=== block 1 ===
Fig. 1: block 1, gate-type map
(2 px per µm)
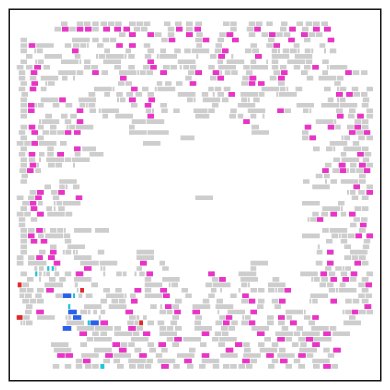
Fig. 2: block 1, sizing map
(2 px per µm)
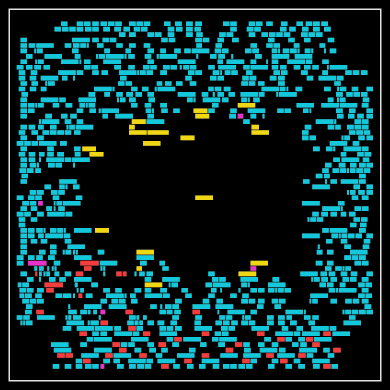
===== src/rtl/axi_lite_arb_pkg.sv =====
// Shared types and helpers for the AXI-Lite command arbiter family.
//   arb_state_t : arbiter FSM encoding (IDLE, ISSUE, WAIT, RESP)
//   RESP_*      : AXI response codes used by requesters and benches
//   rr_next     : round-robin search, first set request above 'last', wrapping
package axi_lite_arb_pkg;

  typedef enum logic [1:0] {
    IDLE  = 2'd0,
    ISSUE = 2'd1,
    WAIT  = 2'd2,
    RESP  = 2'd3
  } arb_state_t;

  localparam logic [1:0] RESP_OKAY   = 2'b00;
  localparam logic [1:0] RESP_SLVERR = 2'b10;

  // Widest arbiter supported by rr_next; narrower request vectors are
  // zero-extended by the caller.
  localparam int unsigned MAX_REQ = 16;

  // Returns the first index with req set, searching upward from last+1 and
  // wrapping modulo n. Scanning from the farthest distance down to the
  // nearest lets the nearest candidate overwrite the others. Returns 'last'
  // when nothing is requesting.
  function automatic logic [3:0] rr_next(input logic [MAX_REQ-1:0] req,
                                         input logic [3:0]         last,
                                         input int unsigned        n);
    logic [3:0]  pick;
    int unsigned idx;
    pick = last;
    for (int unsigned k = MAX_REQ; k >= 1; k--) begin
      if (k <= n) begin
        idx = (32'(last) + k) % n;
        if (req[idx[3:0]]) pick = idx[3:0];
      end
    end
    return pick;
  endfunction

endpackage


===== src/rtl/axi_lite_cmd_arbiter_pick.sv =====
// rr_priority_pick: purely combinational round-robin selector.
//   req        : request vector, one bit per requester
//   last_grant : index granted most recently (search starts just above it)
//   grant      : selected index (equals last_grant when nothing requests)
//   any        : at least one request is set
module rr_priority_pick
  import axi_lite_arb_pkg::*;
#(
  parameter int N_REQ = 4
) (
  input  logic [N_REQ-1:0]         req,
  input  logic [$clog2(N_REQ)-1:0] last_grant,
  output logic [$clog2(N_REQ)-1:0] grant,
  output logic                     any
);

  localparam int IW = $clog2(N_REQ);

  assign any   = |req;
  assign grant = IW'(rr_next(MAX_REQ'(req), 4'(last_grant), N_REQ));

endmodule


===== src/rtl/axi_lite_cmd_arbiter.sv =====
// axi_lite_cmd_arbiter: shares one AXI-Lite controller command port between
// N_REQ requesters, one transaction outstanding at a time, round-robin.
//
// Ports
//   axi_clk, sys_areset            : clock, async active-high reset
//   req_valid/write/addr/wdata/... : packed per-requester command inputs
//   rsp_valid (one-hot), rsp_resp, rsp_rdata : completion back to owner
//   busy, grant_id                 : status (state != IDLE, current/last owner)
//   ctrl_start_write/read          : one-cycle start pulses to the controller
//   ctrl_address/write_data/prot/be: registered command, stable until next grant
//   ctrl_resp/read_data/read_data_valid/done_write : controller completion
//   state_dbg                      : FSM state for observation
//
// Handshake: a requester raises req_valid with its fields and holds both
// until the cycle its rsp_valid bit pulses; it may drop or change them only on
// the edge ending that cycle. Once granted, later changes to req_* are
// ignored and the response is always delivered. Toward the controller, a
// start pulse launches the latched command; exactly one matching completion
// strobe (done_write for writes, read_data_valid for reads) ends it.
module axi_lite_cmd_arbiter
  import axi_lite_arb_pkg::*;
#(
  parameter int N_REQ = 4,
  parameter int AW    = 32,
  parameter int DW    = 32
) (
  input  logic                        axi_clk,
  input  logic                        sys_areset,
  input  logic [N_REQ-1:0]            req_valid,
  input  logic [N_REQ-1:0]            req_write,
  input  logic [N_REQ*AW-1:0]         req_addr,
  input  logic [N_REQ*DW-1:0]         req_wdata,
  input  logic [N_REQ*3-1:0]          req_prot,
  input  logic [N_REQ*(DW/8)-1:0]     req_be,
  output logic [N_REQ-1:0]            rsp_valid,
  output logic [1:0]                  rsp_resp,
  output logic [DW-1:0]               rsp_rdata,
  output logic                        busy,
  output logic [$clog2(N_REQ)-1:0]    grant_id,
  output logic                        ctrl_start_write,
  output logic                        ctrl_start_read,
  output logic [AW-1:0]               ctrl_address,
  output logic [DW-1:0]               ctrl_write_data,
  output logic [2:0]                  ctrl_prot,
  output logic [DW/8-1:0]             ctrl_be,
  input  logic [1:0]                  ctrl_resp,
  input  logic [DW-1:0]               ctrl_read_data,
  input  logic                        ctrl_read_data_valid,
  input  logic                        ctrl_done_write,
  output logic [1:0]                  state_dbg
);

  localparam int IW = $clog2(N_REQ);
  localparam int BW = DW / 8;

  arb_state_t    state_q, state_d;
  logic [IW-1:0] grant_q, grant_d;
  logic [IW-1:0] last_q,  last_d;
  logic          wr_q,    wr_d;
  logic [AW-1:0] addr_q,  addr_d;
  logic [DW-1:0] wdata_q, wdata_d;
  logic [2:0]    prot_q,  prot_d;
  logic [BW-1:0] be_q,    be_d;
  logic [1:0]    resp_q,  resp_d;
  logic [DW-1:0] rdata_q, rdata_d;

  logic [IW-1:0] pick;
  logic          pick_any;
  logic          cmpl;

  rr_priority_pick #(.N_REQ(N_REQ)) u_pick (
    .req        (req_valid),
    .last_grant (last_q),
    .grant      (pick),
    .any        (pick_any)
  );

  // Only the strobe matching the latched op ends WAIT; the other is ignored.
  assign cmpl = wr_q ? ctrl_done_write : ctrl_read_data_valid;

  // State register (FSM plus command/response registers).
  always_ff @(posedge axi_clk or posedge sys_areset) begin
    if (sys_areset) begin
      state_q <= IDLE;
      grant_q <= '0;
      last_q  <= IW'(N_REQ - 1);   // requester 0 wins first after reset
      wr_q    <= 1'b0;
      addr_q  <= '0;
      wdata_q <= '0;
      prot_q  <= '0;
      be_q    <= '0;
      resp_q  <= '0;
      rdata_q <= '0;
    end else begin
      state_q <= state_d;
      grant_q <= grant_d;
      last_q  <= last_d;
      wr_q    <= wr_d;
      addr_q  <= addr_d;
      wdata_q <= wdata_d;
      prot_q  <= prot_d;
      be_q    <= be_d;
      resp_q  <= resp_d;
      rdata_q <= rdata_d;
    end
  end

  // Next-state logic.
  always_comb begin
    state_d = state_q;
    grant_d = grant_q;
    last_d  = last_q;
    wr_d    = wr_q;
    addr_d  = addr_q;
    wdata_d = wdata_q;
    prot_d  = prot_q;
    be_d    = be_q;
    resp_d  = resp_q;
    rdata_d = rdata_q;
    unique case (state_q)
      IDLE: begin
        if (pick_any) begin
          grant_d = pick;
          wr_d    = req_write[pick];
          addr_d  = req_addr[pick*AW +: AW];
          wdata_d = req_wdata[pick*DW +: DW];
          prot_d  = req_prot[pick*3 +: 3];
          be_d    = req_be[pick*BW +: BW];
          state_d = ISSUE;
        end
      end
      ISSUE: state_d = WAIT;
      WAIT: begin
        if (cmpl) begin
          resp_d = ctrl_resp;
          if (!wr_q) rdata_d = ctrl_read_data;
          last_d  = grant_q;
          state_d = RESP;
        end
      end
      RESP: state_d = IDLE;
      default: state_d = IDLE;
    endcase
  end

  // Output decode.
  always_comb begin
    busy             = (state_q != IDLE);
    ctrl_start_write = (state_q == ISSUE) &&  wr_q;
    ctrl_start_read  = (state_q == ISSUE) && !wr_q;
    rsp_valid        = '0;
    if (state_q == RESP) rsp_valid[grant_q] = 1'b1;
  end

  assign grant_id        = grant_q;
  assign ctrl_address    = addr_q;
  assign ctrl_write_data = wdata_q;
  assign ctrl_prot       = prot_q;
  assign ctrl_be         = be_q;
  assign rsp_resp        = resp_q;
  assign rsp_rdata       = rdata_q;
  assign state_dbg       = state_q;

endmodule


===== config.mk =====
export PLATFORM = sky130hd
export DESIGN_NAME = axi_lite_cmd_arbiter
export DESIGN_NICKNAME = d
export VERILOG_FILES = /design/src/rtl/axi_lite_arb_pkg.sv /design/src/rtl/axi_lite_cmd_arbiter_pick.sv /design/src/rtl/axi_lite_cmd_arbiter.sv
export SDC_FILE = /design/constraint.sdc
export NUM_CORES = 1
export LEC_CHECK = 0
export CAP_MARGIN = 20
export CELL_PAD_IN_SITES_DETAIL_PLACEMENT = 0
export CELL_PAD_IN_SITES_GLOBAL_PLACEMENT = 2
export CORE_MARGIN = 3
export CORE_UTILIZATION = 19
export DETAILED_ROUTE_END_ITERATION = 7
export PLACE_DENSITY = 0.77
export SLEW_MARGIN = 20
export SYNTH_ARGS = -nofsm -noshare
export SYNTH_HDL_FRONTEND = slang
export SYNTH_SLANG_ARGS = --single-unit

===== constraint.sdc =====
create_clock -name axi_clk -period 5.1 [get_ports axi_clk]
set_input_delay 1.275 -clock axi_clk [delete_from_list [all_inputs] [get_ports axi_clk]]
set_output_delay 1.275 -clock axi_clk [all_outputs]
set_load 0.01 [all_outputs]

==> results.json <==
{
  "holdPathStages": 2,
  "end_kind": "flip-flop",
  "ys_ff": 112,
  "nonClkBufAreaFrac": 0.4087,
  "switchingPower_mw": 2.166,
  "grt_max_degree": 62,
  "overflow": 0,
  "clkCellAreaFrac": 0.02707,
  "vias": 5975,
  "status": "complete, no violations",
  "route.met3.wl_um": 1962,
  "wl_met2_um": 13690,
  "clock-sinks": 112,
  "synth.top_cells.by_area": "dfrtp_1 45%, mux2i_1 24%, o221ai_1 11%, mux2_2 6.7%, nand2_1 5.2%",
  "finalWirelength_um": 27190
}
About Fig. 1:
[inverters] cyan | cells: 7 | where: lower left
[adder and majority cells] blue | cells: 5 | where: lower left
[multiplexers] magenta | cells: 181 | where: all over the die
[AND and OR gates] red | cells: 4 | where: lower left
Comb/total area: 0.2688
final cell count without fillers: 1351
most frequent logic cell in the layout: clkdlybuf4s50_1

About Fig. 2:
[drive 1 or less] cyan | cells: 886
[drive 6 and up] yellow | cells: 20
[drive 3 to 4] magenta | cells: 6
[drive 2] red | cells: 42
design area: 11280 µm²
setup ws final: 1768 ps
number of signal-net buffers in the layout: 454
area delta synth->final: 85.24%


=== block 2 ===
`config.mk`:
```
export PLATFORM = sky130hd
export DESIGN_NAME = alu_sequencer
export DESIGN_NICKNAME = d
export VERILOG_FILES = /design/src/rtl/alu_sequencer.sv
export SDC_FILE = /design/constraint.sdc
export NUM_CORES = 1
export LEC_CHECK = 0
export ABC_AREA = 1
export CAP_MARGIN = 20
export CORE_MARGIN = 2
export CORE_UTILIZATION = 50
export DETAILED_ROUTE_END_ITERATION = 16
export DONT_BUFFER_PORTS = 1
export GPL_ROUTABILITY_DRIVEN = 0
export GPL_TIMING_DRIVEN = 0
export PLACE_DENSITY = 0.68
export SLEW_MARGIN = 20
export SYNTH_ARGS = -nofsm -noshare
export SYNTH_HDL_FRONTEND = slang
export SYNTH_SLANG_ARGS = --single-unit
```
`constraint.sdc`:
```
create_clock -name clk -period 1.3 [get_ports clk]
set_input_delay 0.26 -clock clk [delete_from_list [all_inputs] [get_ports clk]]
set_output_delay 0.26 -clock clk [all_outputs]
set_load 0.01 [all_outputs]
```
`src/rtl/alu_sequencer.sv`:
```
// Multi-cycle issue controller: accepts one instruction, steps it through READ/EXEC/WB, traps illegal encodings.
// Optional retire counter output enabled by defining ALU_SEQ_RETIRE_CNT_EN.
module alu_sequencer #(
    parameter int REG_ADDR_W = 3,
    parameter int DATA_W     = 16
) (
    input  logic                  clk,
    input  logic                  rst_n,
    input  logic                  instr_valid,
    output logic                  instr_ready,
    input  logic [1:0]            instr_opcode,
    input  logic [3:0]            instr_func,
    input  logic [REG_ADDR_W-1:0] instr_rd,
    input  logic [REG_ADDR_W-1:0] instr_rs,
    input  logic [REG_ADDR_W-1:0] instr_rt,
    input  logic [DATA_W-1:0]     instr_imm,
    input  logic                  ex_stall,
    output logic                  rf_rd_en,
    output logic [REG_ADDR_W-1:0] rf_rd_addr_a,
    output logic [REG_ADDR_W-1:0] rf_rd_addr_b,
    output logic [3:0]            alu_code,
    output logic                  alu_src_imm,
    output logic [DATA_W-1:0]     imm_out,
    output logic                  rf_wr_en,
    output logic [REG_ADDR_W-1:0] rf_wr_addr,
    output logic                  rf_wr_sel,
    output logic                  illegal,
`ifdef ALU_SEQ_RETIRE_CNT_EN
    output logic [15:0]           retire_cnt,
`endif
    output logic                  busy
);

    // state | meaning
    // IDLE  | waiting for an instruction (ready after one settling cycle)
    // READ  | register-file read strobe
    // EXEC  | ALU code valid, held while ex_stall
    // WB    | register-file write strobe
    localparam logic [1:0] S_IDLE = 2'd0;
    localparam logic [1:0] S_READ = 2'd1;
    localparam logic [1:0] S_EXEC = 2'd2;
    localparam logic [1:0] S_WB   = 2'd3;

    logic [1:0] state;

    logic [3:0] d_alu;
    logic       d_imm, d_li, d_read, d_write, d_ill;

    logic [3:0] q_alu;
    logic       q_imm, q_li, q_write, q_ill;

    always_comb begin
        d_alu   = 4'b0000;
        d_imm   = 1'b0;
        d_li    = 1'b0;
        d_read  = 1'b0;
        d_write = 1'b0;
        d_ill   = 1'b0;
        case (instr_opcode)
            2'b01: begin d_alu = 4'b0001; d_read = 1'b1; d_write = 1'b1; end
            2'b10: begin d_alu = 4'b0010; d_read = 1'b1; d_write = 1'b1; end
            2'b11: d_ill = 1'b1;
            default: begin
                case (instr_func)
                    4'b0000: ;
                    4'b0001, 4'b0010, 4'b0011, 4'b0100, 4'b0101: begin
                        d_alu = instr_func; d_read = 1'b1; d_write = 1'b1;
                    end
                    4'b0110: begin d_alu = 4'b0001; d_imm = 1'b1; d_read = 1'b1; d_write = 1'b1; end
                    4'b0111: begin d_alu = 4'b0010; d_imm = 1'b1; d_read = 1'b1; d_write = 1'b1; end
                    4'b1000: begin d_li = 1'b1; d_write = 1'b1; end
                    default: d_ill = 1'b1;
                endcase
            end
        endcase
    end

    always_ff @(posedge clk or negedge rst_n) begin
        if (!rst_n) begin
            state        <= S_IDLE;
            instr_ready  <= 1'b0;
            rf_rd_en     <= 1'b0;
            rf_rd_addr_a <= '0;
            rf_rd_addr_b <= '0;
            alu_code     <= 4'b0000;
            alu_src_imm  <= 1'b0;
            imm_out      <= '0;
            rf_wr_en     <= 1'b0;
            rf_wr_addr   <= '0;
            rf_wr_sel    <= 1'b0;
            illegal      <= 1'b0;
            busy         <= 1'b0;
            q_alu        <= 4'b0000;
            q_imm        <= 1'b0;
            q_li         <= 1'b0;
            q_write      <= 1'b0;
            q_ill        <= 1'b0;
        end else begin
            case (state)
                S_IDLE: begin
                    if (instr_ready && instr_valid) begin
                        q_alu        <= d_alu;
                        q_imm        <= d_imm;
                        q_li         <= d_li;
                        q_write      <= d_write;
                        q_ill        <= d_ill;
                        imm_out      <= instr_imm;
                        rf_rd_addr_a <= instr_rs;
                        rf_rd_addr_b <= instr_rt;
                        rf_wr_addr   <= instr_rd;
                        rf_rd_en     <= d_read;
                        instr_ready  <= 1'b0;
                        busy         <= 1'b1;
                        state        <= S_READ;
                    end else begin
                        instr_ready  <= 1'b1;
                    end
                end
                S_READ: begin
                    rf_rd_en    <= 1'b0;
                    alu_code    <= q_alu;
                    alu_src_imm <= q_imm;
                    rf_wr_sel   <= q_li;
                    illegal     <= q_ill;
                    state       <= S_EXEC;
                end
                S_EXEC: begin
                    // trap pulse covers only the first EXEC cycle, even under stall
                    illegal <= 1'b0;
                    if (!ex_stall) begin
                        rf_wr_en <= q_write;
                        state    <= S_WB;
                    end
                end
                default: begin
                    rf_wr_en    <= 1'b0;
                    alu_code    <= 4'b0000;
                    alu_src_imm <= 1'b0;
                    rf_wr_sel   <= 1'b0;
                    busy        <= 1'b0;
                    instr_ready <= 1'b1;
                    state       <= S_IDLE;
                end
            endcase
        end
    end

`ifdef ALU_SEQ_RETIRE_CNT_EN
    logic [15:0] retire_q;

    always_ff @(posedge clk or negedge rst_n) begin
        if (!rst_n) begin
            retire_q <= 16'h0000;
        end else if (state == S_WB && rf_wr_en) begin
            retire_q <= retire_q + 16'h0001;
        end
    end

    assign retire_cnt = retire_q;
`endif

endmodule

```
==> results.json <==
{
  "wl_met2_um": 2085,
  "area_growth_pct": 17.07,
  "ff_type": "dfrtp_1",
  "status": "complete, but fails checks",
  "holdWs_ps": -357.1,
  "path_cells": "inv_2 > ha_4 > nand3_4 > buf_6 > buf_6 > nand2_1 > nand2_1",
  "pwr-share-comb": 0.349,
  "tightest_slew_ps": 283.1,
  "max_stage_delay_ps": 410,
  "p_per_area_nw_per_um2": 2305,
  "route.met3.wl_um": 297,
  "ys_top_cells_by_count": "119 x nand2_1, 46 x dfrtp_1, 20 x inv_1",
  "fp_util": 0.5167,
  "p_leak_nw": 1.290,
  "cp.depth": 7,
  "top_layer": "met4",
  "synth.top_cells.by_area": "dfrtp_1 56%, nand2_1 22%, ha_1 5.4%, inv_1 3.6%, o21ai_0 2.9%",
  "start_kind": "flip-flop",
  "finalMaxSlewViolations": 0,
  "critPathSlowestCell": "dfrtp_1",
  "violations": "negative hold slack",
  "hold_viol": 46,
  "swShare": 0.3810,
  "hold_path_class": "in -> async",
  "critical_path_class": "reg -> reg",
  "cts_tree": "yes",
  "p_seq_mw": 2.56
}
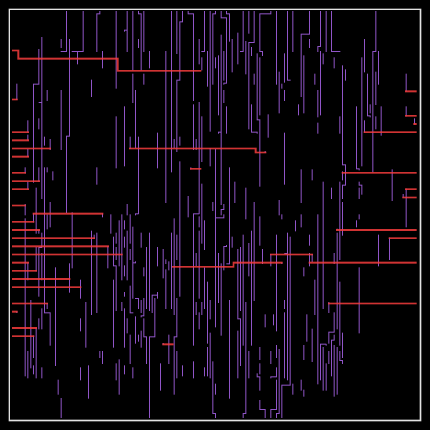
Fig. 3. Wiring by layer (block 2).
(6 px per µm) Two of the layers only.
[met2] purple | wire length: 2090 µm
[met3] red | wire length: 298 µm
gr usage total: 0.1881
final WL: 4274 µm
DR vias: 1520
Routed wire per std cell: 13.92 µm

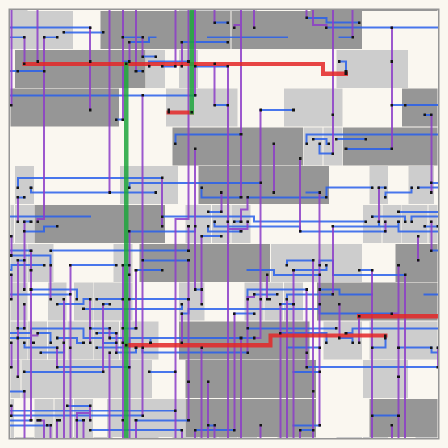
Fig. 4. A small window of the routed layout (block 2).
Window x 19 to 49, y 19 to 49 µm. Cells in gray, sequential cells in the stronger gray; small squares are vias.
[met4] green
[met1] blue
[met2] purple
[met3] red
most frequent: nand2_1 (17), dfrtp_1 (14), inv_1 (5)
cells with their middle in the window: 61
netlist names of flops here include: q_alu (4), imm_out (2)
sequential cells in the window: 14


=== block 3 ===
Fig. 5: block 3, gate-type map
(6 px per µm)
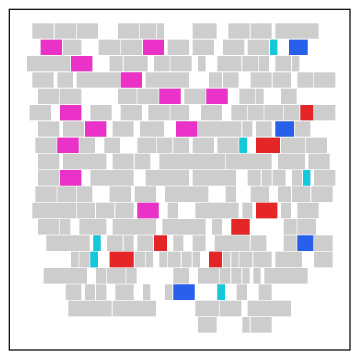
`src/rtl/uart_tx_arbiter.sv`:
```
// Round-robin arbiter sharing one UART transmitter between N_REQ byte requesters.
// Latency: grant edge -> tx_start 1 clk; tx_busy fall -> next req_ready GAP_CLKS+1 clks.
// Backpressure: req_ready pulses one-hot only in IDLE when tx_busy=0; otherwise requesters wait.
// Optional build macro UART_ARB_SRCID_EN: prefix each payload with a header frame {4'hA, grant_id}.
module uart_tx_arbiter #(
  parameter int N_REQ    = 4,
  parameter int GAP_CLKS = 87,
  parameter int IDW      = $clog2(N_REQ)
) (
  input  logic                 clk,
  input  logic                 rst,
  input  logic [N_REQ-1:0]     req_valid,
  input  logic [8*N_REQ-1:0]   req_data,
  output logic [N_REQ-1:0]     req_ready,
  output logic                 tx_start,
  output logic [7:0]           tx_byte,
  input  logic                 tx_busy,
  output logic [IDW-1:0]       grant_id,
  output logic                 active
);

  // Counter holds at most GAP_CLKS-1; keep at least one bit so GAP_CLKS of 0 or 1 still elaborates.
  localparam int GW = (GAP_CLKS > 1) ? $clog2(GAP_CLKS) : 1;
  localparam logic [GW-1:0] GAP_LOAD = GW'((GAP_CLKS > 0) ? GAP_CLKS - 1 : 0);

  typedef enum logic [2:0] {
    S_IDLE,
    S_ISSUE,
    S_WAIT_ACK,
    S_WAIT_DONE,
    S_GAP
  } state_t;

  state_t         state_q, state_d;
  logic [IDW-1:0] grant_id_q, grant_id_d;
  logic [7:0]     tx_byte_q, tx_byte_d;
  logic [GW-1:0]  gap_cnt_q, gap_cnt_d;
  logic [IDW-1:0] win;
  logic [IDW-1:0] cand;
  logic           win_vld;
  logic           frame_done;
  logic           hdr_pend;

`ifdef UART_ARB_SRCID_EN
  logic [7:0]     payload_q, payload_d;
  logic           hdr_pend_q, hdr_pend_d;
  assign hdr_pend = hdr_pend_q;
`else
  assign hdr_pend = 1'b0;
`endif

  // Round-robin search: nearest valid requester after the last grant, wrapping modulo N_REQ.
  always_comb begin
    win     = grant_id_q;
    win_vld = 1'b0;
    cand    = '0;
    // Walk from the farthest candidate down so the nearest one is assigned last and wins.
    for (int k = N_REQ; k >= 1; k--) begin
      cand = IDW'((int'(grant_id_q) + k) % N_REQ);
      if (req_valid[cand]) begin
        win     = cand;
        win_vld = 1'b1;
      end
    end
  end

  // A frame (and its guard gap, if any) has fully ended this cycle.
  always_comb begin
    frame_done = 1'b0;
    if (state_q == S_WAIT_DONE && !tx_busy && GAP_CLKS == 0) frame_done = 1'b1;
    if (state_q == S_GAP && gap_cnt_q == '0)                 frame_done = 1'b1;
  end

  // Next-state and handshake logic.
  always_comb begin
    state_d    = state_q;
    grant_id_d = grant_id_q;
    tx_byte_d  = tx_byte_q;
    gap_cnt_d  = gap_cnt_q;
    req_ready  = '0;
`ifdef UART_ARB_SRCID_EN
    payload_d  = payload_q;
    hdr_pend_d = hdr_pend_q;
`endif
    case (state_q)
      S_IDLE: begin
        // A busy transmitter in IDLE is a frame we did not start; hold off granting.
        if (!rst && win_vld && !tx_busy) begin
          req_ready[win] = 1'b1;
          grant_id_d     = win;
          state_d        = S_ISSUE;
`ifdef UART_ARB_SRCID_EN
          tx_byte_d      = {4'hA, 4'(win)};
          payload_d      = req_data[8*win +: 8];
          hdr_pend_d     = 1'b1;
`else
          tx_byte_d      = req_data[8*win +: 8];
`endif
        end
      end
      S_ISSUE:    state_d = S_WAIT_ACK;
      S_WAIT_ACK: if (tx_busy) state_d = S_WAIT_DONE;
      S_WAIT_DONE: begin
        if (!tx_busy && GAP_CLKS > 0) begin
          state_d   = S_GAP;
          gap_cnt_d = GAP_LOAD;
        end
      end
      S_GAP: begin
        if (gap_cnt_q != '0) gap_cnt_d = gap_cnt_q - GW'(1);
      end
      default: state_d = S_IDLE;
    endcase

    // End of frame: either send the pending payload without rearbitrating, or go idle.
    if (frame_done) begin
`ifdef UART_ARB_SRCID_EN
      if (hdr_pend_q) begin
        state_d    = S_ISSUE;
        tx_byte_d  = payload_q;
        hdr_pend_d = 1'b0;
      end else begin
        state_d    = S_IDLE;
      end
`else
      state_d = S_IDLE;
`endif
    end
  end

  // State registers with synchronous reset; grant_id resets so requester 0 is searched first.
  always_ff @(posedge clk) begin
    if (rst) begin
      state_q    <= S_IDLE;
      grant_id_q <= IDW'(N_REQ - 1);
      tx_byte_q  <= 8'h00;
      gap_cnt_q  <= '0;
`ifdef UART_ARB_SRCID_EN
      payload_q  <= 8'h00;
      hdr_pend_q <= 1'b0;
`endif
    end else begin
      state_q    <= state_d;
      grant_id_q <= grant_id_d;
      tx_byte_q  <= tx_byte_d;
      gap_cnt_q  <= gap_cnt_d;
`ifdef UART_ARB_SRCID_EN
      payload_q  <= payload_d;
      hdr_pend_q <= hdr_pend_d;
`endif
    end
  end

  assign tx_start = (state_q == S_ISSUE) || (state_q == S_WAIT_ACK);
  assign tx_byte  = tx_byte_q;
  assign grant_id = grant_id_q;
  // The gap between header and payload frames still counts as busy for the arbiter.
  assign active   = (state_q != S_IDLE) && ((state_q != S_GAP) || hdr_pend);

endmodule

```
`config.mk`:
```
export PLATFORM = sky130hd
export DESIGN_NAME = uart_tx_arbiter
export DESIGN_NICKNAME = d
export VERILOG_FILES = /design/src/rtl/uart_tx_arbiter.sv
export SDC_FILE = /design/constraint.sdc
export NUM_CORES = 1
export LEC_CHECK = 0
export CAP_MARGIN = 15
export CORE_MARGIN = 2
export CORE_UTILIZATION = 44
export CTS_CLUSTER_SIZE = 20
export DETAILED_ROUTE_END_ITERATION = 8
export GPL_TIMING_DRIVEN = 0
export PLACE_DENSITY_LB_ADDON = 0.15
export SETUP_SLACK_MARGIN = 0.3
export SLEW_MARGIN = 20
export SYNTH_ARGS = -nofsm -noshare
export SYNTH_HDL_FRONTEND = slang
export SYNTH_SLANG_ARGS = --single-unit
```
`constraint.sdc`:
```
create_clock -name clk -period 3.1 [get_ports clk]
set_input_delay 0.62 -clock clk [delete_from_list [all_inputs] [get_ports clk]]
set_output_delay 0.62 -clock clk [all_outputs]
set_load 0.05 [all_outputs]
```
==> results.json <==
{
  "status": "complete, no violations",
  "critPathSlowestCell": "or4_4",
  "yosys.stat.seqShare": 0.3296,
  "p_comb_mw": 0.302,
  "fin_setup_tns_ps": 0,
  "p_clk_frac": 0.276,
  "cts_setup_buffers": 2,
  "max_stage_delay_ps": 520,
  "top_layer": "met4",
  "r2r-start": "gap_cnt_q[0]$_SDFFE_PP0P_",
  "wl_met1_um": 1425,
  "p_total_mw": 0.8179,
  "multiInputGateArea_um2": 770.7,
  "simple_gate_share": 0.2544,
  "startpoint": "req_valid[1]",
  "synth-edff-count": 0,
  "setup_violations": 0,
  "dominant-cell-class": "combinational gates",
  "fmax_mhz": 366.7,
  "fp_util": 0.4523,
  "synthXorXnorAreaFrac": 0.02163,
  "core_um2": 2686,
  "drt_iter0_drc": 56,
  "lay_top_count": "clkdlybuf4s50_1",
  "wl_met2_um": 1817,
  "synth.top_cells.by_area": "dfxtp_1 33%, mux2i_1 9.9%, nand3b_1 4.3%, o221ai_1 4.3%, nor3_1 4.1%",
  "dp_cells": 223,
  "most_common_cell": "dfxtp_1"
}
Notes on Fig. 5 above:
[AND and OR gates] red | cells: 7
[multiplexers] magenta | cells: 12
[inverters] cyan | cells: 6
[AND-OR and OR-AND gates] blue | cells: 4


=== block 4 ===
Fig. 6: block 4, a small window of the routed layout
Window x 48 to 78, y 48 to 78 µm. Cells in gray, sequential cells in the stronger gray; small squares are vias.
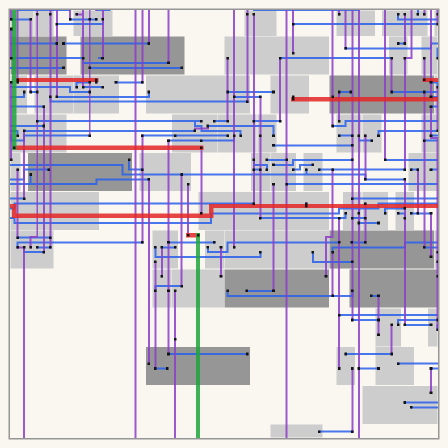
[src/rtl/mem_stage.sv]
// ---------------------------------------------------------------------------
// mem_stage
// Memory-access pipeline stage that sits directly after execute. Non-memory
// instructions pass straight through to the MEM/WB register. Aligned loads and
// stores are issued on a req/ack data-memory bus, and the pipeline stalls
// while an access is outstanding. Misaligned accesses never reach the bus.
// An access with no ack after WAIT_LIMIT wait cycles is abandoned.
//
// state  | meaning
// -------+-----------------------------------------------------------------
// S_IDLE | no access outstanding; inputs sampled, non-mem ops retire
// S_WAIT | request on the bus, bus outputs frozen, waiting for dmem_ack
//
// Ports
//   clk, rst                      clock, synchronous active-high reset
//   in_valid .. mem_unsigned      execute results and MEM/WB controls
//   dmem_req/we/addr/be/wdata     registered data-memory request
//   dmem_rdata, dmem_ack          data-memory response
//   mem_stall                     combinational upstream freeze
//   wb_valid/regwrite/writereg/wdata   registered MEM/WB entry
//   mem_misalign, mem_timeout     one-cycle fault pulses with the wb entry
// ---------------------------------------------------------------------------
module mem_stage #(
    parameter int unsigned WAIT_LIMIT = 255
) (
    input  logic        clk,
    input  logic        rst,
    input  logic        in_valid,
    input  logic [31:0] alu_result,
    input  logic [31:0] store_data,
    input  logic [4:0]  writereg,
    input  logic        regwrite,
    input  logic        memtoreg,
    input  logic        memread,
    input  logic        memwrite,
    input  logic [1:0]  mem_size,
    input  logic        mem_unsigned,
    output logic        dmem_req,
    output logic        dmem_we,
    output logic [31:0] dmem_addr,
    output logic [3:0]  dmem_be,
    output logic [31:0] dmem_wdata,
    input  logic [31:0] dmem_rdata,
    input  logic        dmem_ack,
    output logic        mem_stall,
    output logic        wb_valid,
    output logic        wb_regwrite,
    output logic [4:0]  wb_writereg,
    output logic [31:0] wb_wdata,
    output logic        mem_misalign,
    output logic        mem_timeout
);

    localparam int unsigned CW = $clog2(WAIT_LIMIT + 1);

    typedef enum logic {S_IDLE, S_WAIT} state_t;

    state_t        state_q, state_d;
    logic [CW-1:0] cnt_q, cnt_d;

    logic        req_q, req_d;
    logic        we_q, we_d;
    logic [31:0] addr_q, addr_d;
    logic [3:0]  be_q, be_d;
    logic [31:0] wdata_q, wdata_d;

    logic        wb_valid_q, wb_valid_d;
    logic        wb_regwrite_q, wb_regwrite_d;
    logic [4:0]  wb_writereg_q, wb_writereg_d;
    logic [31:0] wb_wdata_q, wb_wdata_d;
    logic        misalign_q, misalign_d;
    logic        timeout_q, timeout_d;

    // Instruction captured at request issue
    logic        op_store_q, op_store_d;
    logic [1:0]  op_size_q, op_size_d;
    logic [1:0]  op_lane_q, op_lane_d;
    logic        op_unsigned_q, op_unsigned_d;
    logic        op_regwrite_q, op_regwrite_d;
    logic        op_memtoreg_q, op_memtoreg_d;
    logic [4:0]  op_writereg_q, op_writereg_d;
    logic [31:0] op_alu_q, op_alu_d;

    logic        is_mem, misaligned, issue, timeout_hit;
    logic [3:0]  st_be;
    logic [31:0] st_wdata;
    logic [31:0] rd_shift;
    logic [7:0]  rd_byte;
    logic [15:0] rd_half;
    logic [31:0] ld_data;

    // Size 11 behaves as a word everywhere, so mem_size[1] alone marks a word.
    assign is_mem      = memread | memwrite;
    assign misaligned  = ((mem_size == 2'b01) & alu_result[0]) |
                         (mem_size[1] & (alu_result[1:0] != 2'b00));
    assign issue       = (state_q == S_IDLE) & in_valid & is_mem & ~misaligned;
    // Down-counter loaded at issue; reaching zero without ack ends the wait.
    assign timeout_hit = (state_q == S_WAIT) & ~dmem_ack & (cnt_q == '0);
    assign mem_stall   = issue | ((state_q == S_WAIT) & ~dmem_ack & ~timeout_hit);

    always_comb begin
        st_be    = 4'b1111;
        st_wdata = store_data;
        if (mem_size == 2'b00) begin
            st_be    = 4'b0001 << alu_result[1:0];
            st_wdata = {4{store_data[7:0]}};
        end else if (mem_size == 2'b01) begin
            st_be    = alu_result[1] ? 4'b1100 : 4'b0011;
            st_wdata = {2{store_data[15:0]}};
        end
    end

    assign rd_shift = dmem_rdata >> {op_lane_q, 3'b000};
    assign rd_byte  = rd_shift[7:0];
    assign rd_half  = op_lane_q[1] ? dmem_rdata[31:16] : dmem_rdata[15:0];

    always_comb begin
        ld_data = dmem_rdata;
        if (op_size_q == 2'b00) begin
            ld_data = {{24{rd_byte[7] & ~op_unsigned_q}}, rd_byte};
        end else if (op_size_q == 2'b01) begin
            ld_data = {{16{rd_half[15] & ~op_unsigned_q}}, rd_half};
        end
    end

    always_comb begin
        state_d       = state_q;
        cnt_d         = cnt_q;
        req_d         = req_q;
        we_d          = we_q;
        addr_d        = addr_q;
        be_d          = be_q;
        wdata_d       = wdata_q;
        wb_valid_d    = 1'b0;
        wb_regwrite_d = 1'b0;
        wb_writereg_d = wb_writereg_q;
        wb_wdata_d    = wb_wdata_q;
        misalign_d    = 1'b0;
        timeout_d     = 1'b0;
        op_store_d    = op_store_q;
        op_size_d     = op_size_q;
        op_lane_d     = op_lane_q;
        op_unsigned_d = op_unsigned_q;
        op_regwrite_d = op_regwrite_q;
        op_memtoreg_d = op_memtoreg_q;
        op_writereg_d = op_writereg_q;
        op_alu_d      = op_alu_q;

        case (state_q)
            S_IDLE: begin
                if (in_valid) begin
                    if (!is_mem) begin
                        wb_valid_d    = 1'b1;
                        wb_regwrite_d = regwrite;
                        wb_writereg_d = writereg;
                        wb_wdata_d    = alu_result;
                    end else if (misaligned) begin
                        wb_valid_d    = 1'b1;
                        misalign_d    = 1'b1;
                        wb_writereg_d = writereg;
                        wb_wdata_d    = alu_result;
                    end else begin
                        state_d       = S_WAIT;
                        cnt_d         = CW'(WAIT_LIMIT - 1);
                        req_d         = 1'b1;
                        we_d          = memwrite;
                        addr_d        = {alu_result[31:2], 2'b00};
                        be_d          = memwrite ? st_be : 4'b0000;
                        wdata_d       = memwrite ? st_wdata : 32'h0;
                        op_store_d    = memwrite;
                        op_size_d     = mem_size;
                        op_lane_d     = alu_result[1:0];
                        op_unsigned_d = mem_unsigned;
                        op_regwrite_d = regwrite;
                        op_memtoreg_d = memtoreg;
                        op_writereg_d = writereg;
                        op_alu_d      = alu_result;
                    end
                end
            end
            S_WAIT: begin
                if (dmem_ack) begin
                    state_d       = S_IDLE;
                    req_d         = 1'b0;
                    wb_valid_d    = 1'b1;
                    wb_regwrite_d = op_regwrite_q & ~op_store_q;
                    wb_writereg_d = op_writereg_q;
                    wb_wdata_d    = (op_memtoreg_q & ~op_store_q) ? ld_data : op_alu_q;
                end else if (timeout_hit) begin
                    state_d       = S_IDLE;
                    req_d         = 1'b0;
                    wb_valid_d    = 1'b1;
                    timeout_d     = 1'b1;
                    wb_writereg_d = op_writereg_q;
                    wb_wdata_d    = op_alu_q;
                end else begin
                    cnt_d = cnt_q - CW'(1);
                end
            end
            default: state_d = S_IDLE;
        endcase
    end

    always_ff @(posedge clk) begin
        if (rst) begin
            state_q       <= S_IDLE;
            cnt_q         <= '0;
            req_q         <= 1'b0;
            we_q          <= 1'b0;
            addr_q        <= '0;
            be_q          <= '0;
            wdata_q       <= '0;
            wb_valid_q    <= 1'b0;
            wb_regwrite_q <= 1'b0;
            wb_writereg_q <= '0;
            wb_wdata_q    <= '0;
            misalign_q    <= 1'b0;
            timeout_q     <= 1'b0;
            op_store_q    <= 1'b0;
            op_size_q     <= '0;
            op_lane_q     <= '0;
            op_unsigned_q <= 1'b0;
            op_regwrite_q <= 1'b0;
            op_memtoreg_q <= 1'b0;
            op_writereg_q <= '0;
            op_alu_q      <= '0;
        end else begin
            state_q       <= state_d;
            cnt_q         <= cnt_d;
            req_q         <= req_d;
            we_q          <= we_d;
            addr_q        <= addr_d;
            be_q          <= be_d;
            wdata_q       <= wdata_d;
            wb_valid_q    <= wb_valid_d;
            wb_regwrite_q <= wb_regwrite_d;
            wb_writereg_q <= wb_writereg_d;
            wb_wdata_q    <= wb_wdata_d;
            misalign_q    <= misalign_d;
            timeout_q     <= timeout_d;
            op_store_q    <= op_store_d;
            op_size_q     <= op_size_d;
            op_lane_q     <= op_lane_d;
            op_unsigned_q <= op_unsigned_d;
            op_regwrite_q <= op_regwrite_d;
            op_memtoreg_q <= op_memtoreg_d;
            op_writereg_q <= op_writereg_d;
            op_alu_q      <= op_alu_d;
        end
    end

    assign dmem_req     = req_q;
    assign dmem_we      = we_q;
    assign dmem_addr    = addr_q;
    assign dmem_be      = be_q;
    assign dmem_wdata   = wdata_q;
    assign wb_valid     = wb_valid_q;
    assign wb_regwrite  = wb_regwrite_q;
    assign wb_writereg  = wb_writereg_q;
    assign wb_wdata     = wb_wdata_q;
    assign mem_misalign = misalign_q;
    assign mem_timeout  = timeout_q;

endmodule

[config.mk]
export PLATFORM = sky130hd
export DESIGN_NAME = mem_stage
export DESIGN_NICKNAME = d
export VERILOG_FILES = /design/src/rtl/mem_stage.sv
export SDC_FILE = /design/constraint.sdc
export NUM_CORES = 1
export LEC_CHECK = 0
export CORE_UTILIZATION = 46
export CTS_CLUSTER_DIAMETER = 60
export CTS_CLUSTER_SIZE = 20
export DETAILED_ROUTE_END_ITERATION = 8
export PLACE_DENSITY = 0.91
export SLEW_MARGIN = 40
export SYNTH_ARGS = -nofsm -noshare
export SYNTH_HDL_FRONTEND = slang
export SYNTH_SLANG_ARGS = --single-unit
export TNS_END_PERCENT = 10
[constraint.sdc]
create_clock -name clk -period 2.6 [get_ports clk]
set_clock_uncertainty 0.15 [all_clocks]
set_input_delay 0.52 -clock clk [delete_from_list [all_inputs] [get_ports clk]]
set_output_delay 0.52 -clock clk [all_outputs]
set_load 0.005 [all_outputs]
==> results.json <==
{
  "num_rows": 44,
  "yosys_area_um2": 7023,
  "seq_area_um2": 2604,
  "hold_buffers": 0,
  "synth.distinct_cells": 62,
  "slew_headroom": 0.4992,
  "logic_family": "AND-OR/OR-AND gates",
  "violations": "design-rule violations",
  "finalWorstSetupSlack_ps": 71.88,
  "yosys.stat.seqShare": 0.3706,
  "vias": 7445,
  "powerClk_mw": 2.43,
  "busiest_layer": "met2",
  "status": "complete, but fails checks",
  "yosys_cells": 886,
  "drc": 21,
  "cts-buffers-inserted": 17,
  "via_per_inst": 5.913,
  "ant_nets": 0,
  "ys_sh_aoi": 0.2384
}
About Fig. 6:
[met2] purple
[met4] green
[met3] red
[met1] blue
netlist names of flops here include: cnt_q (2)
sequential cells in the window: 8
most frequent: nand2_1 (12), dfxtp_1 (8), a21oi_1 (6)
cells with their middle in the window: 47


=== block 5 ===
Fig. 7: block 5, a small window of the routed layout
Window x 31 to 61, y 75 to 105 µm. Cells in gray, sequential cells in the stronger gray; small squares are vias.
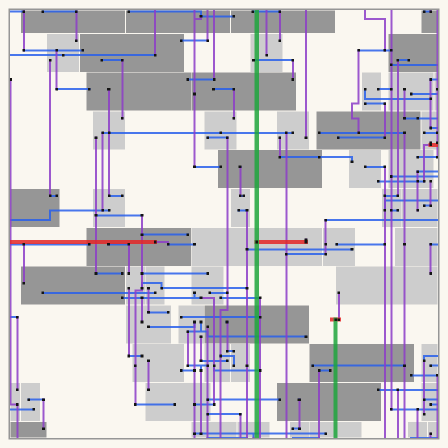
Fig. 8: block 5, wiring by layer
(3 px per µm) Two of the layers only.
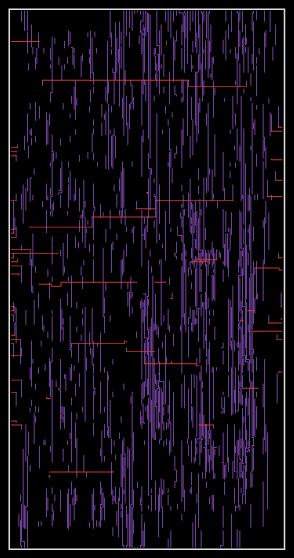
## src/rtl/osd_pkg.sv

```systemverilog
`default_nettype none
// ============================================================================
// Module      : osd_pkg
// Description : Shared constants, types and helpers for the OSD text overlay.
//               Holds the default glyph geometry, the raster counter width,
//               the pipeline latency function and the sync sideband bundle.
// Revision    : 1.0 - initial release
// ============================================================================
package osd_pkg;

  localparam int OSD_CHAR_W = 8;
  localparam int OSD_CHAR_H = 16;
  localparam int OSD_RC_W   = $clog2(4096);

  // Video sync sideband carried alongside the pixel data
  typedef struct packed {
    logic vs;
    logic hs;
    logic de;
  } osd_sync_t;

  // Input-to-output latency: stage 0 register, text buffer, rom_addr
  // register, char ROM, output register
  function automatic int osd_lat(input int txt_lat, input int rom_lat);
    return txt_lat + rom_lat + 3;
  endfunction

  // Raster counters stop at all-ones so an over-long line never wraps
  // back into the text window
  function automatic logic [OSD_RC_W-1:0] osd_sat_inc(input logic [OSD_RC_W-1:0] v);
    return (&v) ? v : v + OSD_RC_W'(1);
  endfunction

endpackage
`default_nettype wire

```

## src/rtl/osd_delay_line.sv

```systemverilog
`default_nettype none
// ============================================================================
// Module      : osd_delay_line
// Description : Fixed-depth shift register with synchronous clear, used to
//               align sideband, pixel data and lookup side-information with
//               the text/glyph lookup pipeline.
// Ports       : clk  - clock
//               rst  - synchronous active-high clear of every tap
//               din  - W-bit input
//               dout - din delayed by DEPTH cycles (DEPTH >= 1)
// Revision    : 1.0 - initial release
// ============================================================================
module osd_delay_line #(
  parameter int W     = 1,
  parameter int DEPTH = 1
) (
  input  logic         clk,
  input  logic         rst,
  input  logic [W-1:0] din,
  output logic [W-1:0] dout
);

  logic [W-1:0] r_taps [DEPTH];

  always_ff @(posedge clk) begin
    if (rst) begin
      for (int i = 0; i < DEPTH; i++) r_taps[i] <= '0;
    end else begin
      r_taps[0] <= din;
      for (int i = 1; i < DEPTH; i++) r_taps[i] <= r_taps[i-1];
    end
  end

  assign dout = r_taps[DEPTH-1];

endmodule
`default_nettype wire

```

## src/rtl/osd_char_overlay.sv

```systemverilog
`default_nettype none
// ============================================================================
// Module      : osd_char_overlay
// Description : Character-cell text overlay on a video stream. Tracks the
//               raster position, reads the character code from a text buffer,
//               reads the glyph row from a char ROM and replaces foreground
//               pixels inside the text window with FG_COLOR. Video sideband
//               and pixels are delayed to match the lookup pipeline.
// Ports       : clk, rst                 - pixel clock, sync active-high reset
//               enable                   - overlay enable, taken at vs rise
//               vid_vs/hs/de, vid_data   - input video
//               txt_rd_en, txt_addr      - text buffer read request
//               txt_code                 - char code, TXT_LAT after request
//               rom_addr                 - char ROM address {code[6:0], yoff}
//               rom_data                 - glyph row, ROM_LAT after rom_addr
//               out_vs/hs/de, out_data   - output video, delayed by latency
// Revision    : 1.0 - initial release
// ============================================================================
module osd_char_overlay
  import osd_pkg::*;
#(
  parameter int              WIN_X0   = 0,
  parameter int              WIN_Y0   = 0,
  parameter int              COLS     = 80,
  parameter int              ROWS     = 30,
  parameter int              CHAR_W   = OSD_CHAR_W,
  parameter int              CHAR_H   = OSD_CHAR_H,
  parameter int              TXT_AW   = 12,
  parameter int              TXT_LAT  = 1,
  parameter int              ROM_LAT  = 1,
  parameter int              PIX_W    = 24,
  parameter logic [PIX_W-1:0] FG_COLOR = 24'hFFFFFF
) (
  input  logic                        clk,
  input  logic                        rst,
  input  logic                        enable,
  input  logic                        vid_vs,
  input  logic                        vid_hs,
  input  logic                        vid_de,
  input  logic [PIX_W-1:0]            vid_data,
  output logic                        txt_rd_en,
  output logic [TXT_AW-1:0]           txt_addr,
  input  logic [7:0]                  txt_code,
  output logic [6+$clog2(CHAR_H):0]   rom_addr,
  input  logic [CHAR_W-1:0]           rom_data,
  output logic                        out_vs,
  output logic                        out_hs,
  output logic                        out_de,
  output logic [PIX_W-1:0]            out_data
);

  localparam int C_XOFF_W = $clog2(CHAR_W);
  localparam int C_YOFF_W = $clog2(CHAR_H);
  localparam int C_RC_W   = OSD_RC_W;
  localparam int C_LAT    = osd_lat(TXT_LAT, ROM_LAT);
  localparam int C_WIN_W  = COLS * CHAR_W;
  localparam int C_WIN_H  = ROWS * CHAR_H;

  // --------------------------------------------------------------------------
  // Raster tracking, lock and per-frame enable
  // --------------------------------------------------------------------------
  logic              r_vs_prev;
  logic              r_de_prev;
  logic              r_locked;
  logic              r_en_f;
  logic [C_RC_W-1:0] r_x;
  logic [C_RC_W-1:0] r_y;

  logic              w_vs_rise;
  logic              w_de_fall;
  logic [C_RC_W-1:0] w_y_cur;
  logic              w_locked;
  logic              w_en;

  assign w_vs_rise = vid_vs & ~r_vs_prev;
  assign w_de_fall = ~vid_de & r_de_prev;

  // A pixel coinciding with the vs rising edge already belongs to the new
  // frame: line 0, locked, and governed by the freshly sampled enable.
  assign w_y_cur  = w_vs_rise ? '0 : r_y;
  assign w_locked = r_locked | w_vs_rise;
  assign w_en     = w_vs_rise ? enable : r_en_f;

  always_ff @(posedge clk) begin
    if (rst) begin
      r_vs_prev <= 1'b0;
      r_de_prev <= 1'b0;
      r_locked  <= 1'b0;
      r_en_f    <= 1'b0;
      r_x       <= '0;
      r_y       <= '0;
    end else begin
      r_vs_prev <= vid_vs;
      r_de_prev <= vid_de;
      if (w_vs_rise) begin
        r_locked <= 1'b1;
        r_en_f   <= enable;
      end
      r_x <= vid_de ? osd_sat_inc(r_x) : '0;
      if (w_vs_rise) begin
        r_y <= '0;
      end else if (w_de_fall) begin
        r_y <= osd_sat_inc(r_y);
      end
    end
  end

  // --------------------------------------------------------------------------
  // Window test and cell arithmetic. Offsets carry two extra bits; the top
  // bit is the borrow that flags a position left of / above the window.
  // --------------------------------------------------------------------------
  logic [C_RC_W+1:0]          w_xd;
  logic [C_RC_W+1:0]          w_yd;
  logic                       w_in_x;
  logic                       w_in_y;
  logic                       w_in_win;
  logic [C_RC_W-C_XOFF_W-1:0] w_col;
  logic [C_RC_W-C_YOFF_W-1:0] w_row;

  assign w_xd     = {2'b00, r_x}     - (C_RC_W+2)'(WIN_X0);
  assign w_yd     = {2'b00, w_y_cur} - (C_RC_W+2)'(WIN_Y0);
  assign w_in_x   = ~w_xd[C_RC_W+1] & (w_xd[C_RC_W:0] < (C_RC_W+1)'(C_WIN_W));
  assign w_in_y   = ~w_yd[C_RC_W+1] & (w_yd[C_RC_W:0] < (C_RC_W+1)'(C_WIN_H));
  assign w_in_win = vid_de & w_locked & w_en & w_in_x & w_in_y;
  assign w_col    = w_xd[C_RC_W-1:C_XOFF_W];
  assign w_row    = w_yd[C_RC_W-1:C_YOFF_W];

  // --------------------------------------------------------------------------
  // Stage 0: text buffer request; txt_rd_en doubles as the stage-0 in_win
  // --------------------------------------------------------------------------
  logic [C_XOFF_W-1:0] r_s0_xoff;
  logic [C_YOFF_W-1:0] r_s0_yoff;

  always_ff @(posedge clk) begin
    if (rst) begin
      txt_rd_en <= 1'b0;
      txt_addr  <= '0;
      r_s0_xoff <= '0;
      r_s0_yoff <= '0;
    end else begin
      txt_rd_en <= w_in_win;
      r_s0_xoff <= w_xd[C_XOFF_W-1:0];
      r_s0_yoff <= w_yd[C_YOFF_W-1:0];
      if (w_in_win) begin
        txt_addr <= TXT_AW'(int'(w_row) * COLS + int'(w_col));
      end
    end
  end

  // --------------------------------------------------------------------------
  // Stage 1: glyph row address once the char code arrives
  // --------------------------------------------------------------------------
  logic                w_s1_win;
  logic [C_YOFF_W-1:0] w_s1_yoff;
  logic                r_s1_inv;

  osd_delay_line #(.W(1 + C_YOFF_W), .DEPTH(TXT_LAT)) u_dly_s1 (
    .clk  (clk),
    .rst  (rst),
    .din  ({txt_rd_en, r_s0_yoff}),
    .dout ({w_s1_win, w_s1_yoff})
  );

  always_ff @(posedge clk) begin
    if (rst) begin
      rom_addr <= '0;
      r_s1_inv <= 1'b0;
    end else if (w_s1_win) begin
      rom_addr <= {txt_code[6:0], w_s1_yoff};
      r_s1_inv <= txt_code[7];
    end
  end

  // --------------------------------------------------------------------------
  // Stage 2: pick the glyph bit (MSB = leftmost pixel) and blend
  // --------------------------------------------------------------------------
  logic                w_s2_win;
  logic [C_XOFF_W-1:0] w_s2_xoff;
  logic                w_s2_inv;
  logic [PIX_W-1:0]    w_s2_pix;
  logic [C_XOFF_W-1:0] w_bit_idx;
  logic                w_fg;

  osd_delay_line #(.W(1 + C_XOFF_W), .DEPTH(TXT_LAT + ROM_LAT + 1)) u_dly_s2 (
    .clk  (clk),
    .rst  (rst),
    .din  ({txt_rd_en, r_s0_xoff}),
    .dout ({w_s2_win, w_s2_xoff})
  );

  osd_delay_line #(.W(1), .DEPTH(ROM_LAT)) u_dly_inv (
    .clk  (clk),
    .rst  (rst),
    .din  (r_s1_inv),
    .dout (w_s2_inv)
  );

  osd_delay_line #(.W(PIX_W), .DEPTH(C_LAT - 1)) u_dly_pix (
    .clk  (clk),
    .rst  (rst),
    .din  (vid_data),
    .dout (w_s2_pix)
  );

  assign w_bit_idx = C_XOFF_W'(CHAR_W - 1) - w_s2_xoff;
  assign w_fg      = w_s2_win & (rom_data[w_bit_idx] ^ w_s2_inv);

  always_ff @(posedge clk) begin
    if (rst) begin
      out_data <= '0;
    end else begin
      out_data <= w_fg ? FG_COLOR : w_s2_pix;
    end
  end

  // --------------------------------------------------------------------------
  // Sideband passthrough, full latency
  // --------------------------------------------------------------------------
  osd_sync_t w_sync_in;
  osd_sync_t w_sync_out;

  assign w_sync_in.vs = vid_vs;
  assign w_sync_in.hs = vid_hs;
  assign w_sync_in.de = vid_de;

  osd_delay_line #(.W($bits(osd_sync_t)), .DEPTH(C_LAT)) u_dly_sync (
    .clk  (clk),
    .rst  (rst),
    .din  (w_sync_in),
    .dout (w_sync_out)
  );

  assign out_vs = w_sync_out.vs;
  assign out_hs = w_sync_out.hs;
  assign out_de = w_sync_out.de;

endmodule
`default_nettype wire

```

## config.mk

```make
export PLATFORM = sky130hd
export DESIGN_NAME = osd_char_overlay
export DESIGN_NICKNAME = d
export VERILOG_FILES = /design/src/rtl/osd_pkg.sv /design/src/rtl/osd_delay_line.sv /design/src/rtl/osd_char_overlay.sv
export SDC_FILE = /design/constraint.sdc
export NUM_CORES = 1
export LEC_CHECK = 0
export CAP_MARGIN = 25
export CORE_ASPECT_RATIO = 2
export CORE_MARGIN = 1.5
export CORE_UTILIZATION = 45
export DETAILED_ROUTE_END_ITERATION = 8
export PLACE_DENSITY_LB_ADDON = 0.05
export RECOVER_POWER = 25
export SYNTH_ARGS = -nofsm -noshare
export SYNTH_HDL_FRONTEND = slang
export SYNTH_SLANG_ARGS = --single-unit
```

## constraint.sdc

```tcl
create_clock -name clk -period 2.7 [get_ports clk]
set_input_delay 0.405 -clock clk [delete_from_list [all_inputs] [get_ports clk]]
set_output_delay 0.405 -clock clk [all_outputs]
set_load 0.02 [all_outputs]
```

==> results.json <==
{
  "status": "complete, no violations",
  "hold_path_class": "in -> reg",
  "route.met3.wl_um": 388,
  "dp_hpwl_um": 8556,
  "dieArea_um2": 16380,
  "antenna_found_initial": 0,
  "logic_family": "simple AND/OR/NAND/NOR gates",
  "syn_inst": 658,
  "holdWs_ps": 288.5,
  "hold_viol": 0,
  "ys_async_sr_fraction": 0,
  "yosysWarningCount": 0,
  "ir_drop_v": 0.0005594,
  "drive_above_1_share": 0.08398,
  "fp_util": 0.4582,
  "fin_setup_tns_ps": 0,
  "nets": 823
}
## Picture notes: Fig. 7
[met1] blue
[met4] green
[met2] purple
[met3] red
most frequent: dfxtp_1 (13), nor2b_1 (7), nor2_1 (5)
sequential cells in the window: 13
cells with their middle in the window: 43
netlist names of flops here include: r_s0_xoff (3), r_x (3), txt_addr (2)

## Picture notes: Fig. 8
[met3] red | wire length: 389 µm
[met2] purple | wire length: 6990 µm


=== block 6 ===
Fig. 9: block 6, wiring by layer
(8 px per µm) Two of the layers only.
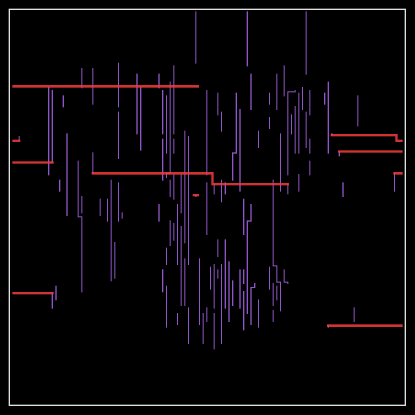
==> config.mk <==
export PLATFORM = sky130hd
export DESIGN_NAME = quad_step_decoder
export DESIGN_NICKNAME = d
export VERILOG_FILES = /design/src/rtl/quad_step_decoder.sv
export SDC_FILE = /design/constraint.sdc
export NUM_CORES = 1
export LEC_CHECK = 0
export CAP_MARGIN = 20
export CORE_MARGIN = 4
export CORE_UTILIZATION = 45
export CTS_CLUSTER_DIAMETER = 60
export DETAILED_ROUTE_END_ITERATION = 16
export PLACE_DENSITY = 0.68
export SYNTH_ARGS = -nofsm -noshare
export SYNTH_HDL_FRONTEND = slang
export SYNTH_SLANG_ARGS = --single-unit
==> constraint.sdc <==
create_clock -name clk -period 1.8 [get_ports clk]
set_input_delay 0.18 -clock clk [delete_from_list [all_inputs] [get_ports clk]]
set_output_delay 0.18 -clock clk [all_outputs]
set_load 0.05 [all_outputs]
==> src/rtl/quad_step_decoder.sv <==
// Quadrature A/B decoder that produces a one-cycle step pulse, a direction level and a sticky illegal-jump flag.
// Optional position counter is enabled by defining QUAD_POS_COUNT_EN.
module quad_step_decoder #(
  parameter int FILT_CYCLES = 4,
  parameter int CNT_W       = 4
) (
  input  logic             clk,
  input  logic             rst_n,
  input  logic             quad_a,
  input  logic             quad_b,
  input  logic             enable,
  input  logic             err_clr,
`ifdef QUAD_POS_COUNT_EN
  input  logic             load,
  input  logic [CNT_W-1:0] load_val,
  output logic [CNT_W-1:0] pos,
`endif
  output logic             step,
  output logic             up,
  output logic             err,
  output logic [1:0]       ab_state
);

  localparam logic [3:0] FILT_LAST = 4'(FILT_CYCLES);

  logic [1:0] sync1_reg;
  logic [1:0] sync2_reg;
  logic [1:0] cand_reg;
  logic [3:0] filt_cnt_reg;
  logic [1:0] ab_reg;
  logic [1:0] ab_prev_reg;
  logic       step_reg;
  logic       up_reg;
  logic       err_reg;

  logic       fwd_move;
  logic       rev_move;
  logic       bad_move;
  logic [3:0] filt_cnt_inc;

  assign filt_cnt_inc = filt_cnt_reg + 4'd1;

  // Two-flop synchroniser per phase
  always_ff @(posedge clk or negedge rst_n) begin
    if (!rst_n) begin
      sync1_reg <= 2'b00;
      sync2_reg <= 2'b00;
    end else begin
      sync1_reg <= {quad_a, quad_b};
      sync2_reg <= sync1_reg;
    end
  end

  // Filter: a candidate value must be seen on FILT_CYCLES consecutive edges; any change restarts.
  always_ff @(posedge clk or negedge rst_n) begin
    if (!rst_n) begin
      cand_reg     <= 2'b00;
      filt_cnt_reg <= 4'd0;
      ab_reg       <= 2'b00;
    end else if (sync2_reg == ab_reg) begin
      filt_cnt_reg <= 4'd0;
    end else if (filt_cnt_reg == 4'd0 || sync2_reg != cand_reg) begin
      cand_reg <= sync2_reg;
      if (FILT_CYCLES == 1) begin
        ab_reg       <= sync2_reg;
        filt_cnt_reg <= 4'd0;
      end else begin
        filt_cnt_reg <= 4'd1;
      end
    end else if (filt_cnt_inc == FILT_LAST) begin
      ab_reg       <= sync2_reg;
      filt_cnt_reg <= 4'd0;
    end else begin
      filt_cnt_reg <= filt_cnt_inc;
    end
  end

  // Classify the transition between last cycle's and this cycle's filtered state
  always_comb begin
    fwd_move = 1'b0;
    rev_move = 1'b0;
    bad_move = 1'b0;
    case ({ab_prev_reg, ab_reg})
      4'b00_01, 4'b01_11, 4'b11_10, 4'b10_00: fwd_move = 1'b1;
      4'b00_10, 4'b10_11, 4'b11_01, 4'b01_00: rev_move = 1'b1;
      4'b00_11, 4'b11_00, 4'b01_10, 4'b10_01: bad_move = 1'b1;
      default: ;
    endcase
  end

  // ab_prev tracks even while disabled so re-enabling never replays old transitions
  always_ff @(posedge clk or negedge rst_n) begin
    if (!rst_n) begin
      ab_prev_reg <= 2'b00;
      step_reg    <= 1'b0;
      up_reg      <= 1'b1;
      err_reg     <= 1'b0;
    end else begin
      ab_prev_reg <= ab_reg;
      step_reg    <= enable & (fwd_move | rev_move);
      if (enable && (fwd_move || rev_move))
        up_reg <= fwd_move;
      if (enable && bad_move)
        err_reg <= 1'b1;
      else if (err_clr)
        err_reg <= 1'b0;
    end
  end

`ifdef QUAD_POS_COUNT_EN
  logic [CNT_W-1:0] pos_reg;

  always_ff @(posedge clk or negedge rst_n) begin
    if (!rst_n)
      pos_reg <= '0;
    else if (load)
      pos_reg <= load_val;
    else if (step_reg)
      pos_reg <= up_reg ? pos_reg + CNT_W'(1) : pos_reg - CNT_W'(1);
  end

  assign pos = pos_reg;
`endif

  assign step     = step_reg;
  assign up       = up_reg;
  assign err      = err_reg;
  assign ab_state = ab_reg;

endmodule

==> results.json <==
{
  "status": "complete, no violations",
  "logic_family": "XOR/XNOR gates",
  "p_per_area_nw_per_um2": 1557,
  "drt_iter0_drc": 4,
  "cp.depth": 1,
  "ctsHtreeMaxLevel": 1,
  "end_kind": "output pin",
  "fin_crit_sh": 0.8954,
  "flops": 17,
  "yosys_area_um2": 768.2,
  "switchingPower_mw": 0.5711,
  "synth.top_cells.by_area": "dfrtp_1 52%, xnor2_1 8.0%, xor2_1 5.7%, dfstp_2 3.4%, ha_1 3.3%",
  "dp_cells": 91,
  "r2r_slack_ps": 450,
  "cts-buffers-inserted": 3,
  "max_cap_violations": 0,
  "num_rows": 14,
  "cp_data_required_time_ps": 1620,
  "synth_area_um2": 768.2,
  "clk_latency_ps": 290,
  "first_global_vias": 514,
  "path_cells": "clkdlybuf4s50_1",
  "gp_congestion": 0.6878
}
## Picture notes: Fig. 9
[met3] red | wire length: 86.4 µm
[met2] purple | wire length: 530 µm
DR vias: 506
Routed wire per std cell: 12.20 µm
final WL: 1159 µm


=== block 7 ===
## config.mk

```make
export PLATFORM = sky130hd
export DESIGN_NAME = two_parallel_serializer
export DESIGN_NICKNAME = d
export VERILOG_FILES = /design/src/rtl/two_parallel_pkg.sv /design/src/rtl/two_parallel_serializer_requant.sv /design/src/rtl/two_parallel_serializer.sv
export SDC_FILE = /design/constraint.sdc
export NUM_CORES = 1
export LEC_CHECK = 0
export CAP_MARGIN = 20
export CORE_ASPECT_RATIO = 1.75
export CORE_UTILIZATION = 50
export CTS_CLUSTER_SIZE = 16
export DETAILED_ROUTE_END_ITERATION = 7
export MAX_ROUTING_LAYER = met4
export PLACE_DENSITY = 0.82
export SETUP_SLACK_MARGIN = 0.02
export SLEW_MARGIN = 30
export SYNTH_ARGS = -nofsm -noshare
export SYNTH_HDL_FRONTEND = slang
export SYNTH_SLANG_ARGS = --single-unit
export TNS_END_PERCENT = 10
```

## constraint.sdc

```tcl
create_clock -name clk -period 3.1 [get_ports clk]
set_input_delay 0.62 -clock clk [delete_from_list [all_inputs] [get_ports clk]]
set_output_delay 0.62 -clock clk [all_outputs]
set_load 0.01 [all_outputs]
```

## src/rtl/two_parallel_pkg.sv

```systemverilog
// Shared widths, output bounds and the packed sample-pair type used by the
// two-parallel FIR output stage.
package two_parallel_pkg;

  localparam int IN_W_DEF  = 64;
  localparam int OUT_W_DEF = 16;

  localparam logic signed [OUT_W_DEF-1:0] OUT_MAX = 16'sh7FFF;
  localparam logic signed [OUT_W_DEF-1:0] OUT_MIN = 16'sh8000;

  typedef struct packed {
    logic signed [OUT_W_DEF-1:0] lane1;
    logic signed [OUT_W_DEF-1:0] lane2;
  } pair_t;

endpackage

```

## src/rtl/two_parallel_serializer_requant.sv

```systemverilog
// Combinational requantizer: round-half-up arithmetic right shift by SHIFT,
// then saturation to OUT_W signed; sat flags a clipped sample.
module requant #(
  parameter int IN_W  = 64,
  parameter int OUT_W = 16,
  parameter int SHIFT = 15
) (
  input  logic signed [IN_W-1:0]  din,
  output logic signed [OUT_W-1:0] dout,
  output logic                    sat
);

  localparam logic [IN_W:0] RND = ({{IN_W{1'b0}}, 1'b1} << SHIFT) >> 1;
  localparam logic signed [IN_W:0] HI =
    $signed({{(IN_W - OUT_W + 2){1'b0}}, {(OUT_W - 1){1'b1}}});
  localparam logic signed [IN_W:0] LO = ~HI;

  // One guard bit keeps the rounding add from overflowing at the input extremes.
  function automatic logic signed [IN_W:0] round_shift(input logic signed [IN_W-1:0] x);
    logic signed [IN_W:0] ext;
    ext = {x[IN_W-1], x};
    ext = ext + $signed(RND);
    return ext >>> SHIFT;
  endfunction

  function automatic logic signed [OUT_W-1:0] saturate(input logic signed [IN_W:0] x);
    if (x > HI) return HI[OUT_W-1:0];
    if (x < LO) return LO[OUT_W-1:0];
    return x[OUT_W-1:0];
  endfunction

  logic signed [IN_W:0] w_shifted;

  assign w_shifted = round_shift(din);
  assign dout      = saturate(w_shifted);
  assign sat       = (w_shifted > HI) || (w_shifted < LO);

endmodule

```

## src/rtl/two_parallel_serializer.sv

```systemverilog
// Requantizes parallel FIR output pairs, buffers them and emits one serial
// stream (lane1 then lane2). Define OVF_COUNT_EN to enable ovf_count.
module two_parallel_serializer
  import two_parallel_pkg::*;
#(
  parameter int IN_W  = IN_W_DEF,
  parameter int OUT_W = OUT_W_DEF,
  parameter int SHIFT = 15,
  parameter int DEPTH = 4
) (
  input  logic                    clk,
  input  logic                    rst,
  input  logic signed [IN_W-1:0]  din1,
  input  logic signed [IN_W-1:0]  din2,
  input  logic                    in_valid,
  output logic                    in_ready,
  output logic signed [OUT_W-1:0] dout,
  output logic                    out_valid,
  input  logic                    out_ready,
  output logic [15:0]             ovf_count
);

  localparam int PW = $clog2(DEPTH);
  localparam int CW = PW + 1;

  logic signed [OUT_W-1:0] w_q1, w_q2;
  logic                    w_sat1, w_sat2;

  requant #(.IN_W(IN_W), .OUT_W(OUT_W), .SHIFT(SHIFT)) u_requant1 (
    .din (din1),
    .dout(w_q1),
    .sat (w_sat1)
  );

  requant #(.IN_W(IN_W), .OUT_W(OUT_W), .SHIFT(SHIFT)) u_requant2 (
    .din (din2),
    .dout(w_q2),
    .sat (w_sat2)
  );

  pair_t          r_mem [DEPTH];
  pair_t          w_head;
  logic [PW-1:0]  r_wr_ptr, r_rd_ptr;
  logic [CW-1:0]  r_count, w_count_nxt;
  logic           r_phase, r_in_ready;
  logic           w_push, w_pop, w_empty;

  assign w_empty   = (r_count == '0);
  assign out_valid = !w_empty;
  assign in_ready  = r_in_ready;
  assign w_push    = in_valid && r_in_ready;
  assign w_pop     = out_valid && out_ready && r_phase;
  assign w_head    = r_mem[r_rd_ptr];

  always_comb begin
    w_count_nxt = r_count;
    if (w_push && !w_pop)
      w_count_nxt = r_count + CW'(1);
    else if (!w_push && w_pop)
      w_count_nxt = r_count - CW'(1);
  end

  // in_ready is a registered not-full flag, so a pop never re-opens it in the same cycle.
  always_ff @(posedge clk or negedge rst) begin
    if (!rst) begin
      r_wr_ptr   <= '0;
      r_rd_ptr   <= '0;
      r_count    <= '0;
      r_phase    <= 1'b0;
      r_in_ready <= 1'b0;
    end else begin
      r_count    <= w_count_nxt;
      r_in_ready <= (w_count_nxt != CW'(DEPTH));
      if (w_push)
        r_wr_ptr <= r_wr_ptr + PW'(1);
      if (w_pop)
        r_rd_ptr <= r_rd_ptr + PW'(1);
      if (out_valid && out_ready)
        r_phase <= !r_phase;
    end
  end

  always_ff @(posedge clk) begin
    if (w_push)
      r_mem[r_wr_ptr] <= '{lane1: w_q1, lane2: w_q2};
  end

  always_comb begin
    dout = '0;
    if (!w_empty)
      dout = r_phase ? w_head.lane2 : w_head.lane1;
  end

`ifdef OVF_COUNT_EN
  logic [15:0] r_ovf;
  logic [16:0] w_ovf_sum;

  assign w_ovf_sum = {1'b0, r_ovf} + 17'(w_sat1) + 17'(w_sat2);

  always_ff @(posedge clk or negedge rst) begin
    if (!rst)
      r_ovf <= '0;
    else if (w_push)
      r_ovf <= w_ovf_sum[16] ? 16'hFFFF : w_ovf_sum[15:0];
  end

  assign ovf_count = r_ovf;
`else
  logic w_sat_unused;
  assign w_sat_unused = w_sat1 ^ w_sat2;
  assign ovf_count    = '0;
`endif

endmodule

```

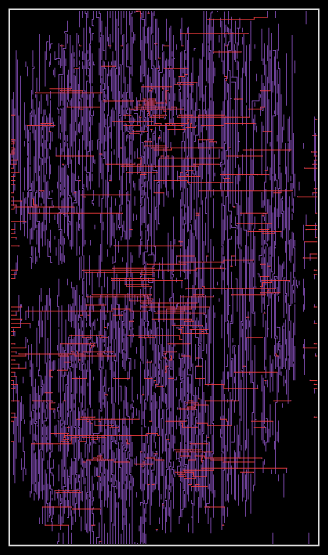
Fig. 10. Wiring by layer (block 7).
(3 px per µm) Two of the layers only.
[met2] purple | wire length: 16200 µm
[met3] red | wire length: 2060 µm

==> results.json <==
{
  "lay_top_cells": "231 x buf_4, 128 x edfxtp_1, 49 x nand2_1, 49 x nand3_1, 49 x clkdlybuf4s50_1",
  "route.met3.wl_um": 2055,
  "critPathSlowestCell": "or4_4",
  "via_per_inst": 6.264,
  "antenna_cells": 0,
  "yosysTopAreaCellShare": 0.4332,
  "first_global_vias": 8600,
  "fin_worst_skew_ps": 15.85,
  "ir_drop_v": 0.0005817,
  "seq_area_um2": 4070,
  "p_seq_mw": 2.58,
  "ant_nets": 0,
  "fp_util": 0.5083,
  "vias": 8713,
  "top_register": "r_mem",
  "post-route-min-period_ps": 3186,
  "synth.distinct_cells": 86,
  "setup_violations": 42,
  "nNonClkInverters": 16,
  "use_met1": 0.3266,
  "violations": "negative setup slack",
  "crit_path_max_fanout": 8,
  "cpMostUsedCell": "buf_6",
  "finalWorstSetupSlack_ps": -85.78,
  "yosysWarningCount": 0,
  "hold_path_class": "in -> async",
  "status": "complete, but fails checks",
  "grt_use_met2": 0.5867,
  "ios": 166
}

=== block 8 ===
Fig. 11: block 8, gate-type map
(1.5 px per µm)
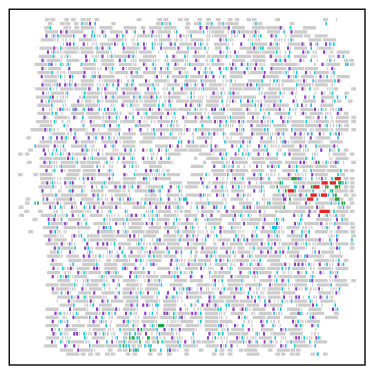
Fig. 12: block 8, placed standard cells
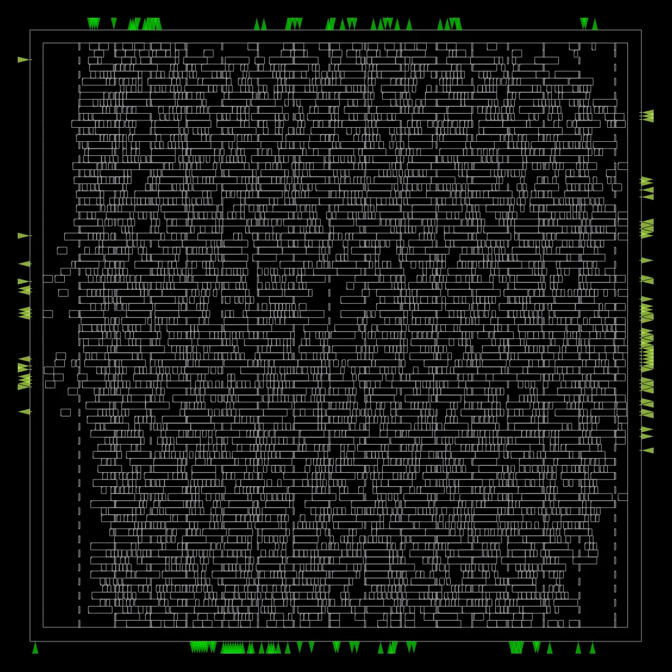
===== src/rtl/mmio_store_bridge_pkg.sv =====
// Shared MMIO bridge definitions: default window map, window size and entry layout helper.
package mmio_store_bridge_pkg;

  localparam int          MMIO_ADDR_W     = 32;
  localparam int          MMIO_WIN_LOG2   = 13;
  localparam logic [31:0] MMIO_VIDEO_BASE = 32'h0000_8000;
  localparam logic [31:0] MMIO_UART_BASE  = 32'h0000_C000;
  // ch0 sits in the LSBs of the packed base vector
  localparam logic [63:0] MMIO_CH_BASE    = {MMIO_UART_BASE, MMIO_VIDEO_BASE};

  function automatic int entry_w(input int data_w, input int ch_w);
    return MMIO_ADDR_W + data_w + data_w / 8 + ch_w;
  endfunction

endpackage


===== src/rtl/mmio_store_bridge_fifo.sv =====
// Flop-based first-word-fall-through FIFO; head word comes straight from the storage flops.
module sync_fifo #(
  parameter  int WIDTH = 8,
  parameter  int DEPTH = 8,
  localparam int PTR_W = $clog2(DEPTH),
  localparam int CNT_W = PTR_W + 1
) (
  input  logic             clk,
  input  logic             rst,
  input  logic             push,
  input  logic             pop,
  input  logic             flush,
  input  logic [WIDTH-1:0] din,
  output logic [WIDTH-1:0] dout,
  output logic [CNT_W-1:0] count,
  output logic             full,
  output logic             empty
);

  logic [WIDTH-1:0] mem_q [DEPTH];
  logic [WIDTH-1:0] mem_d [DEPTH];
  logic [PTR_W-1:0] wr_ptr_q, wr_ptr_d;
  logic [PTR_W-1:0] rd_ptr_q, rd_ptr_d;
  logic [CNT_W-1:0] count_q, count_d;

  always_comb begin
    mem_d    = mem_q;
    wr_ptr_d = wr_ptr_q;
    rd_ptr_d = rd_ptr_q;
    count_d  = count_q;
    if (flush) begin
      wr_ptr_d = '0;
      rd_ptr_d = '0;
      count_d  = '0;
    end else begin
      // pointers are PTR_W bits wide, so the increment wraps modulo DEPTH
      if (push) begin
        mem_d[wr_ptr_q] = din;
        wr_ptr_d        = wr_ptr_q + PTR_W'(1);
      end
      if (pop) rd_ptr_d = rd_ptr_q + PTR_W'(1);
      count_d = count_q + CNT_W'(push) - CNT_W'(pop);
    end
  end

  always_ff @(posedge clk or posedge rst) begin
    if (rst) begin
      for (int i = 0; i < DEPTH; i++) mem_q[i] <= '0;
      wr_ptr_q <= '0;
      rd_ptr_q <= '0;
      count_q  <= '0;
    end else begin
      mem_q    <= mem_d;
      wr_ptr_q <= wr_ptr_d;
      rd_ptr_q <= rd_ptr_d;
      count_q  <= count_d;
    end
  end

  assign dout  = mem_q[rd_ptr_q];
  assign count = count_q;
  assign full  = (count_q == CNT_W'(DEPTH));
  assign empty = (count_q == '0);

endmodule


===== src/rtl/mmio_store_bridge.sv =====
// MEM-stage store tap: decodes stores into address windows, buffers hits and drains them over valid/ready.
// Master port: an entry transfers on a cycle with m_valid & m_ready; m_* stay stable while m_valid & !m_ready.
module mmio_store_bridge
  import mmio_store_bridge_pkg::*;
#(
  parameter  int                  DATA_W   = 32,
  parameter  int                  DEPTH    = 8,
  parameter  int                  NUM_CH   = 2,
  parameter  int                  WIN_LOG2 = MMIO_WIN_LOG2,
  parameter  logic [NUM_CH*32-1:0] CH_BASE = MMIO_CH_BASE,
  parameter  bit                  REL_ADDR = 1'b0,
  parameter  bit                  STALL_EN = 1'b1,
  localparam int                  MASK_W   = DATA_W / 8,
  localparam int                  CH_W     = $clog2(NUM_CH) + 1,
  localparam int                  CNT_W    = $clog2(DEPTH) + 1
) (
  input  logic              clk,
  input  logic              rst,
  input  logic              st_valid,
  input  logic [31:0]       st_addr,
  input  logic [DATA_W-1:0] st_data,
  input  logic [MASK_W-1:0] st_mask,
  output logic              st_hit,
  output logic              stall,
  input  logic              flush,
  output logic              m_valid,
  input  logic              m_ready,
  output logic [31:0]       m_addr,
  output logic [DATA_W-1:0] m_data,
  output logic [MASK_W-1:0] m_mask,
  output logic [CH_W-1:0]   m_ch,
  output logic [CNT_W-1:0]  count,
  output logic              drop_err,
  input  logic              err_clr
);

  localparam int          ENT_W    = entry_w(DATA_W, CH_W);
  localparam logic [31:0] OFF_MASK = 32'((64'd1 << WIN_LOG2) - 64'd1);

  logic             win_hit;
  logic [CH_W-1:0]  hit_ch;
  logic             want, push, pop, drop;
  logic             full, empty;
  logic [31:0]      ent_addr;
  logic [ENT_W-1:0] fifo_din, fifo_dout;
  logic             drop_err_q, drop_err_d;

  // scan from the top so the lowest matching channel is written last and wins
  always_comb begin
    win_hit = 1'b0;
    hit_ch  = '0;
    for (int i = NUM_CH - 1; i >= 0; i--) begin
      if (st_addr[31:WIN_LOG2] == CH_BASE[i*32+WIN_LOG2 +: 32-WIN_LOG2]) begin
        win_hit = 1'b1;
        hit_ch  = CH_W'(i);
      end
    end
  end

  assign st_hit   = st_valid & win_hit;
  assign want     = st_hit & (|st_mask) & ~flush;
  assign push     = want & ~full;
  assign stall    = STALL_EN & want & full;
  assign drop     = ~STALL_EN & want & full;
  assign pop      = m_valid & m_ready & ~flush;
  assign ent_addr = REL_ADDR ? (st_addr & OFF_MASK) : st_addr;
  assign fifo_din = {ent_addr, st_data, st_mask, hit_ch};

  sync_fifo #(
    .WIDTH(ENT_W),
    .DEPTH(DEPTH)
  ) u_fifo (
    .clk  (clk),
    .rst  (rst),
    .push (push),
    .pop  (pop),
    .flush(flush),
    .din  (fifo_din),
    .dout (fifo_dout),
    .count(count),
    .full (full),
    .empty(empty)
  );

  assign m_valid = ~empty;
  assign {m_addr, m_data, m_mask, m_ch} = fifo_dout;

  // a drop in the same cycle as err_clr keeps the flag set
  always_comb begin
    drop_err_d = drop_err_q;
    if (err_clr) drop_err_d = 1'b0;
    if (drop)    drop_err_d = 1'b1;
  end

  always_ff @(posedge clk or posedge rst) begin
    if (rst) drop_err_q <= 1'b0;
    else     drop_err_q <= drop_err_d;
  end

  assign drop_err = drop_err_q;

endmodule


===== config.mk =====
export PLATFORM = sky130hd
export DESIGN_NAME = mmio_store_bridge
export DESIGN_NICKNAME = d
export VERILOG_FILES = /design/src/rtl/mmio_store_bridge_pkg.sv /design/src/rtl/mmio_store_bridge_fifo.sv /design/src/rtl/mmio_store_bridge.sv
export SDC_FILE = /design/constraint.sdc
export NUM_CORES = 1
export LEC_CHECK = 0
export ABC_AREA = 1
export CAP_MARGIN = 10
export CORE_MARGIN = 5
export CORE_UTILIZATION = 55
export DETAILED_ROUTE_END_ITERATION = 7
export GPL_ROUTABILITY_DRIVEN = 0
export PLACE_DENSITY = 0.73
export RECOVER_POWER = 25
export SYNTH_ARGS = -nofsm -noshare
export SYNTH_HDL_FRONTEND = slang
export SYNTH_HIERARCHICAL = 1
export SYNTH_SLANG_ARGS = --single-unit

===== constraint.sdc =====
create_clock -name clk -period 22.8 [get_ports clk]
set_input_delay 5.7 -clock clk [delete_from_list [all_inputs] [get_ports clk]]
set_output_delay 5.7 -clock clk [all_outputs]
set_load 0.01 [all_outputs]

==> results.json <==
{
  "status": "complete, but fails checks",
  "violations": "max-capacitance violations, max-slew violations",
  "antenna_cells": 0,
  "comb_share": 0.3269,
  "synth-edff-count": 0,
  "setup_violations": 0,
  "cts_buffer_depth": 3,
  "n_all_buffers": 171,
  "grt_max_degree": 146,
  "area_growth_pct": 11.86,
  "overflow": 0,
  "finalMaxSlewViolations": 347,
  "clkTransAtPathRegs_ps": 60,
  "synth.top_cells.by_area": "dfrtp_1 51%, nand2_1 20%, inv_1 8.6%, o21ai_0 7.1%, nand3_1 5.0%",
  "lay_top_cells": "1485 x nand2_1, 645 x inv_1, 567 x dfrtp_1",
  "cp_data_required_time_ps": 17100,
  "setup.worst_path.end": "stall",
  "max_cap_violations": 4,
  "fp_util": 0.5520,
  "yosysWarningCount": 6,
  "reg2reg_depth": 10,
  "yosys_area_um2": 28150,
  "hold_viol": 0,
  "rsz0062_at_grt": "no"
}
About Fig. 11:
[adder and majority cells] red | cells: 9 | where: middle right
[inverters] cyan | cells: 653 | where: all over the die
[inverting AOI/OAI gates] purple | cells: 569 | where: all over the die
[NOR gates] green | cells: 30

About Fig. 12:
core area: 50990 µm²
Tapcells: 680
flop count: 570
final cell count without fillers: 4572
flop share of the area: 0.4533


=== block 9 ===
Fig. 13: block 9, a small window of the routed layout
Window x 87 to 117, y 87 to 117 µm. Cells in gray, sequential cells in the stronger gray; small squares are vias.
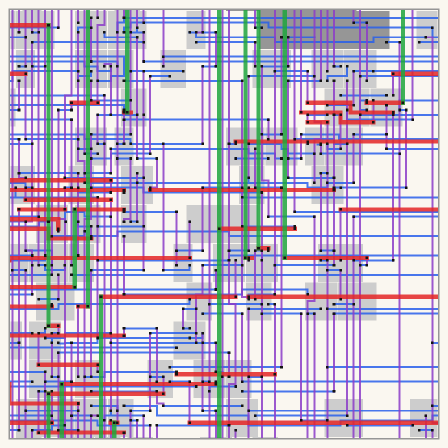
`src/rtl/spi_reg_pkg.sv`:
```
// Shared types and command-byte layout for the SPI register responder.
package spi_reg_pkg;

  typedef enum logic [1:0] {
    IDLE,
    CMD,
    DATA
  } state_t;

  localparam int CMD_ADDR_MSB = 7;
  localparam int CMD_ADDR_LSB = 3;
  localparam int CMD_DIR_BIT  = 1;

  localparam logic [7:0] WRITE_DUMMY = 8'h00;

endpackage

```
`src/rtl/spi_reg_responder_if.sv`:
```
// SPI pin bundle between a bus master and the register responder.
interface spi_reg_responder_if;

  logic spi_sclk;
  logic spi_cs_n;
  logic spi_mosi;
  logic spi_miso;
  logic spi_miso_oe;

  modport master (
    output spi_sclk,
    output spi_cs_n,
    output spi_mosi,
    input  spi_miso,
    input  spi_miso_oe
  );

  modport slave (
    input  spi_sclk,
    input  spi_cs_n,
    input  spi_mosi,
    output spi_miso,
    output spi_miso_oe
  );

endinterface

```
`src/rtl/spi_sync_edge.sv`:
```
// Multi-stage synchronizer with rise/fall detect on the synced level.
module spi_sync_edge #(
  parameter int   STAGES   = 2,
  parameter logic IDLE_VAL = 1'b0
) (
  input  logic clk,
  input  logic reset_n,
  input  logic din,
  output logic q,
  output logic rise,
  output logic fall
);

  logic [STAGES-1:0] sync;
  logic              prev;

  always_ff @(posedge clk or negedge reset_n) begin
    if (!reset_n) begin
      sync <= {STAGES{IDLE_VAL}};
      prev <= IDLE_VAL;
    end else begin
      sync <= {sync[STAGES-2:0], din};
      prev <= sync[STAGES-1];
    end
  end

  assign q    = sync[STAGES-1];
  assign rise = q & ~prev;
  assign fall = ~q & prev;

endmodule

```
`src/rtl/spi_reg_responder.sv`:
```
// SPI mode-0 responder over a register file, MAX3421E-style command byte,
// with all SPI pins oversampled in the system clock domain.
module spi_reg_responder
  import spi_reg_pkg::*;
#(
  parameter int SYNC_STAGES = 2,
  parameter int AUTO_INC    = 1,
  parameter int ADDR_W      = 5
) (
  input  logic              clk,
  input  logic              reset_n,
  spi_reg_responder_if.slave spi,
  input  logic [7:0]        status,
  input  logic              host_we,
  input  logic [ADDR_W-1:0] host_addr,
  input  logic [7:0]        host_wdata,
  output logic              wr_valid,
  output logic [ADDR_W-1:0] wr_addr,
  output logic [7:0]        wr_data,
  output logic              rd_strobe,
  output logic              busy
);

  localparam int NREG = 1 << ADDR_W;
  localparam bit INC  = (AUTO_INC != 0);

  logic sclk_q, sclk_rise, sclk_fall;
  logic cs_q, cs_rise, cs_fall;
  logic mosi_q, mosi_rise, mosi_fall;
  logic unused;

  spi_sync_edge #(.STAGES(SYNC_STAGES), .IDLE_VAL(1'b0)) u_sclk (
    .clk(clk), .reset_n(reset_n), .din(spi.spi_sclk),
    .q(sclk_q), .rise(sclk_rise), .fall(sclk_fall)
  );

  spi_sync_edge #(.STAGES(SYNC_STAGES), .IDLE_VAL(1'b1)) u_cs (
    .clk(clk), .reset_n(reset_n), .din(spi.spi_cs_n),
    .q(cs_q), .rise(cs_rise), .fall(cs_fall)
  );

  spi_sync_edge #(.STAGES(SYNC_STAGES), .IDLE_VAL(1'b0)) u_mosi (
    .clk(clk), .reset_n(reset_n), .din(spi.spi_mosi),
    .q(mosi_q), .rise(mosi_rise), .fall(mosi_fall)
  );

  assign unused = ^{sclk_q, mosi_rise, mosi_fall};

  state_t            state;
  logic [2:0]        bit_cnt;
  logic [6:0]        rx_shift;
  logic [7:0]        tx_shift;
  logic [7:0]        next_byte;
  logic [ADDR_W-1:0] addr;
  logic              dir_wr;
  logic [7:0]        regs [NREG];

  logic [7:0]        rx_byte;
  logic              byte_done;
  logic [ADDR_W-1:0] cmd_addr;
  logic [ADDR_W-1:0] addr_inc;
  logic [ADDR_W-1:0] rd_addr;

  assign rx_byte   = {rx_shift, mosi_q};
  assign byte_done = sclk_rise && (bit_cnt == 3'd7);
  assign cmd_addr  = ADDR_W'(rx_byte[CMD_ADDR_MSB:CMD_ADDR_LSB]);
  assign addr_inc  = addr + ADDR_W'(1);
  assign rd_addr   = INC ? addr_inc : addr;

  always_ff @(posedge clk or negedge reset_n) begin
    if (!reset_n) begin
      state     <= IDLE;
      bit_cnt   <= '0;
      rx_shift  <= '0;
      tx_shift  <= '0;
      next_byte <= '0;
      addr      <= '0;
      dir_wr    <= 1'b0;
      wr_valid  <= 1'b0;
      wr_addr   <= '0;
      wr_data   <= '0;
      rd_strobe <= 1'b0;
      for (int i = 0; i < NREG; i++) regs[i] <= '0;
    end else begin
      wr_valid  <= 1'b0;
      rd_strobe <= 1'b0;
      // SPI write below is scheduled later, so it wins a same-cycle clash
      if (host_we) regs[host_addr] <= host_wdata;
      if (cs_fall) begin
        state    <= CMD;
        bit_cnt  <= '0;
        tx_shift <= status;
      end else if (cs_rise) begin
        state <= IDLE;
      end else if (state != IDLE) begin
        if (sclk_rise) begin
          rx_shift <= rx_byte[6:0];
          bit_cnt  <= bit_cnt + 3'd1;
        end
        if (byte_done) begin
          unique case (1'b1)
            state == CMD: begin
              addr   <= cmd_addr;
              dir_wr <= rx_byte[CMD_DIR_BIT];
              state  <= DATA;
              if (rx_byte[CMD_DIR_BIT]) begin
                next_byte <= WRITE_DUMMY;
              end else begin
                next_byte <= regs[cmd_addr];
                rd_strobe <= 1'b1;
              end
            end
            state == DATA: begin
              if (dir_wr) begin
                regs[addr] <= rx_byte;
                wr_valid   <= 1'b1;
                wr_addr    <= addr;
                wr_data    <= rx_byte;
                if (INC) addr <= addr_inc;
              end else begin
                addr      <= rd_addr;
                next_byte <= regs[rd_addr];
                rd_strobe <= 1'b1;
              end
            end
            default: ;
          endcase
        end
        if (sclk_fall) begin
          if (bit_cnt == 3'd0) tx_shift <= next_byte;
          else tx_shift <= {tx_shift[6:0], 1'b0};
        end
      end
    end
  end

  assign spi.spi_miso_oe = ~cs_q;
  assign spi.spi_miso    = ~cs_q & tx_shift[7];
  assign busy            = (state != IDLE);

endmodule

```
`src/flat_wrapper.sv`:
```
// flat-port wrapper written by rule: the top's interface ports become plain ports
module spi_reg_responder_flat import spi_reg_pkg::*;
#(
  parameter int SYNC_STAGES = 2,
  parameter int AUTO_INC    = 1,
  parameter int ADDR_W      = 5
)
  (clk, reset_n, status, host_we, host_addr, host_wdata, wr_valid, wr_addr, wr_data, rd_strobe, busy, spi_spi_sclk, spi_spi_cs_n, spi_spi_mosi, spi_spi_miso, spi_spi_miso_oe);
  spi_reg_responder_if spi_i ();
  input  logic clk;
  input  logic reset_n;
  input  logic [7:0] status;
  input  logic host_we;
  input  logic [ADDR_W-1:0] host_addr;
  input  logic [7:0] host_wdata;
  output logic wr_valid;
  output logic [ADDR_W-1:0] wr_addr;
  output logic [7:0] wr_data;
  output logic rd_strobe;
  output logic busy;
  input wire logic [$bits(spi_i.spi_sclk)-1:0] spi_spi_sclk;
  input wire logic [$bits(spi_i.spi_cs_n)-1:0] spi_spi_cs_n;
  input wire logic [$bits(spi_i.spi_mosi)-1:0] spi_spi_mosi;
  output wire logic [$bits(spi_i.spi_miso)-1:0] spi_spi_miso;
  output wire logic [$bits(spi_i.spi_miso_oe)-1:0] spi_spi_miso_oe;
  assign spi_i.spi_sclk = spi_spi_sclk;
  assign spi_i.spi_cs_n = spi_spi_cs_n;
  assign spi_i.spi_mosi = spi_spi_mosi;
  assign spi_spi_miso = spi_i.spi_miso;
  assign spi_spi_miso_oe = spi_i.spi_miso_oe;
  spi_reg_responder #(.SYNC_STAGES(SYNC_STAGES), .AUTO_INC(AUTO_INC), .ADDR_W(ADDR_W)) u_core (.clk(clk), .reset_n(reset_n), .spi(spi_i), .status(status), .host_we(host_we), .host_addr(host_addr), .host_wdata(host_wdata), .wr_valid(wr_valid), .wr_addr(wr_addr), .wr_data(wr_data), .rd_strobe(rd_strobe), .busy(busy));
endmodule
```
`config.mk`:
```
export PLATFORM = sky130hd
export DESIGN_NAME = spi_reg_responder_flat
export DESIGN_NICKNAME = d
export VERILOG_FILES = /design/src/rtl/spi_reg_pkg.sv /design/src/rtl/spi_reg_responder_if.sv /design/src/rtl/spi_sync_edge.sv /design/src/rtl/spi_reg_responder.sv /design/src/flat_wrapper.sv
export SDC_FILE = /design/constraint.sdc
export NUM_CORES = 1
export LEC_CHECK = 0
export ABC_CLOCK_PERIOD_IN_PS = 3850
export CORE_MARGIN = 4
export CORE_UTILIZATION = 50
export CTS_BUF_LIST = sky130_fd_sc_hd__clkbuf_2 sky130_fd_sc_hd__clkbuf_4 sky130_fd_sc_hd__clkbuf_8
export DETAILED_ROUTE_END_ITERATION = 6
export GPL_ROUTABILITY_DRIVEN = 0
export PLACE_DENSITY_LB_ADDON = 0.1
export SLEW_MARGIN = 20
export SYNTH_ARGS = -nofsm -noshare
export SYNTH_HDL_FRONTEND = slang
export SYNTH_SLANG_ARGS = --single-unit
export TNS_END_PERCENT = 10
```
`constraint.sdc`:
```
create_clock -name clk -period 3.85 [get_ports clk]
set_input_delay 0.77 -clock clk [delete_from_list [all_inputs] [get_ports clk]]
set_output_delay 0.77 -clock clk [all_outputs]
set_load 0.03 [all_outputs]
```
==> results.json <==
{
  "ir_drop_v": 0.0003705,
  "most_common_cell": "dfrtp_1",
  "ant_nets": 0,
  "end_kind": "flip-flop",
  "dieArea_um2": 41310,
  "crit_path_max_fanout": 30,
  "yosysWarningCount": 0,
  "cts-buffers-inserted": 57,
  "timing.rr.end": "u_core.next_byte[4]$_DFFE_PN0P_",
  "p_clk_frac": 0.287,
  "cpMostUsedCell": "a2111oi_0",
  "die_h_um": 203.2,
  "ys_sh_aoi": 0.1200,
  "n_all_buffers": 117,
  "status": "complete, no violations",
  "rsz0062_at_grt": "no",
  "antenna_found_initial": 1,
  "dr.pass1.iters": 6,
  "antenna_cells": 0,
  "grtUsageMet3": 0.06742,
  "route.met3.wl_um": 5184,
  "core_um2": 37670
}
## Picture notes: Fig. 13
[met2] purple
[met3] red
[met4] green
[met1] blue
sequential cells in the window: 1
most frequent: o22ai_1 (16), nor3_1 (13)
netlist names of flops here include: u_core.next_byte (1)
cells with their middle in the window: 56


=== block 10 ===
<file path="config.mk">
export PLATFORM = sky130hd
export DESIGN_NAME = lfsr_stream_ctrl
export DESIGN_NICKNAME = d
export VERILOG_FILES = /design/src/rtl/lfsr_stream_ctrl.sv
export SDC_FILE = /design/constraint.sdc
export NUM_CORES = 1
export LEC_CHECK = 0
export CAP_MARGIN = 20
export CORE_UTILIZATION = 40
export CTS_CLUSTER_DIAMETER = 30
export DETAILED_ROUTE_END_ITERATION = 16
export PLACE_DENSITY = 0.68
export SLEW_MARGIN = 20
export SYNTH_ARGS = -nofsm -noshare
export SYNTH_HDL_FRONTEND = slang
export SYNTH_SLANG_ARGS = --single-unit
</file>
<file path="constraint.sdc">
create_clock -name clk -period 4.4 [get_ports clk]
set_clock_uncertainty 0.05 [all_clocks]
set_input_delay 0.88 -clock clk [delete_from_list [all_inputs] [get_ports clk]]
set_output_delay 0.88 -clock clk [all_outputs]
set_load 0.02 [all_outputs]
</file>
<file path="src/rtl/lfsr_stream_ctrl.sv">
// lfsr_stream_ctrl: sequences an external LFSR (seed load, N shifts per word)
// and streams the sampled LFSR state out over a valid/ready interface.
// Optional feature macro: LFSR_STREAM_CTRL_ZERO_SEED_GUARD_EN -- when defined,
// an all-zero seed is replaced by 1 so a lock-up-prone LFSR still runs.
module lfsr_stream_ctrl #(
  parameter int DATA_W          = 32,
  parameter int CNT_W           = 16,
  parameter int SHIFTS_PER_WORD = 1
) (
  input  logic              clk,
  input  logic              rst_n,
  input  logic              start,
  input  logic [DATA_W-1:0] seed_in,
  input  logic [CNT_W-1:0]  num_words,
  output logic              lfsr_set,
  output logic              lfsr_shift,
  output logic [DATA_W-1:0] lfsr_seed,
  input  logic [DATA_W-1:0] lfsr_state,
  output logic [DATA_W-1:0] m_data,
  output logic              m_valid,
  input  logic              m_ready,
  output logic              busy,
  output logic              done,
  output logic [CNT_W-1:0]  word_cnt
);

  typedef enum logic [2:0] {
    IDLE  = 3'd0,
    LOAD  = 3'd1,
    SHIFT = 3'd2,
    CAPT  = 3'd3,
    OUT   = 3'd4,
    FIN   = 3'd5
  } state_t;

  // Last value of the 8-bit shift counter before moving on to capture.
  localparam logic [7:0] SHIFT_LAST = 8'(SHIFTS_PER_WORD - 1);

  state_t            state_reg;
  state_t            state_next;
  logic [DATA_W-1:0] seed_reg;
  logic [DATA_W-1:0] seed_guarded;
  logic [DATA_W-1:0] m_data_reg;
  logic [CNT_W-1:0]  num_words_reg;
  logic [CNT_W-1:0]  word_cnt_reg;
  logic [CNT_W-1:0]  word_cnt_inc;
  logic [7:0]        shift_cnt_reg;
  logic              start_accept;
  logic              handshake;

`ifdef LFSR_STREAM_CTRL_ZERO_SEED_GUARD_EN
  // An all-zero seed would freeze the LFSR; substitute the smallest nonzero seed.
  assign seed_guarded = (seed_in == '0) ? DATA_W'(1) : seed_in;
`else
  assign seed_guarded = seed_in;
`endif

  assign start_accept = (state_reg == IDLE) && start;
  assign handshake    = (state_reg == OUT) && m_ready;
  // Increment stays within CNT_W: it is only used while word_cnt < num_words.
  assign word_cnt_inc = word_cnt_reg + CNT_W'(1);

  // State register.
  always_ff @(posedge clk) begin
    if (!rst_n) begin
      state_reg <= IDLE;
    end else begin
      state_reg <= state_next;
    end
  end

  // Next-state logic.
  always_comb begin
    state_next = state_reg;
    case (state_reg)
      IDLE: begin
        if (start) begin
          state_next = (num_words == '0) ? FIN : LOAD;
        end
      end
      LOAD:  state_next = SHIFT;
      SHIFT: begin
        if (shift_cnt_reg == SHIFT_LAST) begin
          state_next = CAPT;
        end
      end
      CAPT:  state_next = OUT;
      OUT: begin
        if (m_ready) begin
          state_next = (word_cnt_inc == num_words_reg) ? FIN : SHIFT;
        end
      end
      FIN:     state_next = IDLE;
      default: state_next = IDLE;
    endcase
  end

  // Run parameters, shift pacing, captured word and progress counter.
  always_ff @(posedge clk) begin
    if (!rst_n) begin
      seed_reg      <= '0;
      num_words_reg <= '0;
      word_cnt_reg  <= '0;
      m_data_reg    <= '0;
      shift_cnt_reg <= '0;
    end else begin
      if (start_accept) begin
        seed_reg      <= seed_guarded;
        num_words_reg <= num_words;
        word_cnt_reg  <= '0;
      end
      if ((state_reg == SHIFT) && (state_next == SHIFT)) begin
        shift_cnt_reg <= shift_cnt_reg + 8'd1;
      end else begin
        shift_cnt_reg <= '0;
      end
      if (state_reg == CAPT) begin
        m_data_reg <= lfsr_state;
      end
      if (handshake) begin
        word_cnt_reg <= word_cnt_inc;
      end
    end
  end

  assign lfsr_set   = (state_reg == LOAD);
  assign lfsr_shift = (state_reg == SHIFT);
  assign lfsr_seed  = seed_reg;
  assign m_data     = m_data_reg;
  assign m_valid    = (state_reg == OUT);
  assign busy       = (state_reg != IDLE);
  assign done       = (state_reg == FIN);
  assign word_cnt   = word_cnt_reg;

endmodule

</file>
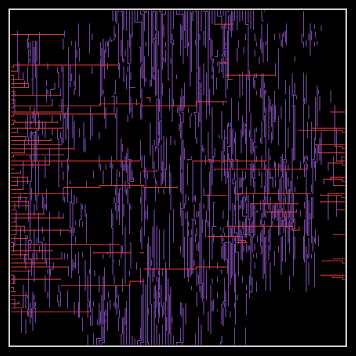
Fig. 14. Wiring by layer (block 10).
(3 px per µm) Two of the layers only.
[met3] red | wire length: 1100 µm
[met2] purple | wire length: 6350 µm
gr usage total: 0.2200
Routed wire per std cell: 14.88 µm

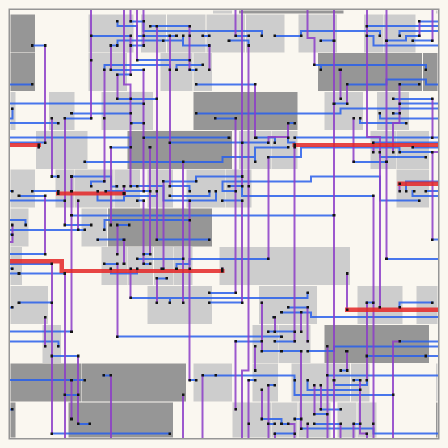
Fig. 15. A small window of the routed layout (block 10).
Window x 41 to 71, y 41 to 71 µm. Cells in gray, sequential cells in the stronger gray; small squares are vias.
[met1] blue
[met2] purple
[met3] red
cells with their middle in the window: 59
netlist names of flops here include: state_reg (3), shift_cnt_reg (2), word_cnt (2)
most frequent: o21ai_0 (8), dfxtp_1 (8), nor2_1 (6)
sequential cells in the window: 8

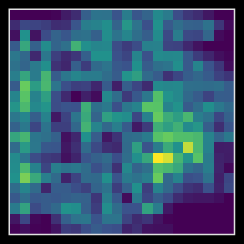
Fig. 16. Signal metal coverage by tile (block 10).
(2 px per µm) The die is cut into 22 by 22 equal tiles; dark purple is low, yellow is high, scaled to the fullest tile. Values are wire area over tile area, all layers added.
fullest tile: 0.55
densest ninth of the die: middle right
emptiest ninth of the die: lower right
mean over tiles: 0.17
tiles over half the peak: 13%
final WL: 13160 µm
DR vias: 4496

==> results.json <==
{
  "status": "complete, but fails checks",
  "violations": "design-rule violations",
  "drc": 7,
  "logic_gate_count": 442,
  "grtUsageMet3": 0.08383,
  "post-route-min-period_ps": 2911,
  "synth-edff-count": 0,
  "dp_cells": 869,
  "power_frac_seq": 0.475,
  "most_common_cell": "nand2_1",
  "dpl_cell_area_um2": 6541,
  "cts-root-buf": "clkbuf_16",
  "synthXorXnorAreaFrac": 0.05054,
  "die_x_um": 111.9,
  "p_comb_mw": 0.382,
  "seq_area_um2": 2142,
  "lay_top_cells": "177 x nand2_1, 167 x clkdlybuf4s50_1, 107 x dfxtp_1",
  "n_tap_cell": 143,
  "clkTransAtPathRegs_ps": 70
}

=== block 11 ===
File: src/rtl/tick_gen_multi.sv
// tick_gen_multi: N-channel programmable tick generator with shadowed, glitch-free period updates.
// Optional one-shot mode is built when the macro TICKGEN_ONESHOT_EN is defined.
module tick_gen_multi #(
   parameter int  CLK_FREQ = 100_000_000,
   parameter int  DEF_FREQ = 1000,
   parameter int  N_CH     = 4,
   parameter int  CNT_W    = 32,
   localparam int CH_W     = (N_CH > 1) ? $clog2(N_CH) : 1
) (
   input  logic             clk_100Mhz,
   input  logic             rst_n,
   input  logic [N_CH-1:0]  en,
   input  logic             sync_clr,
   input  logic             cfg_valid,
   output logic             cfg_ready,
   input  logic [CH_W-1:0]  cfg_ch,
   input  logic [CNT_W-1:0] cfg_period,
   input  logic             cfg_oneshot,
   output logic [N_CH-1:0]  tick,
   output logic [N_CH-1:0]  busy
);

`ifdef TICKGEN_ONESHOT_EN
   localparam bit ONESHOT = 1'b1;
`else
   localparam bit ONESHOT = 1'b0;
`endif

   localparam logic [CNT_W-1:0] P0 = CNT_W'(CLK_FREQ / DEF_FREQ);

   logic [CNT_W-1:0] cnt_q    [N_CH];
   logic [CNT_W-1:0] cnt_d    [N_CH];
   logic [CNT_W-1:0] period_q [N_CH];
   logic [CNT_W-1:0] period_d [N_CH];
   logic [CNT_W-1:0] shadow_q [N_CH];
   logic [CNT_W-1:0] shadow_d [N_CH];
   logic [N_CH-1:0]  pending_q, pending_d;
   logic [N_CH-1:0]  oneshot_q, oneshot_d;
   logic [N_CH-1:0]  shos_q, shos_d;
   logic [N_CH-1:0]  stopped_q, stopped_d;
   logic [N_CH-1:0]  tick_q, tick_d;
   logic [N_CH-1:0]  busy_q, busy_d;
   logic             accept;
   logic             hit, last, applied;

   // Out-of-range channel numbers match no channel, so they are always ready and dropped.
   always_comb begin
      cfg_ready = 1'b1;
      for (int c = 0; c < N_CH; c++) begin
         if (cfg_ch == CH_W'(c)) cfg_ready = ~pending_q[c];
      end
   end

   assign accept = cfg_valid & cfg_ready;

   always_comb begin
      cnt_d     = cnt_q;
      period_d  = period_q;
      shadow_d  = shadow_q;
      pending_d = pending_q;
      oneshot_d = oneshot_q;
      shos_d    = shos_q;
      stopped_d = stopped_q;
      tick_d    = '0;
      busy_d    = '0;
      hit       = 1'b0;
      last      = 1'b0;
      applied   = 1'b0;
      for (int c = 0; c < N_CH; c++) begin
         hit  = accept && (cfg_ch == CH_W'(c));
         last = (period_q[c] <= CNT_W'(1)) || (cnt_q[c] == period_q[c] - CNT_W'(1));
         if (sync_clr || !en[c] || stopped_q[c]) begin
            // Channel not counting: shadow and fresh writes land in the live period immediately.
            cnt_d[c] = '0;
            applied  = pending_q[c] | hit;
            if (pending_q[c]) begin
               period_d[c]  = shadow_q[c];
               oneshot_d[c] = shos_q[c];
            end
            if (hit) begin
               period_d[c]  = cfg_period;
               oneshot_d[c] = ONESHOT & cfg_oneshot;
            end
            pending_d[c] = 1'b0;
            stopped_d[c] = stopped_q[c] & en[c] & ~sync_clr & ~applied;
         end else begin
            if (last) begin
               cnt_d[c]  = '0;
               tick_d[c] = 1'b1;
               if (pending_q[c]) begin
                  period_d[c]  = shadow_q[c];
                  oneshot_d[c] = shos_q[c];
               end
               pending_d[c] = 1'b0;
               stopped_d[c] = ONESHOT & oneshot_q[c] & ~pending_q[c];
            end else begin
               cnt_d[c] = cnt_q[c] + CNT_W'(1);
            end
            // pending_q is clear here (write was ready), so it simply waits for the next terminal count.
            if (hit) begin
               shadow_d[c]  = cfg_period;
               shos_d[c]    = ONESHOT & cfg_oneshot;
               pending_d[c] = 1'b1;
            end
         end
         busy_d[c] = en[c] & ~stopped_d[c];
      end
   end

   always_ff @(posedge clk_100Mhz or negedge rst_n) begin
      if (!rst_n) begin
         for (int c = 0; c < N_CH; c++) begin
            cnt_q[c]    <= '0;
            period_q[c] <= P0;
            shadow_q[c] <= P0;
         end
         pending_q <= '0;
         oneshot_q <= '0;
         shos_q    <= '0;
         stopped_q <= '0;
         tick_q    <= '0;
         busy_q    <= '0;
      end else begin
         cnt_q     <= cnt_d;
         period_q  <= period_d;
         shadow_q  <= shadow_d;
         pending_q <= pending_d;
         oneshot_q <= oneshot_d;
         shos_q    <= shos_d;
         stopped_q <= stopped_d;
         tick_q    <= tick_d;
         busy_q    <= busy_d;
      end
   end

   assign tick = tick_q;
   assign busy = busy_q;

endmodule
File: config.mk
export PLATFORM = sky130hd
export DESIGN_NAME = tick_gen_multi
export DESIGN_NICKNAME = d
export VERILOG_FILES = /design/src/rtl/tick_gen_multi.sv
export SDC_FILE = /design/constraint.sdc
export NUM_CORES = 1
export LEC_CHECK = 0
export ABC_AREA = 1
export CORE_UTILIZATION = 25
export CTS_BUF_LIST = sky130_fd_sc_hd__clkbuf_8
export DETAILED_ROUTE_END_ITERATION = 8
export PLACE_DENSITY = 0.52
export SLEW_MARGIN = 20
export SYNTH_ARGS = -nofsm -noshare
export SYNTH_HDL_FRONTEND = slang
export SYNTH_SLANG_ARGS = --single-unit
export TNS_END_PERCENT = 20
File: constraint.sdc
create_clock -name clk_100Mhz -period 2.3 [get_ports clk_100Mhz]
set_input_delay 0.23 -clock clk_100Mhz [delete_from_list [all_inputs] [get_ports clk_100Mhz]]
set_output_delay 0.23 -clock clk_100Mhz [all_outputs]
set_load 0.01 [all_outputs]
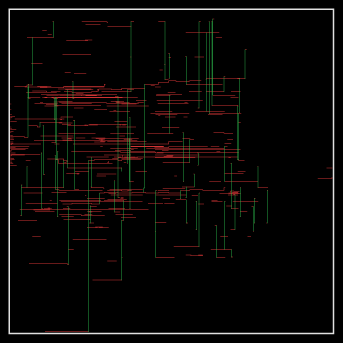
Fig. 17. Wiring by layer (block 11).
(1 px per µm) Two of the layers only.
[met3] red | wire length: 5800 µm
[met4] green | wire length: 2970 µm
final WL: 93190 µm
gr usage total: 0.1764
Routed wire per std cell: 16.40 µm

==> results.json <==
{
  "violations": "negative setup slack",
  "setup_violations": 263,
  "cts_buffer_depth": 3,
  "hold_viol": 0,
  "cp_data_required_time_ps": 2850,
  "critical_path_class": "reg -> reg",
  "yosysTopAreaCell": "dfrtp_1",
  "crit_path_max_fanout": 8,
  "switchingPower_mw": 8.950,
  "p_clk_frac": 0.282,
  "fin_setup_tns_ps": -45580,
  "logic_gate_count": 2767,
  "status": "complete, but fails checks",
  "wl_met1_um": 41840,
  "r2r_slack_ps": -240,
  "cpMostUsedCell": "buf_6",
  "comb_share": 0.4181,
  "pwr-share-comb": 0.343,
  "clkTransAtPathRegs_ps": 60,
  "lay_top_cells": "977 x nand2_1, 469 x buf_4, 450 x nor2_1",
  "finalWorstSetupSlack_ps": -243.6,
  "first_global_vias": 25180,
  "drt_iter0_drc": 2010,
  "p_seq_mw": 9.29,
  "critPathSlowestCell": "dfstp_2"
}
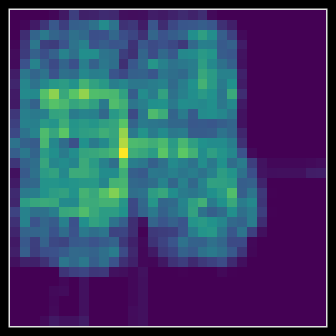
Fig. 18. Signal metal coverage by tile (block 11).
The die is cut into 32 by 32 equal tiles; dark purple is low, yellow is high, scaled to the fullest tile. Values are wire area over tile area, all layers added.
fullest tile: 0.62
tiles over half the peak: 15%
nearly empty tiles: 34%
emptiest ninth of the die: lower right
DR vias: 26170


=== block 12 ===
Fig. 19: block 12, placed standard cells
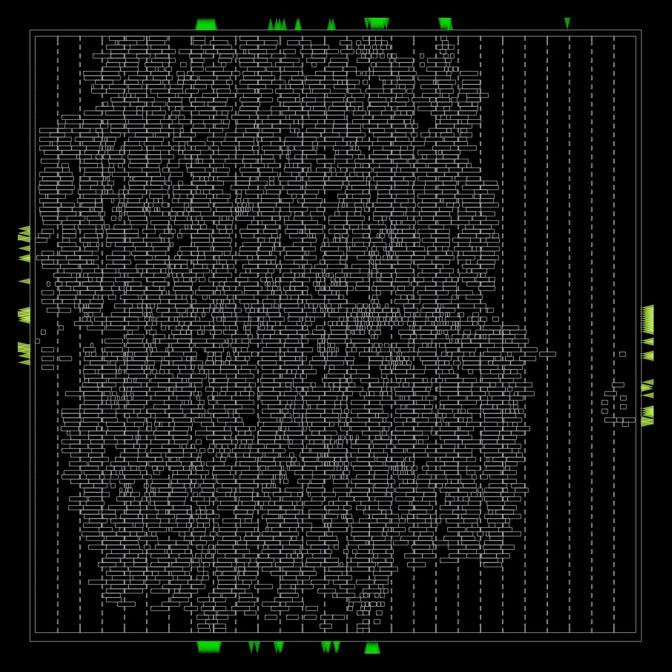
Fig. 20: block 12, a small window of the routed layout
Window x 175 to 205, y 175 to 205 µm. Cells in gray, sequential cells in the stronger gray; small squares are vias.
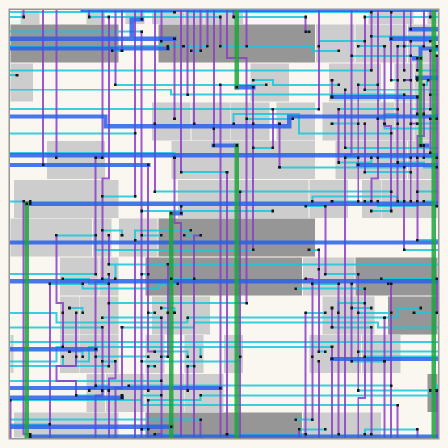
`config.mk`:
```
export PLATFORM = sky130hd
export DESIGN_NAME = lut_ram_mp
export DESIGN_NICKNAME = d
export VERILOG_FILES = /design/src/rtl/lut_ram_mp.sv
export SDC_FILE = /design/constraint.sdc
export NUM_CORES = 1
export LEC_CHECK = 0
export CAP_MARGIN = 20
export CORE_MARGIN = 3
export CORE_UTILIZATION = 35
export CTS_CLUSTER_DIAMETER = 80
export DETAILED_ROUTE_END_ITERATION = 6
export GPL_ROUTABILITY_DRIVEN = 0
export SLEW_MARGIN = 30
export SYNTH_ARGS = -nofsm -noshare
export SYNTH_HDL_FRONTEND = slang
export SYNTH_SLANG_ARGS = --single-unit
```
`constraint.sdc`:
```
create_clock -name clk -period 3.8 [get_ports clk]
set_input_delay 1.14 -clock clk [delete_from_list [all_inputs] [get_ports clk]]
set_output_delay 1.14 -clock clk [all_outputs]
set_load 0.03 [all_outputs]
```
`src/rtl/lut_ram_mp.sv`:
```
// Multi-read-port LUT RAM with byte-strobed synchronous write and a
// post-reset clear sweep that writes INIT_VALUE to every entry.
// Optional feature: define LUT_RAM_MP_BYPASS_EN to forward a same-cycle
// write to any read port addressing the same entry.
module lut_ram_mp #(
  parameter int unsigned DATA_WIDTH = 32,
  parameter int unsigned DEPTH      = 32,
  parameter int unsigned NUM_RD     = 2,
  parameter logic [DATA_WIDTH-1:0] INIT_VALUE = '0
) (
  input  logic                                           clk,
  input  logic                                           rst_n,
  input  logic                                           wr_en,
  input  logic [((DEPTH > 1) ? $clog2(DEPTH) : 1)-1:0]   wr_addr,
  input  logic [DATA_WIDTH-1:0]                          wr_data,
  input  logic [DATA_WIDTH/8-1:0]                        wr_strb,
  input  logic [NUM_RD*((DEPTH > 1) ? $clog2(DEPTH) : 1)-1:0] rd_addr,
  output logic [NUM_RD*DATA_WIDTH-1:0]                   rd_data,
  output logic                                           init_busy
);

  localparam int unsigned ADDR_WIDTH = (DEPTH > 1) ? $clog2(DEPTH) : 1;
  localparam int unsigned NUM_LANES  = DATA_WIDTH / 8;

  typedef enum logic {CLEAR = 1'b0, RUN = 1'b1} state_t;

  state_t                  state_q, state_d;
  logic [ADDR_WIDTH-1:0]   clr_idx_q, clr_idx_d;
  logic                    init_busy_d;
  logic [DATA_WIDTH-1:0]   ram [DEPTH];

  logic                    clr_last;
  logic                    wr_in_range;
  logic                    wr_fire;
  logic [DATA_WIDTH-1:0]   wr_word;

  assign clr_last    = (32'(clr_idx_q) == 32'(DEPTH - 1));
  assign wr_in_range = (32'(wr_addr) < 32'(DEPTH));
  assign wr_fire     = (state_q == RUN) && wr_en && wr_in_range;

  // State, sweep counter and busy flag registers
  always_ff @(posedge clk or negedge rst_n) begin
    if (!rst_n) begin
      state_q   <= CLEAR;
      clr_idx_q <= '0;
      init_busy <= 1'b1;
    end else begin
      state_q   <= state_d;
      clr_idx_q <= clr_idx_d;
      init_busy <= init_busy_d;
    end
  end

  // Next-state: sweep until the last entry, then stay in RUN
  always_comb begin
    state_d = state_q;
    case (state_q)
      CLEAR:   if (clr_last) state_d = RUN;
      RUN:     state_d = RUN;
      default: state_d = CLEAR;
    endcase
  end

  // Next outputs: sweep index advance and registered busy flag
  always_comb begin
    clr_idx_d   = clr_idx_q;
    init_busy_d = (state_d == CLEAR);
    if (state_q == CLEAR) begin
      clr_idx_d = clr_last ? '0 : clr_idx_q + ADDR_WIDTH'(1);
    end
  end

  // Merged write word: strobed lanes from wr_data, others from the old entry
  always_comb begin
    wr_word = '0;
    if (wr_in_range) wr_word = ram[wr_addr];
    for (int i = 0; i < int'(NUM_LANES); i++) begin
      if (wr_strb[i]) wr_word[i*8 +: 8] = wr_data[i*8 +: 8];
    end
  end

  // Storage: clear sweep has priority, normal writes only in RUN
  always_ff @(posedge clk) begin
    if (state_q == CLEAR) begin
      ram[clr_idx_q] <= INIT_VALUE;
    end else if (wr_fire) begin
      ram[wr_addr] <= wr_word;
    end
  end

  // Combinational read ports with busy override and out-of-range zeroing
  always_comb begin
    rd_data = '0;
    for (int p = 0; p < int'(NUM_RD); p++) begin
      logic [ADDR_WIDTH-1:0] a;
      a = rd_addr[p*ADDR_WIDTH +: ADDR_WIDTH];
      if (init_busy) begin
        rd_data[p*DATA_WIDTH +: DATA_WIDTH] = INIT_VALUE;
      end else if (32'(a) < 32'(DEPTH)) begin
`ifdef LUT_RAM_MP_BYPASS_EN
        if (wr_fire && (a == wr_addr)) begin
          rd_data[p*DATA_WIDTH +: DATA_WIDTH] = wr_word;
        end else begin
          rd_data[p*DATA_WIDTH +: DATA_WIDTH] = ram[a];
        end
`else
        rd_data[p*DATA_WIDTH +: DATA_WIDTH] = ram[a];
`endif
      end
    end
  end

endmodule
```
==> results.json <==
{
  "dr.pass1.iters": 6,
  "finalWorstSetupSlack_ps": -311.3,
  "post-route-min-period_ps": 4111,
  "grt.total_usage": 0.2319,
  "setup_violations": 64,
  "seq_area_um2": 30930,
  "p_leak_nw": 23.41,
  "drt_iter0_drc": 3911,
  "powerClk_mw": 11.1,
  "status": "complete, but fails checks",
  "yosys_cells": 2568,
  "first_global_vias": 32030,
  "dp_cells": 4825,
  "fmax_mhz": 243.2,
  "rsz0062_at_grt": "yes",
  "dp_slack_ps": -737.5,
  "pwr-share-comb": 0.131,
  "die_h_um": 379.2,
  "nNonClkInverters": 3,
  "wl_met1_um": 65110,
  "overflow": 0,
  "area_growth_pct": 34.15,
  "p_comb_mw": 3.57,
  "violations": "negative setup slack"
}
About Fig. 19:
fin util: 0.4746
final cell count without fillers: 5141
flop share of the area: 0.4728

About Fig. 20:
[met3] blue
[met1] cyan
[met2] purple
[met4] green
cells with their middle in the window: 54
sequential cells in the window: 6
netlist names of flops here include: ram (6)
most frequent: buf_4 (17), nor2_1 (11), edfxtp_1 (6)


=== block 13 ===
Fig. 21: block 13, wiring by layer
(4 px per µm) Two of the layers only.
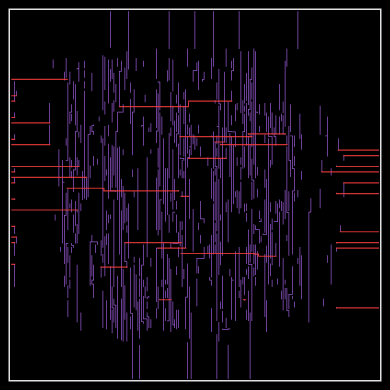
Fig. 22: block 13, signal metal coverage by tile
(3 px per µm) The die is cut into 18 by 18 equal tiles; dark purple is low, yellow is high, scaled to the fullest tile. Values are wire area over tile area, all layers added.
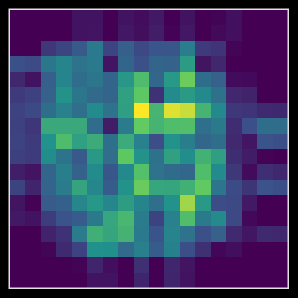
$ cat src/rtl/seq_bin_to_bcd_pkg.sv
// Shared constants for the sequential binary-to-BCD converter.
// Holds the FSM state codes, the add-3 correction values and the digit sizing helper.
// No logic here; imported by the converter files.
package seq_bcd_pkg;

  // FSM state encoding; the spare code 2'd2/2'd3 falls back to idle
  localparam logic [1:0] ST_IDLE  = 2'd0;
  localparam logic [1:0] ST_SHIFT = 2'd1;

  // A BCD digit at or above this value would overflow past 9 when doubled
  localparam logic [3:0] ADJ_THRESH = 4'd5;
  localparam logic [3:0] ADJ_ADD    = 4'd3;

  // Number of decimal digits needed to hold 2^width-1. The digit count of
  // 2^width-1 equals ceil(width*log10(2)) since 2^width is never a power of 10.
  function automatic int min_digits(input int width);
    logic [63:0] v;
    int          n;
    v = (64'd1 << width) - 64'd1;
    n = 0;
    for (int i = 0; i < 20; i++) begin
      if (v != 64'd0) begin
        n = n + 1;
        v = v / 64'd10;
      end
    end
    if (n < 1) n = 1;
    return n;
  endfunction

endpackage

$ cat src/rtl/seq_bin_to_bcd_if.sv
// Request/result bundle between a controller and the BCD converter.
// The controller drives start/bin and picks up busy/done/bcd.
// Handshake is start/busy/done; no queuing, start is ignored while busy.
interface seq_bin_to_bcd_if #(
  parameter int WIDTH  = 16,
  parameter int DIGITS = 5
);
  logic                  start;
  logic [WIDTH-1:0]      bin;
  logic                  busy;
  logic                  done;
  logic [4*DIGITS-1:0]   bcd;

  modport master (output start, bin, input busy, done, bcd);
  modport slave  (input start, bin, output busy, done, bcd);
endinterface

$ cat src/rtl/seq_bin_to_bcd_digit_adjust.sv
// Double-dabble correction for one BCD digit: add 3 when the digit is 5 or more.
// Purely combinational, zero latency.
// No flow control; the 4-bit sum wraps with no carry to the next digit.
module bcd_digit_adjust
  import seq_bcd_pkg::*;
(
  input  logic [3:0] din,
  output logic [3:0] dout
);

  assign dout = (din >= ADJ_THRESH) ? (din + ADJ_ADD) : din;

endmodule

$ cat src/rtl/seq_bin_to_bcd.sv
// Sequential shift-add-3 binary-to-BCD converter, one input bit per clock.
// Latency: done pulses WIDTH cycles after start is accepted; one conversion per WIDTH+1 cycles.
// start is only sampled in idle; requests while busy are dropped, bcd holds the last result.
module seq_bin_to_bcd
  import seq_bcd_pkg::*;
#(
  parameter int WIDTH  = 16,
  parameter int DIGITS = 5
)(
  input  logic           clk,
  input  logic           reset,
  seq_bin_to_bcd_if.slave bus
);

  localparam int CW = $clog2(WIDTH + 1);
  localparam int BW = 4 * DIGITS;

  // Reject parameter combinations that cannot hold the full operand range
  if (WIDTH < 4 || WIDTH > 32) begin : g_bad_width
    $error("seq_bin_to_bcd: WIDTH must be in 4..32");
  end
  if (DIGITS < min_digits(WIDTH)) begin : g_bad_digits
    $error("seq_bin_to_bcd: DIGITS too small for WIDTH");
  end

  logic [1:0]       state, state_nxt;
  logic [WIDTH-1:0] shreg;
  logic [BW-1:0]    scratch;
  logic [BW-1:0]    adj;
  logic [BW-1:0]    scratch_nxt;
  logic [CW-1:0]    cnt;
  logic [BW-1:0]    bcd_q;
  logic             done_q;

  logic             accept;
  logic             last;
  logic             shifting;
  logic             unused_adj_top;

  // Per-digit add-3 correction ahead of every shift
  for (genvar d = 0; d < DIGITS; d++) begin : g_adj
    bcd_digit_adjust u_adj (
      .din  (scratch[4*d +: 4]),
      .dout (adj[4*d +: 4])
    );
  end

  // The top bit of the adjusted value is shifted out; it is always 0 for legal DIGITS
  assign unused_adj_top = adj[BW-1];
  assign scratch_nxt    = {adj[BW-2:0], shreg[WIDTH-1]};

  // State register
  always_ff @(posedge clk or posedge reset) begin
    if (reset) state <= ST_IDLE;
    else       state <= state_nxt;
  end

  // Next-state logic: launch on start, return to idle after the last bit
  always_comb begin
    state_nxt = ST_IDLE;
    case (state)
      ST_IDLE:  state_nxt = bus.start ? ST_SHIFT : ST_IDLE;
      ST_SHIFT: state_nxt = (cnt == CW'(1)) ? ST_IDLE : ST_SHIFT;
      default:  state_nxt = ST_IDLE;
    endcase
  end

  // Output/control decode from the current state
  always_comb begin
    accept   = 1'b0;
    last     = 1'b0;
    shifting = 1'b0;
    case (state)
      ST_IDLE:  accept = bus.start;
      ST_SHIFT: begin
        shifting = 1'b1;
        last     = (cnt == CW'(1));
      end
      default: ;
    endcase
  end

  // Datapath: load operand, adjust-and-shift each cycle, publish result on the last bit
  always_ff @(posedge clk or posedge reset) begin
    if (reset) begin
      shreg   <= '0;
      scratch <= '0;
      cnt     <= '0;
      bcd_q   <= '0;
      done_q  <= 1'b0;
    end else begin
      done_q <= last;
      if (accept) begin
        shreg   <= bus.bin;
        scratch <= '0;
        cnt     <= CW'(WIDTH);
      end else if (shifting) begin
        shreg   <= {shreg[WIDTH-2:0], 1'b0};
        scratch <= scratch_nxt;
        cnt     <= cnt - CW'(1);
        if (last) bcd_q <= scratch_nxt;
      end
    end
  end

  assign bus.busy = shifting;
  assign bus.done = done_q;
  assign bus.bcd  = bcd_q;

endmodule

$ cat src/flat_wrapper.sv
// flat-port wrapper written by rule: the top's interface ports become plain ports
module seq_bin_to_bcd_flat import seq_bcd_pkg::*;
#(
  parameter int WIDTH  = 16,
  parameter int DIGITS = 5
)
  (clk, reset, bus_start, bus_bin, bus_busy, bus_done, bus_bcd);
  seq_bin_to_bcd_if #(.WIDTH(WIDTH), .DIGITS(DIGITS)) bus_i ();
  input  logic clk;
  input  logic reset;
  input wire logic [$bits(bus_i.start)-1:0] bus_start;
  input wire logic [$bits(bus_i.bin)-1:0] bus_bin;
  output wire logic [$bits(bus_i.busy)-1:0] bus_busy;
  output wire logic [$bits(bus_i.done)-1:0] bus_done;
  output wire logic [$bits(bus_i.bcd)-1:0] bus_bcd;
  assign bus_i.start = bus_start;
  assign bus_i.bin = bus_bin;
  assign bus_busy = bus_i.busy;
  assign bus_done = bus_i.done;
  assign bus_bcd = bus_i.bcd;
  seq_bin_to_bcd #(.WIDTH(WIDTH), .DIGITS(DIGITS)) u_core (.clk(clk), .reset(reset), .bus(bus_i));
endmodule
$ cat config.mk
export PLATFORM = sky130hd
export DESIGN_NAME = seq_bin_to_bcd_flat
export DESIGN_NICKNAME = d
export VERILOG_FILES = /design/src/rtl/seq_bin_to_bcd_pkg.sv /design/src/rtl/seq_bin_to_bcd_if.sv /design/src/rtl/seq_bin_to_bcd_digit_adjust.sv /design/src/rtl/seq_bin_to_bcd.sv /design/src/flat_wrapper.sv
export SDC_FILE = /design/constraint.sdc
export NUM_CORES = 1
export LEC_CHECK = 0
export CORE_MARGIN = 8
export CORE_UTILIZATION = 53
export DETAILED_ROUTE_END_ITERATION = 7
export GPL_TIMING_DRIVEN = 0
export PLACE_DENSITY = 0.77
export SLEW_MARGIN = 5
export SYNTH_ARGS = -nofsm -noshare
export SYNTH_HDL_FRONTEND = slang
export SYNTH_SLANG_ARGS = --single-unit
$ cat constraint.sdc
create_clock -name clk -period 2.2 [get_ports clk]
set_clock_uncertainty 0.1 [all_clocks]
set_input_delay 0.33 -clock clk [delete_from_list [all_inputs] [get_ports clk]]
set_output_delay 0.33 -clock clk [all_outputs]
set_load 0.1 [all_outputs]
==> results.json <==
{
  "status": "complete, no violations",
  "synth_area_um2": 3102,
  "logic_gate_count": 191,
  "route.met3.wl_um": 365,
  "cts_tree": "yes",
  "wl_met2_um": 3095,
  "holdPathStages": 2,
  "ys_top_cells_by_count": "63 x dfrtp_1, 33 x nand2_1, 33 x o21ai_0",
  "r2r-start": "u_core.scratch[4]$_DFFE_PP0P_",
  "yosysTopAreaCellShare": 0.5083,
  "worstHoldStart": "u_core.bus.bcd[8]$_DFFE_PP0P_",
  "cp_top_family": "buffers and inverters",
  "grt_max_degree": 64,
  "finalInstanceArea_um2": 3722,
  "yosysWarningCount": 0,
  "fp_util": 0.5366,
  "holdWs_ps": 371.0,
  "busiest_layer": "met2",
  "synth_area_per_cell_um2": 11.00,
  "seq_area_um2": 1577,
  "synth.top_cells.by_area": "dfrtp_1 51%, mux2i_1 8.1%, o21ai_0 5.3%, ha_1 4.8%, nand2_1 4.0%",
  "nets": 364,
  "dp_cells": 397,
  "clkTransAtPathRegs_ps": 60,
  "multiInputGateArea_um2": 1385,
  "cp_data_required_time_ps": 1770
}
Notes on Fig. 21 above:
[met3] red | wire length: 366 µm
[met2] purple | wire length: 3100 µm
final WL: 6416 µm
DR vias: 2206
gr usage total: 0.1600
Routed wire per std cell: 15.65 µm

Notes on Fig. 22 above:
nearly empty tiles: 24%
tiles over half the peak: 17%
emptiest ninth of the die: upper right



==> layout pictures side by side <==
Wiring by layer.
panel A
(2 px per µm) Two of the layers only.
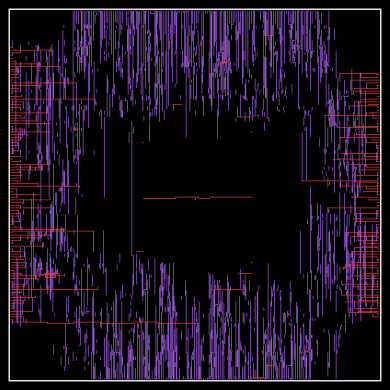
panel B
(1.5 px per µm) Two of the layers only.
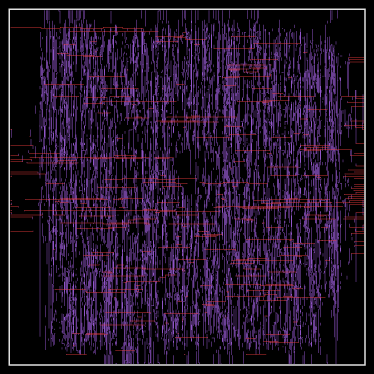
panel C
(3 px per µm) Two of the layers only.
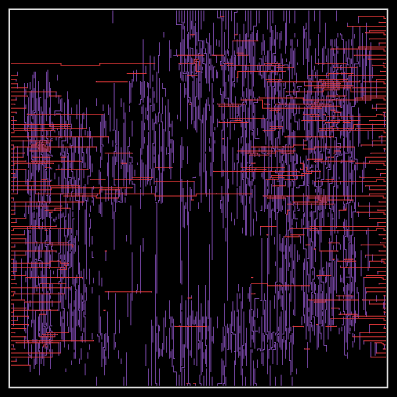
panel D
(2 px per µm) Two of the layers only.
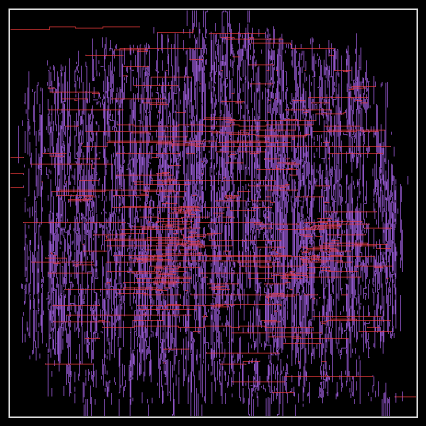
panel E
(6 px per µm) Two of the layers only.
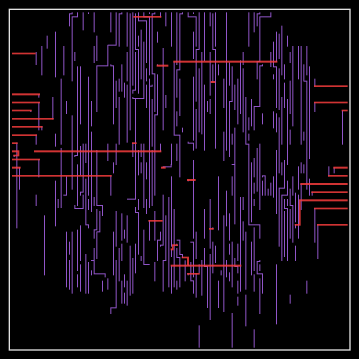
panel F
(1 px per µm) Two of the layers only.
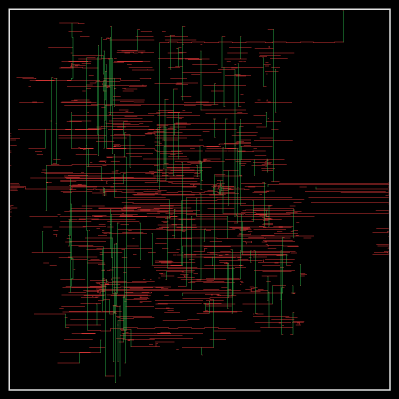
panel A: block 1
panel E: block 3
panel C: block 4
panel D: block 9
panel B: block 8
panel F: block 12
Of these, smallest die: panel E
Of these, largest die: panel F

Key to panel C:
[met3] red | wire length: 2510 µm
[met2] purple | wire length: 10300 µm


==> screenshots <==
Gate-type map.
picture 1
(3 px per µm)
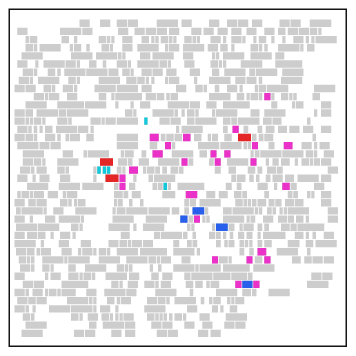
picture 2
(3 px per µm)
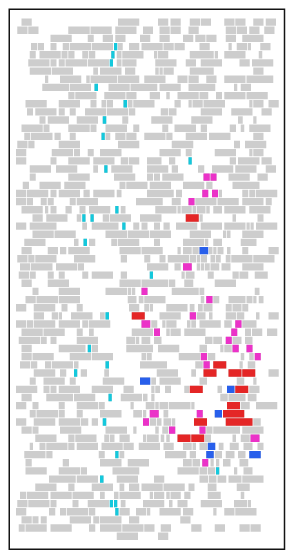
picture 3
(6 px per µm)
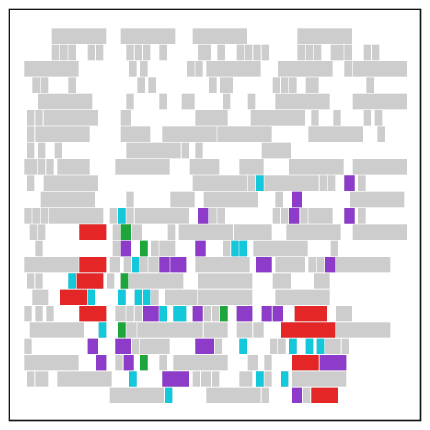
picture 4
(3 px per µm)
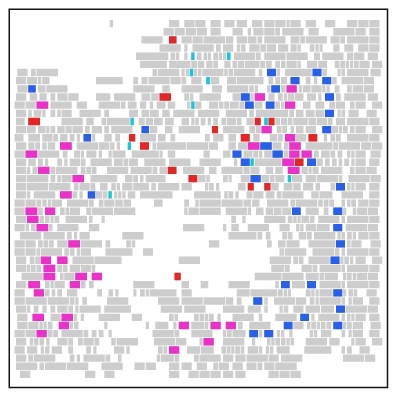
picture 5
(2 px per µm)
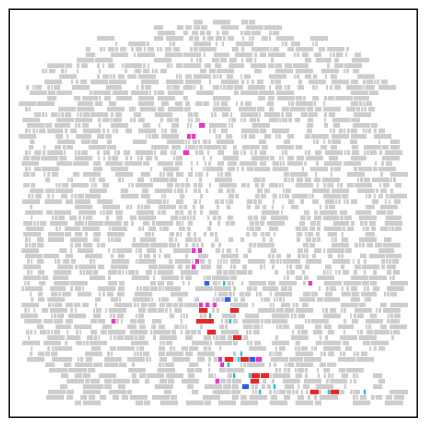
picture 6
(3 px per µm)
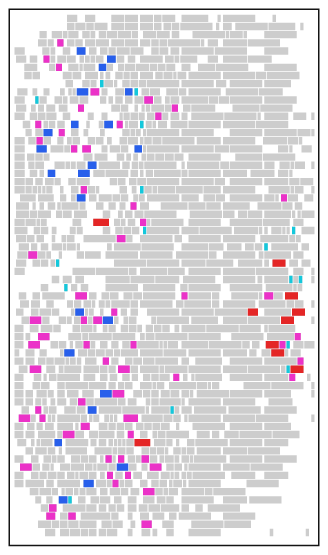
For block 4, see picture 4.
For block 7, see picture 6.
For block 5, see picture 2.
For block 2, see picture 3.
For block 9, see picture 5.
For block 10, see picture 1.

Key to picture 2:
[adder and majority cells] red | cells: 14
[inverters] cyan | cells: 27
[AND-OR and OR-AND gates] blue | cells: 7 | where: lower right
[AND and OR gates] magenta | cells: 26

Power and IR drop assume default switching activity.
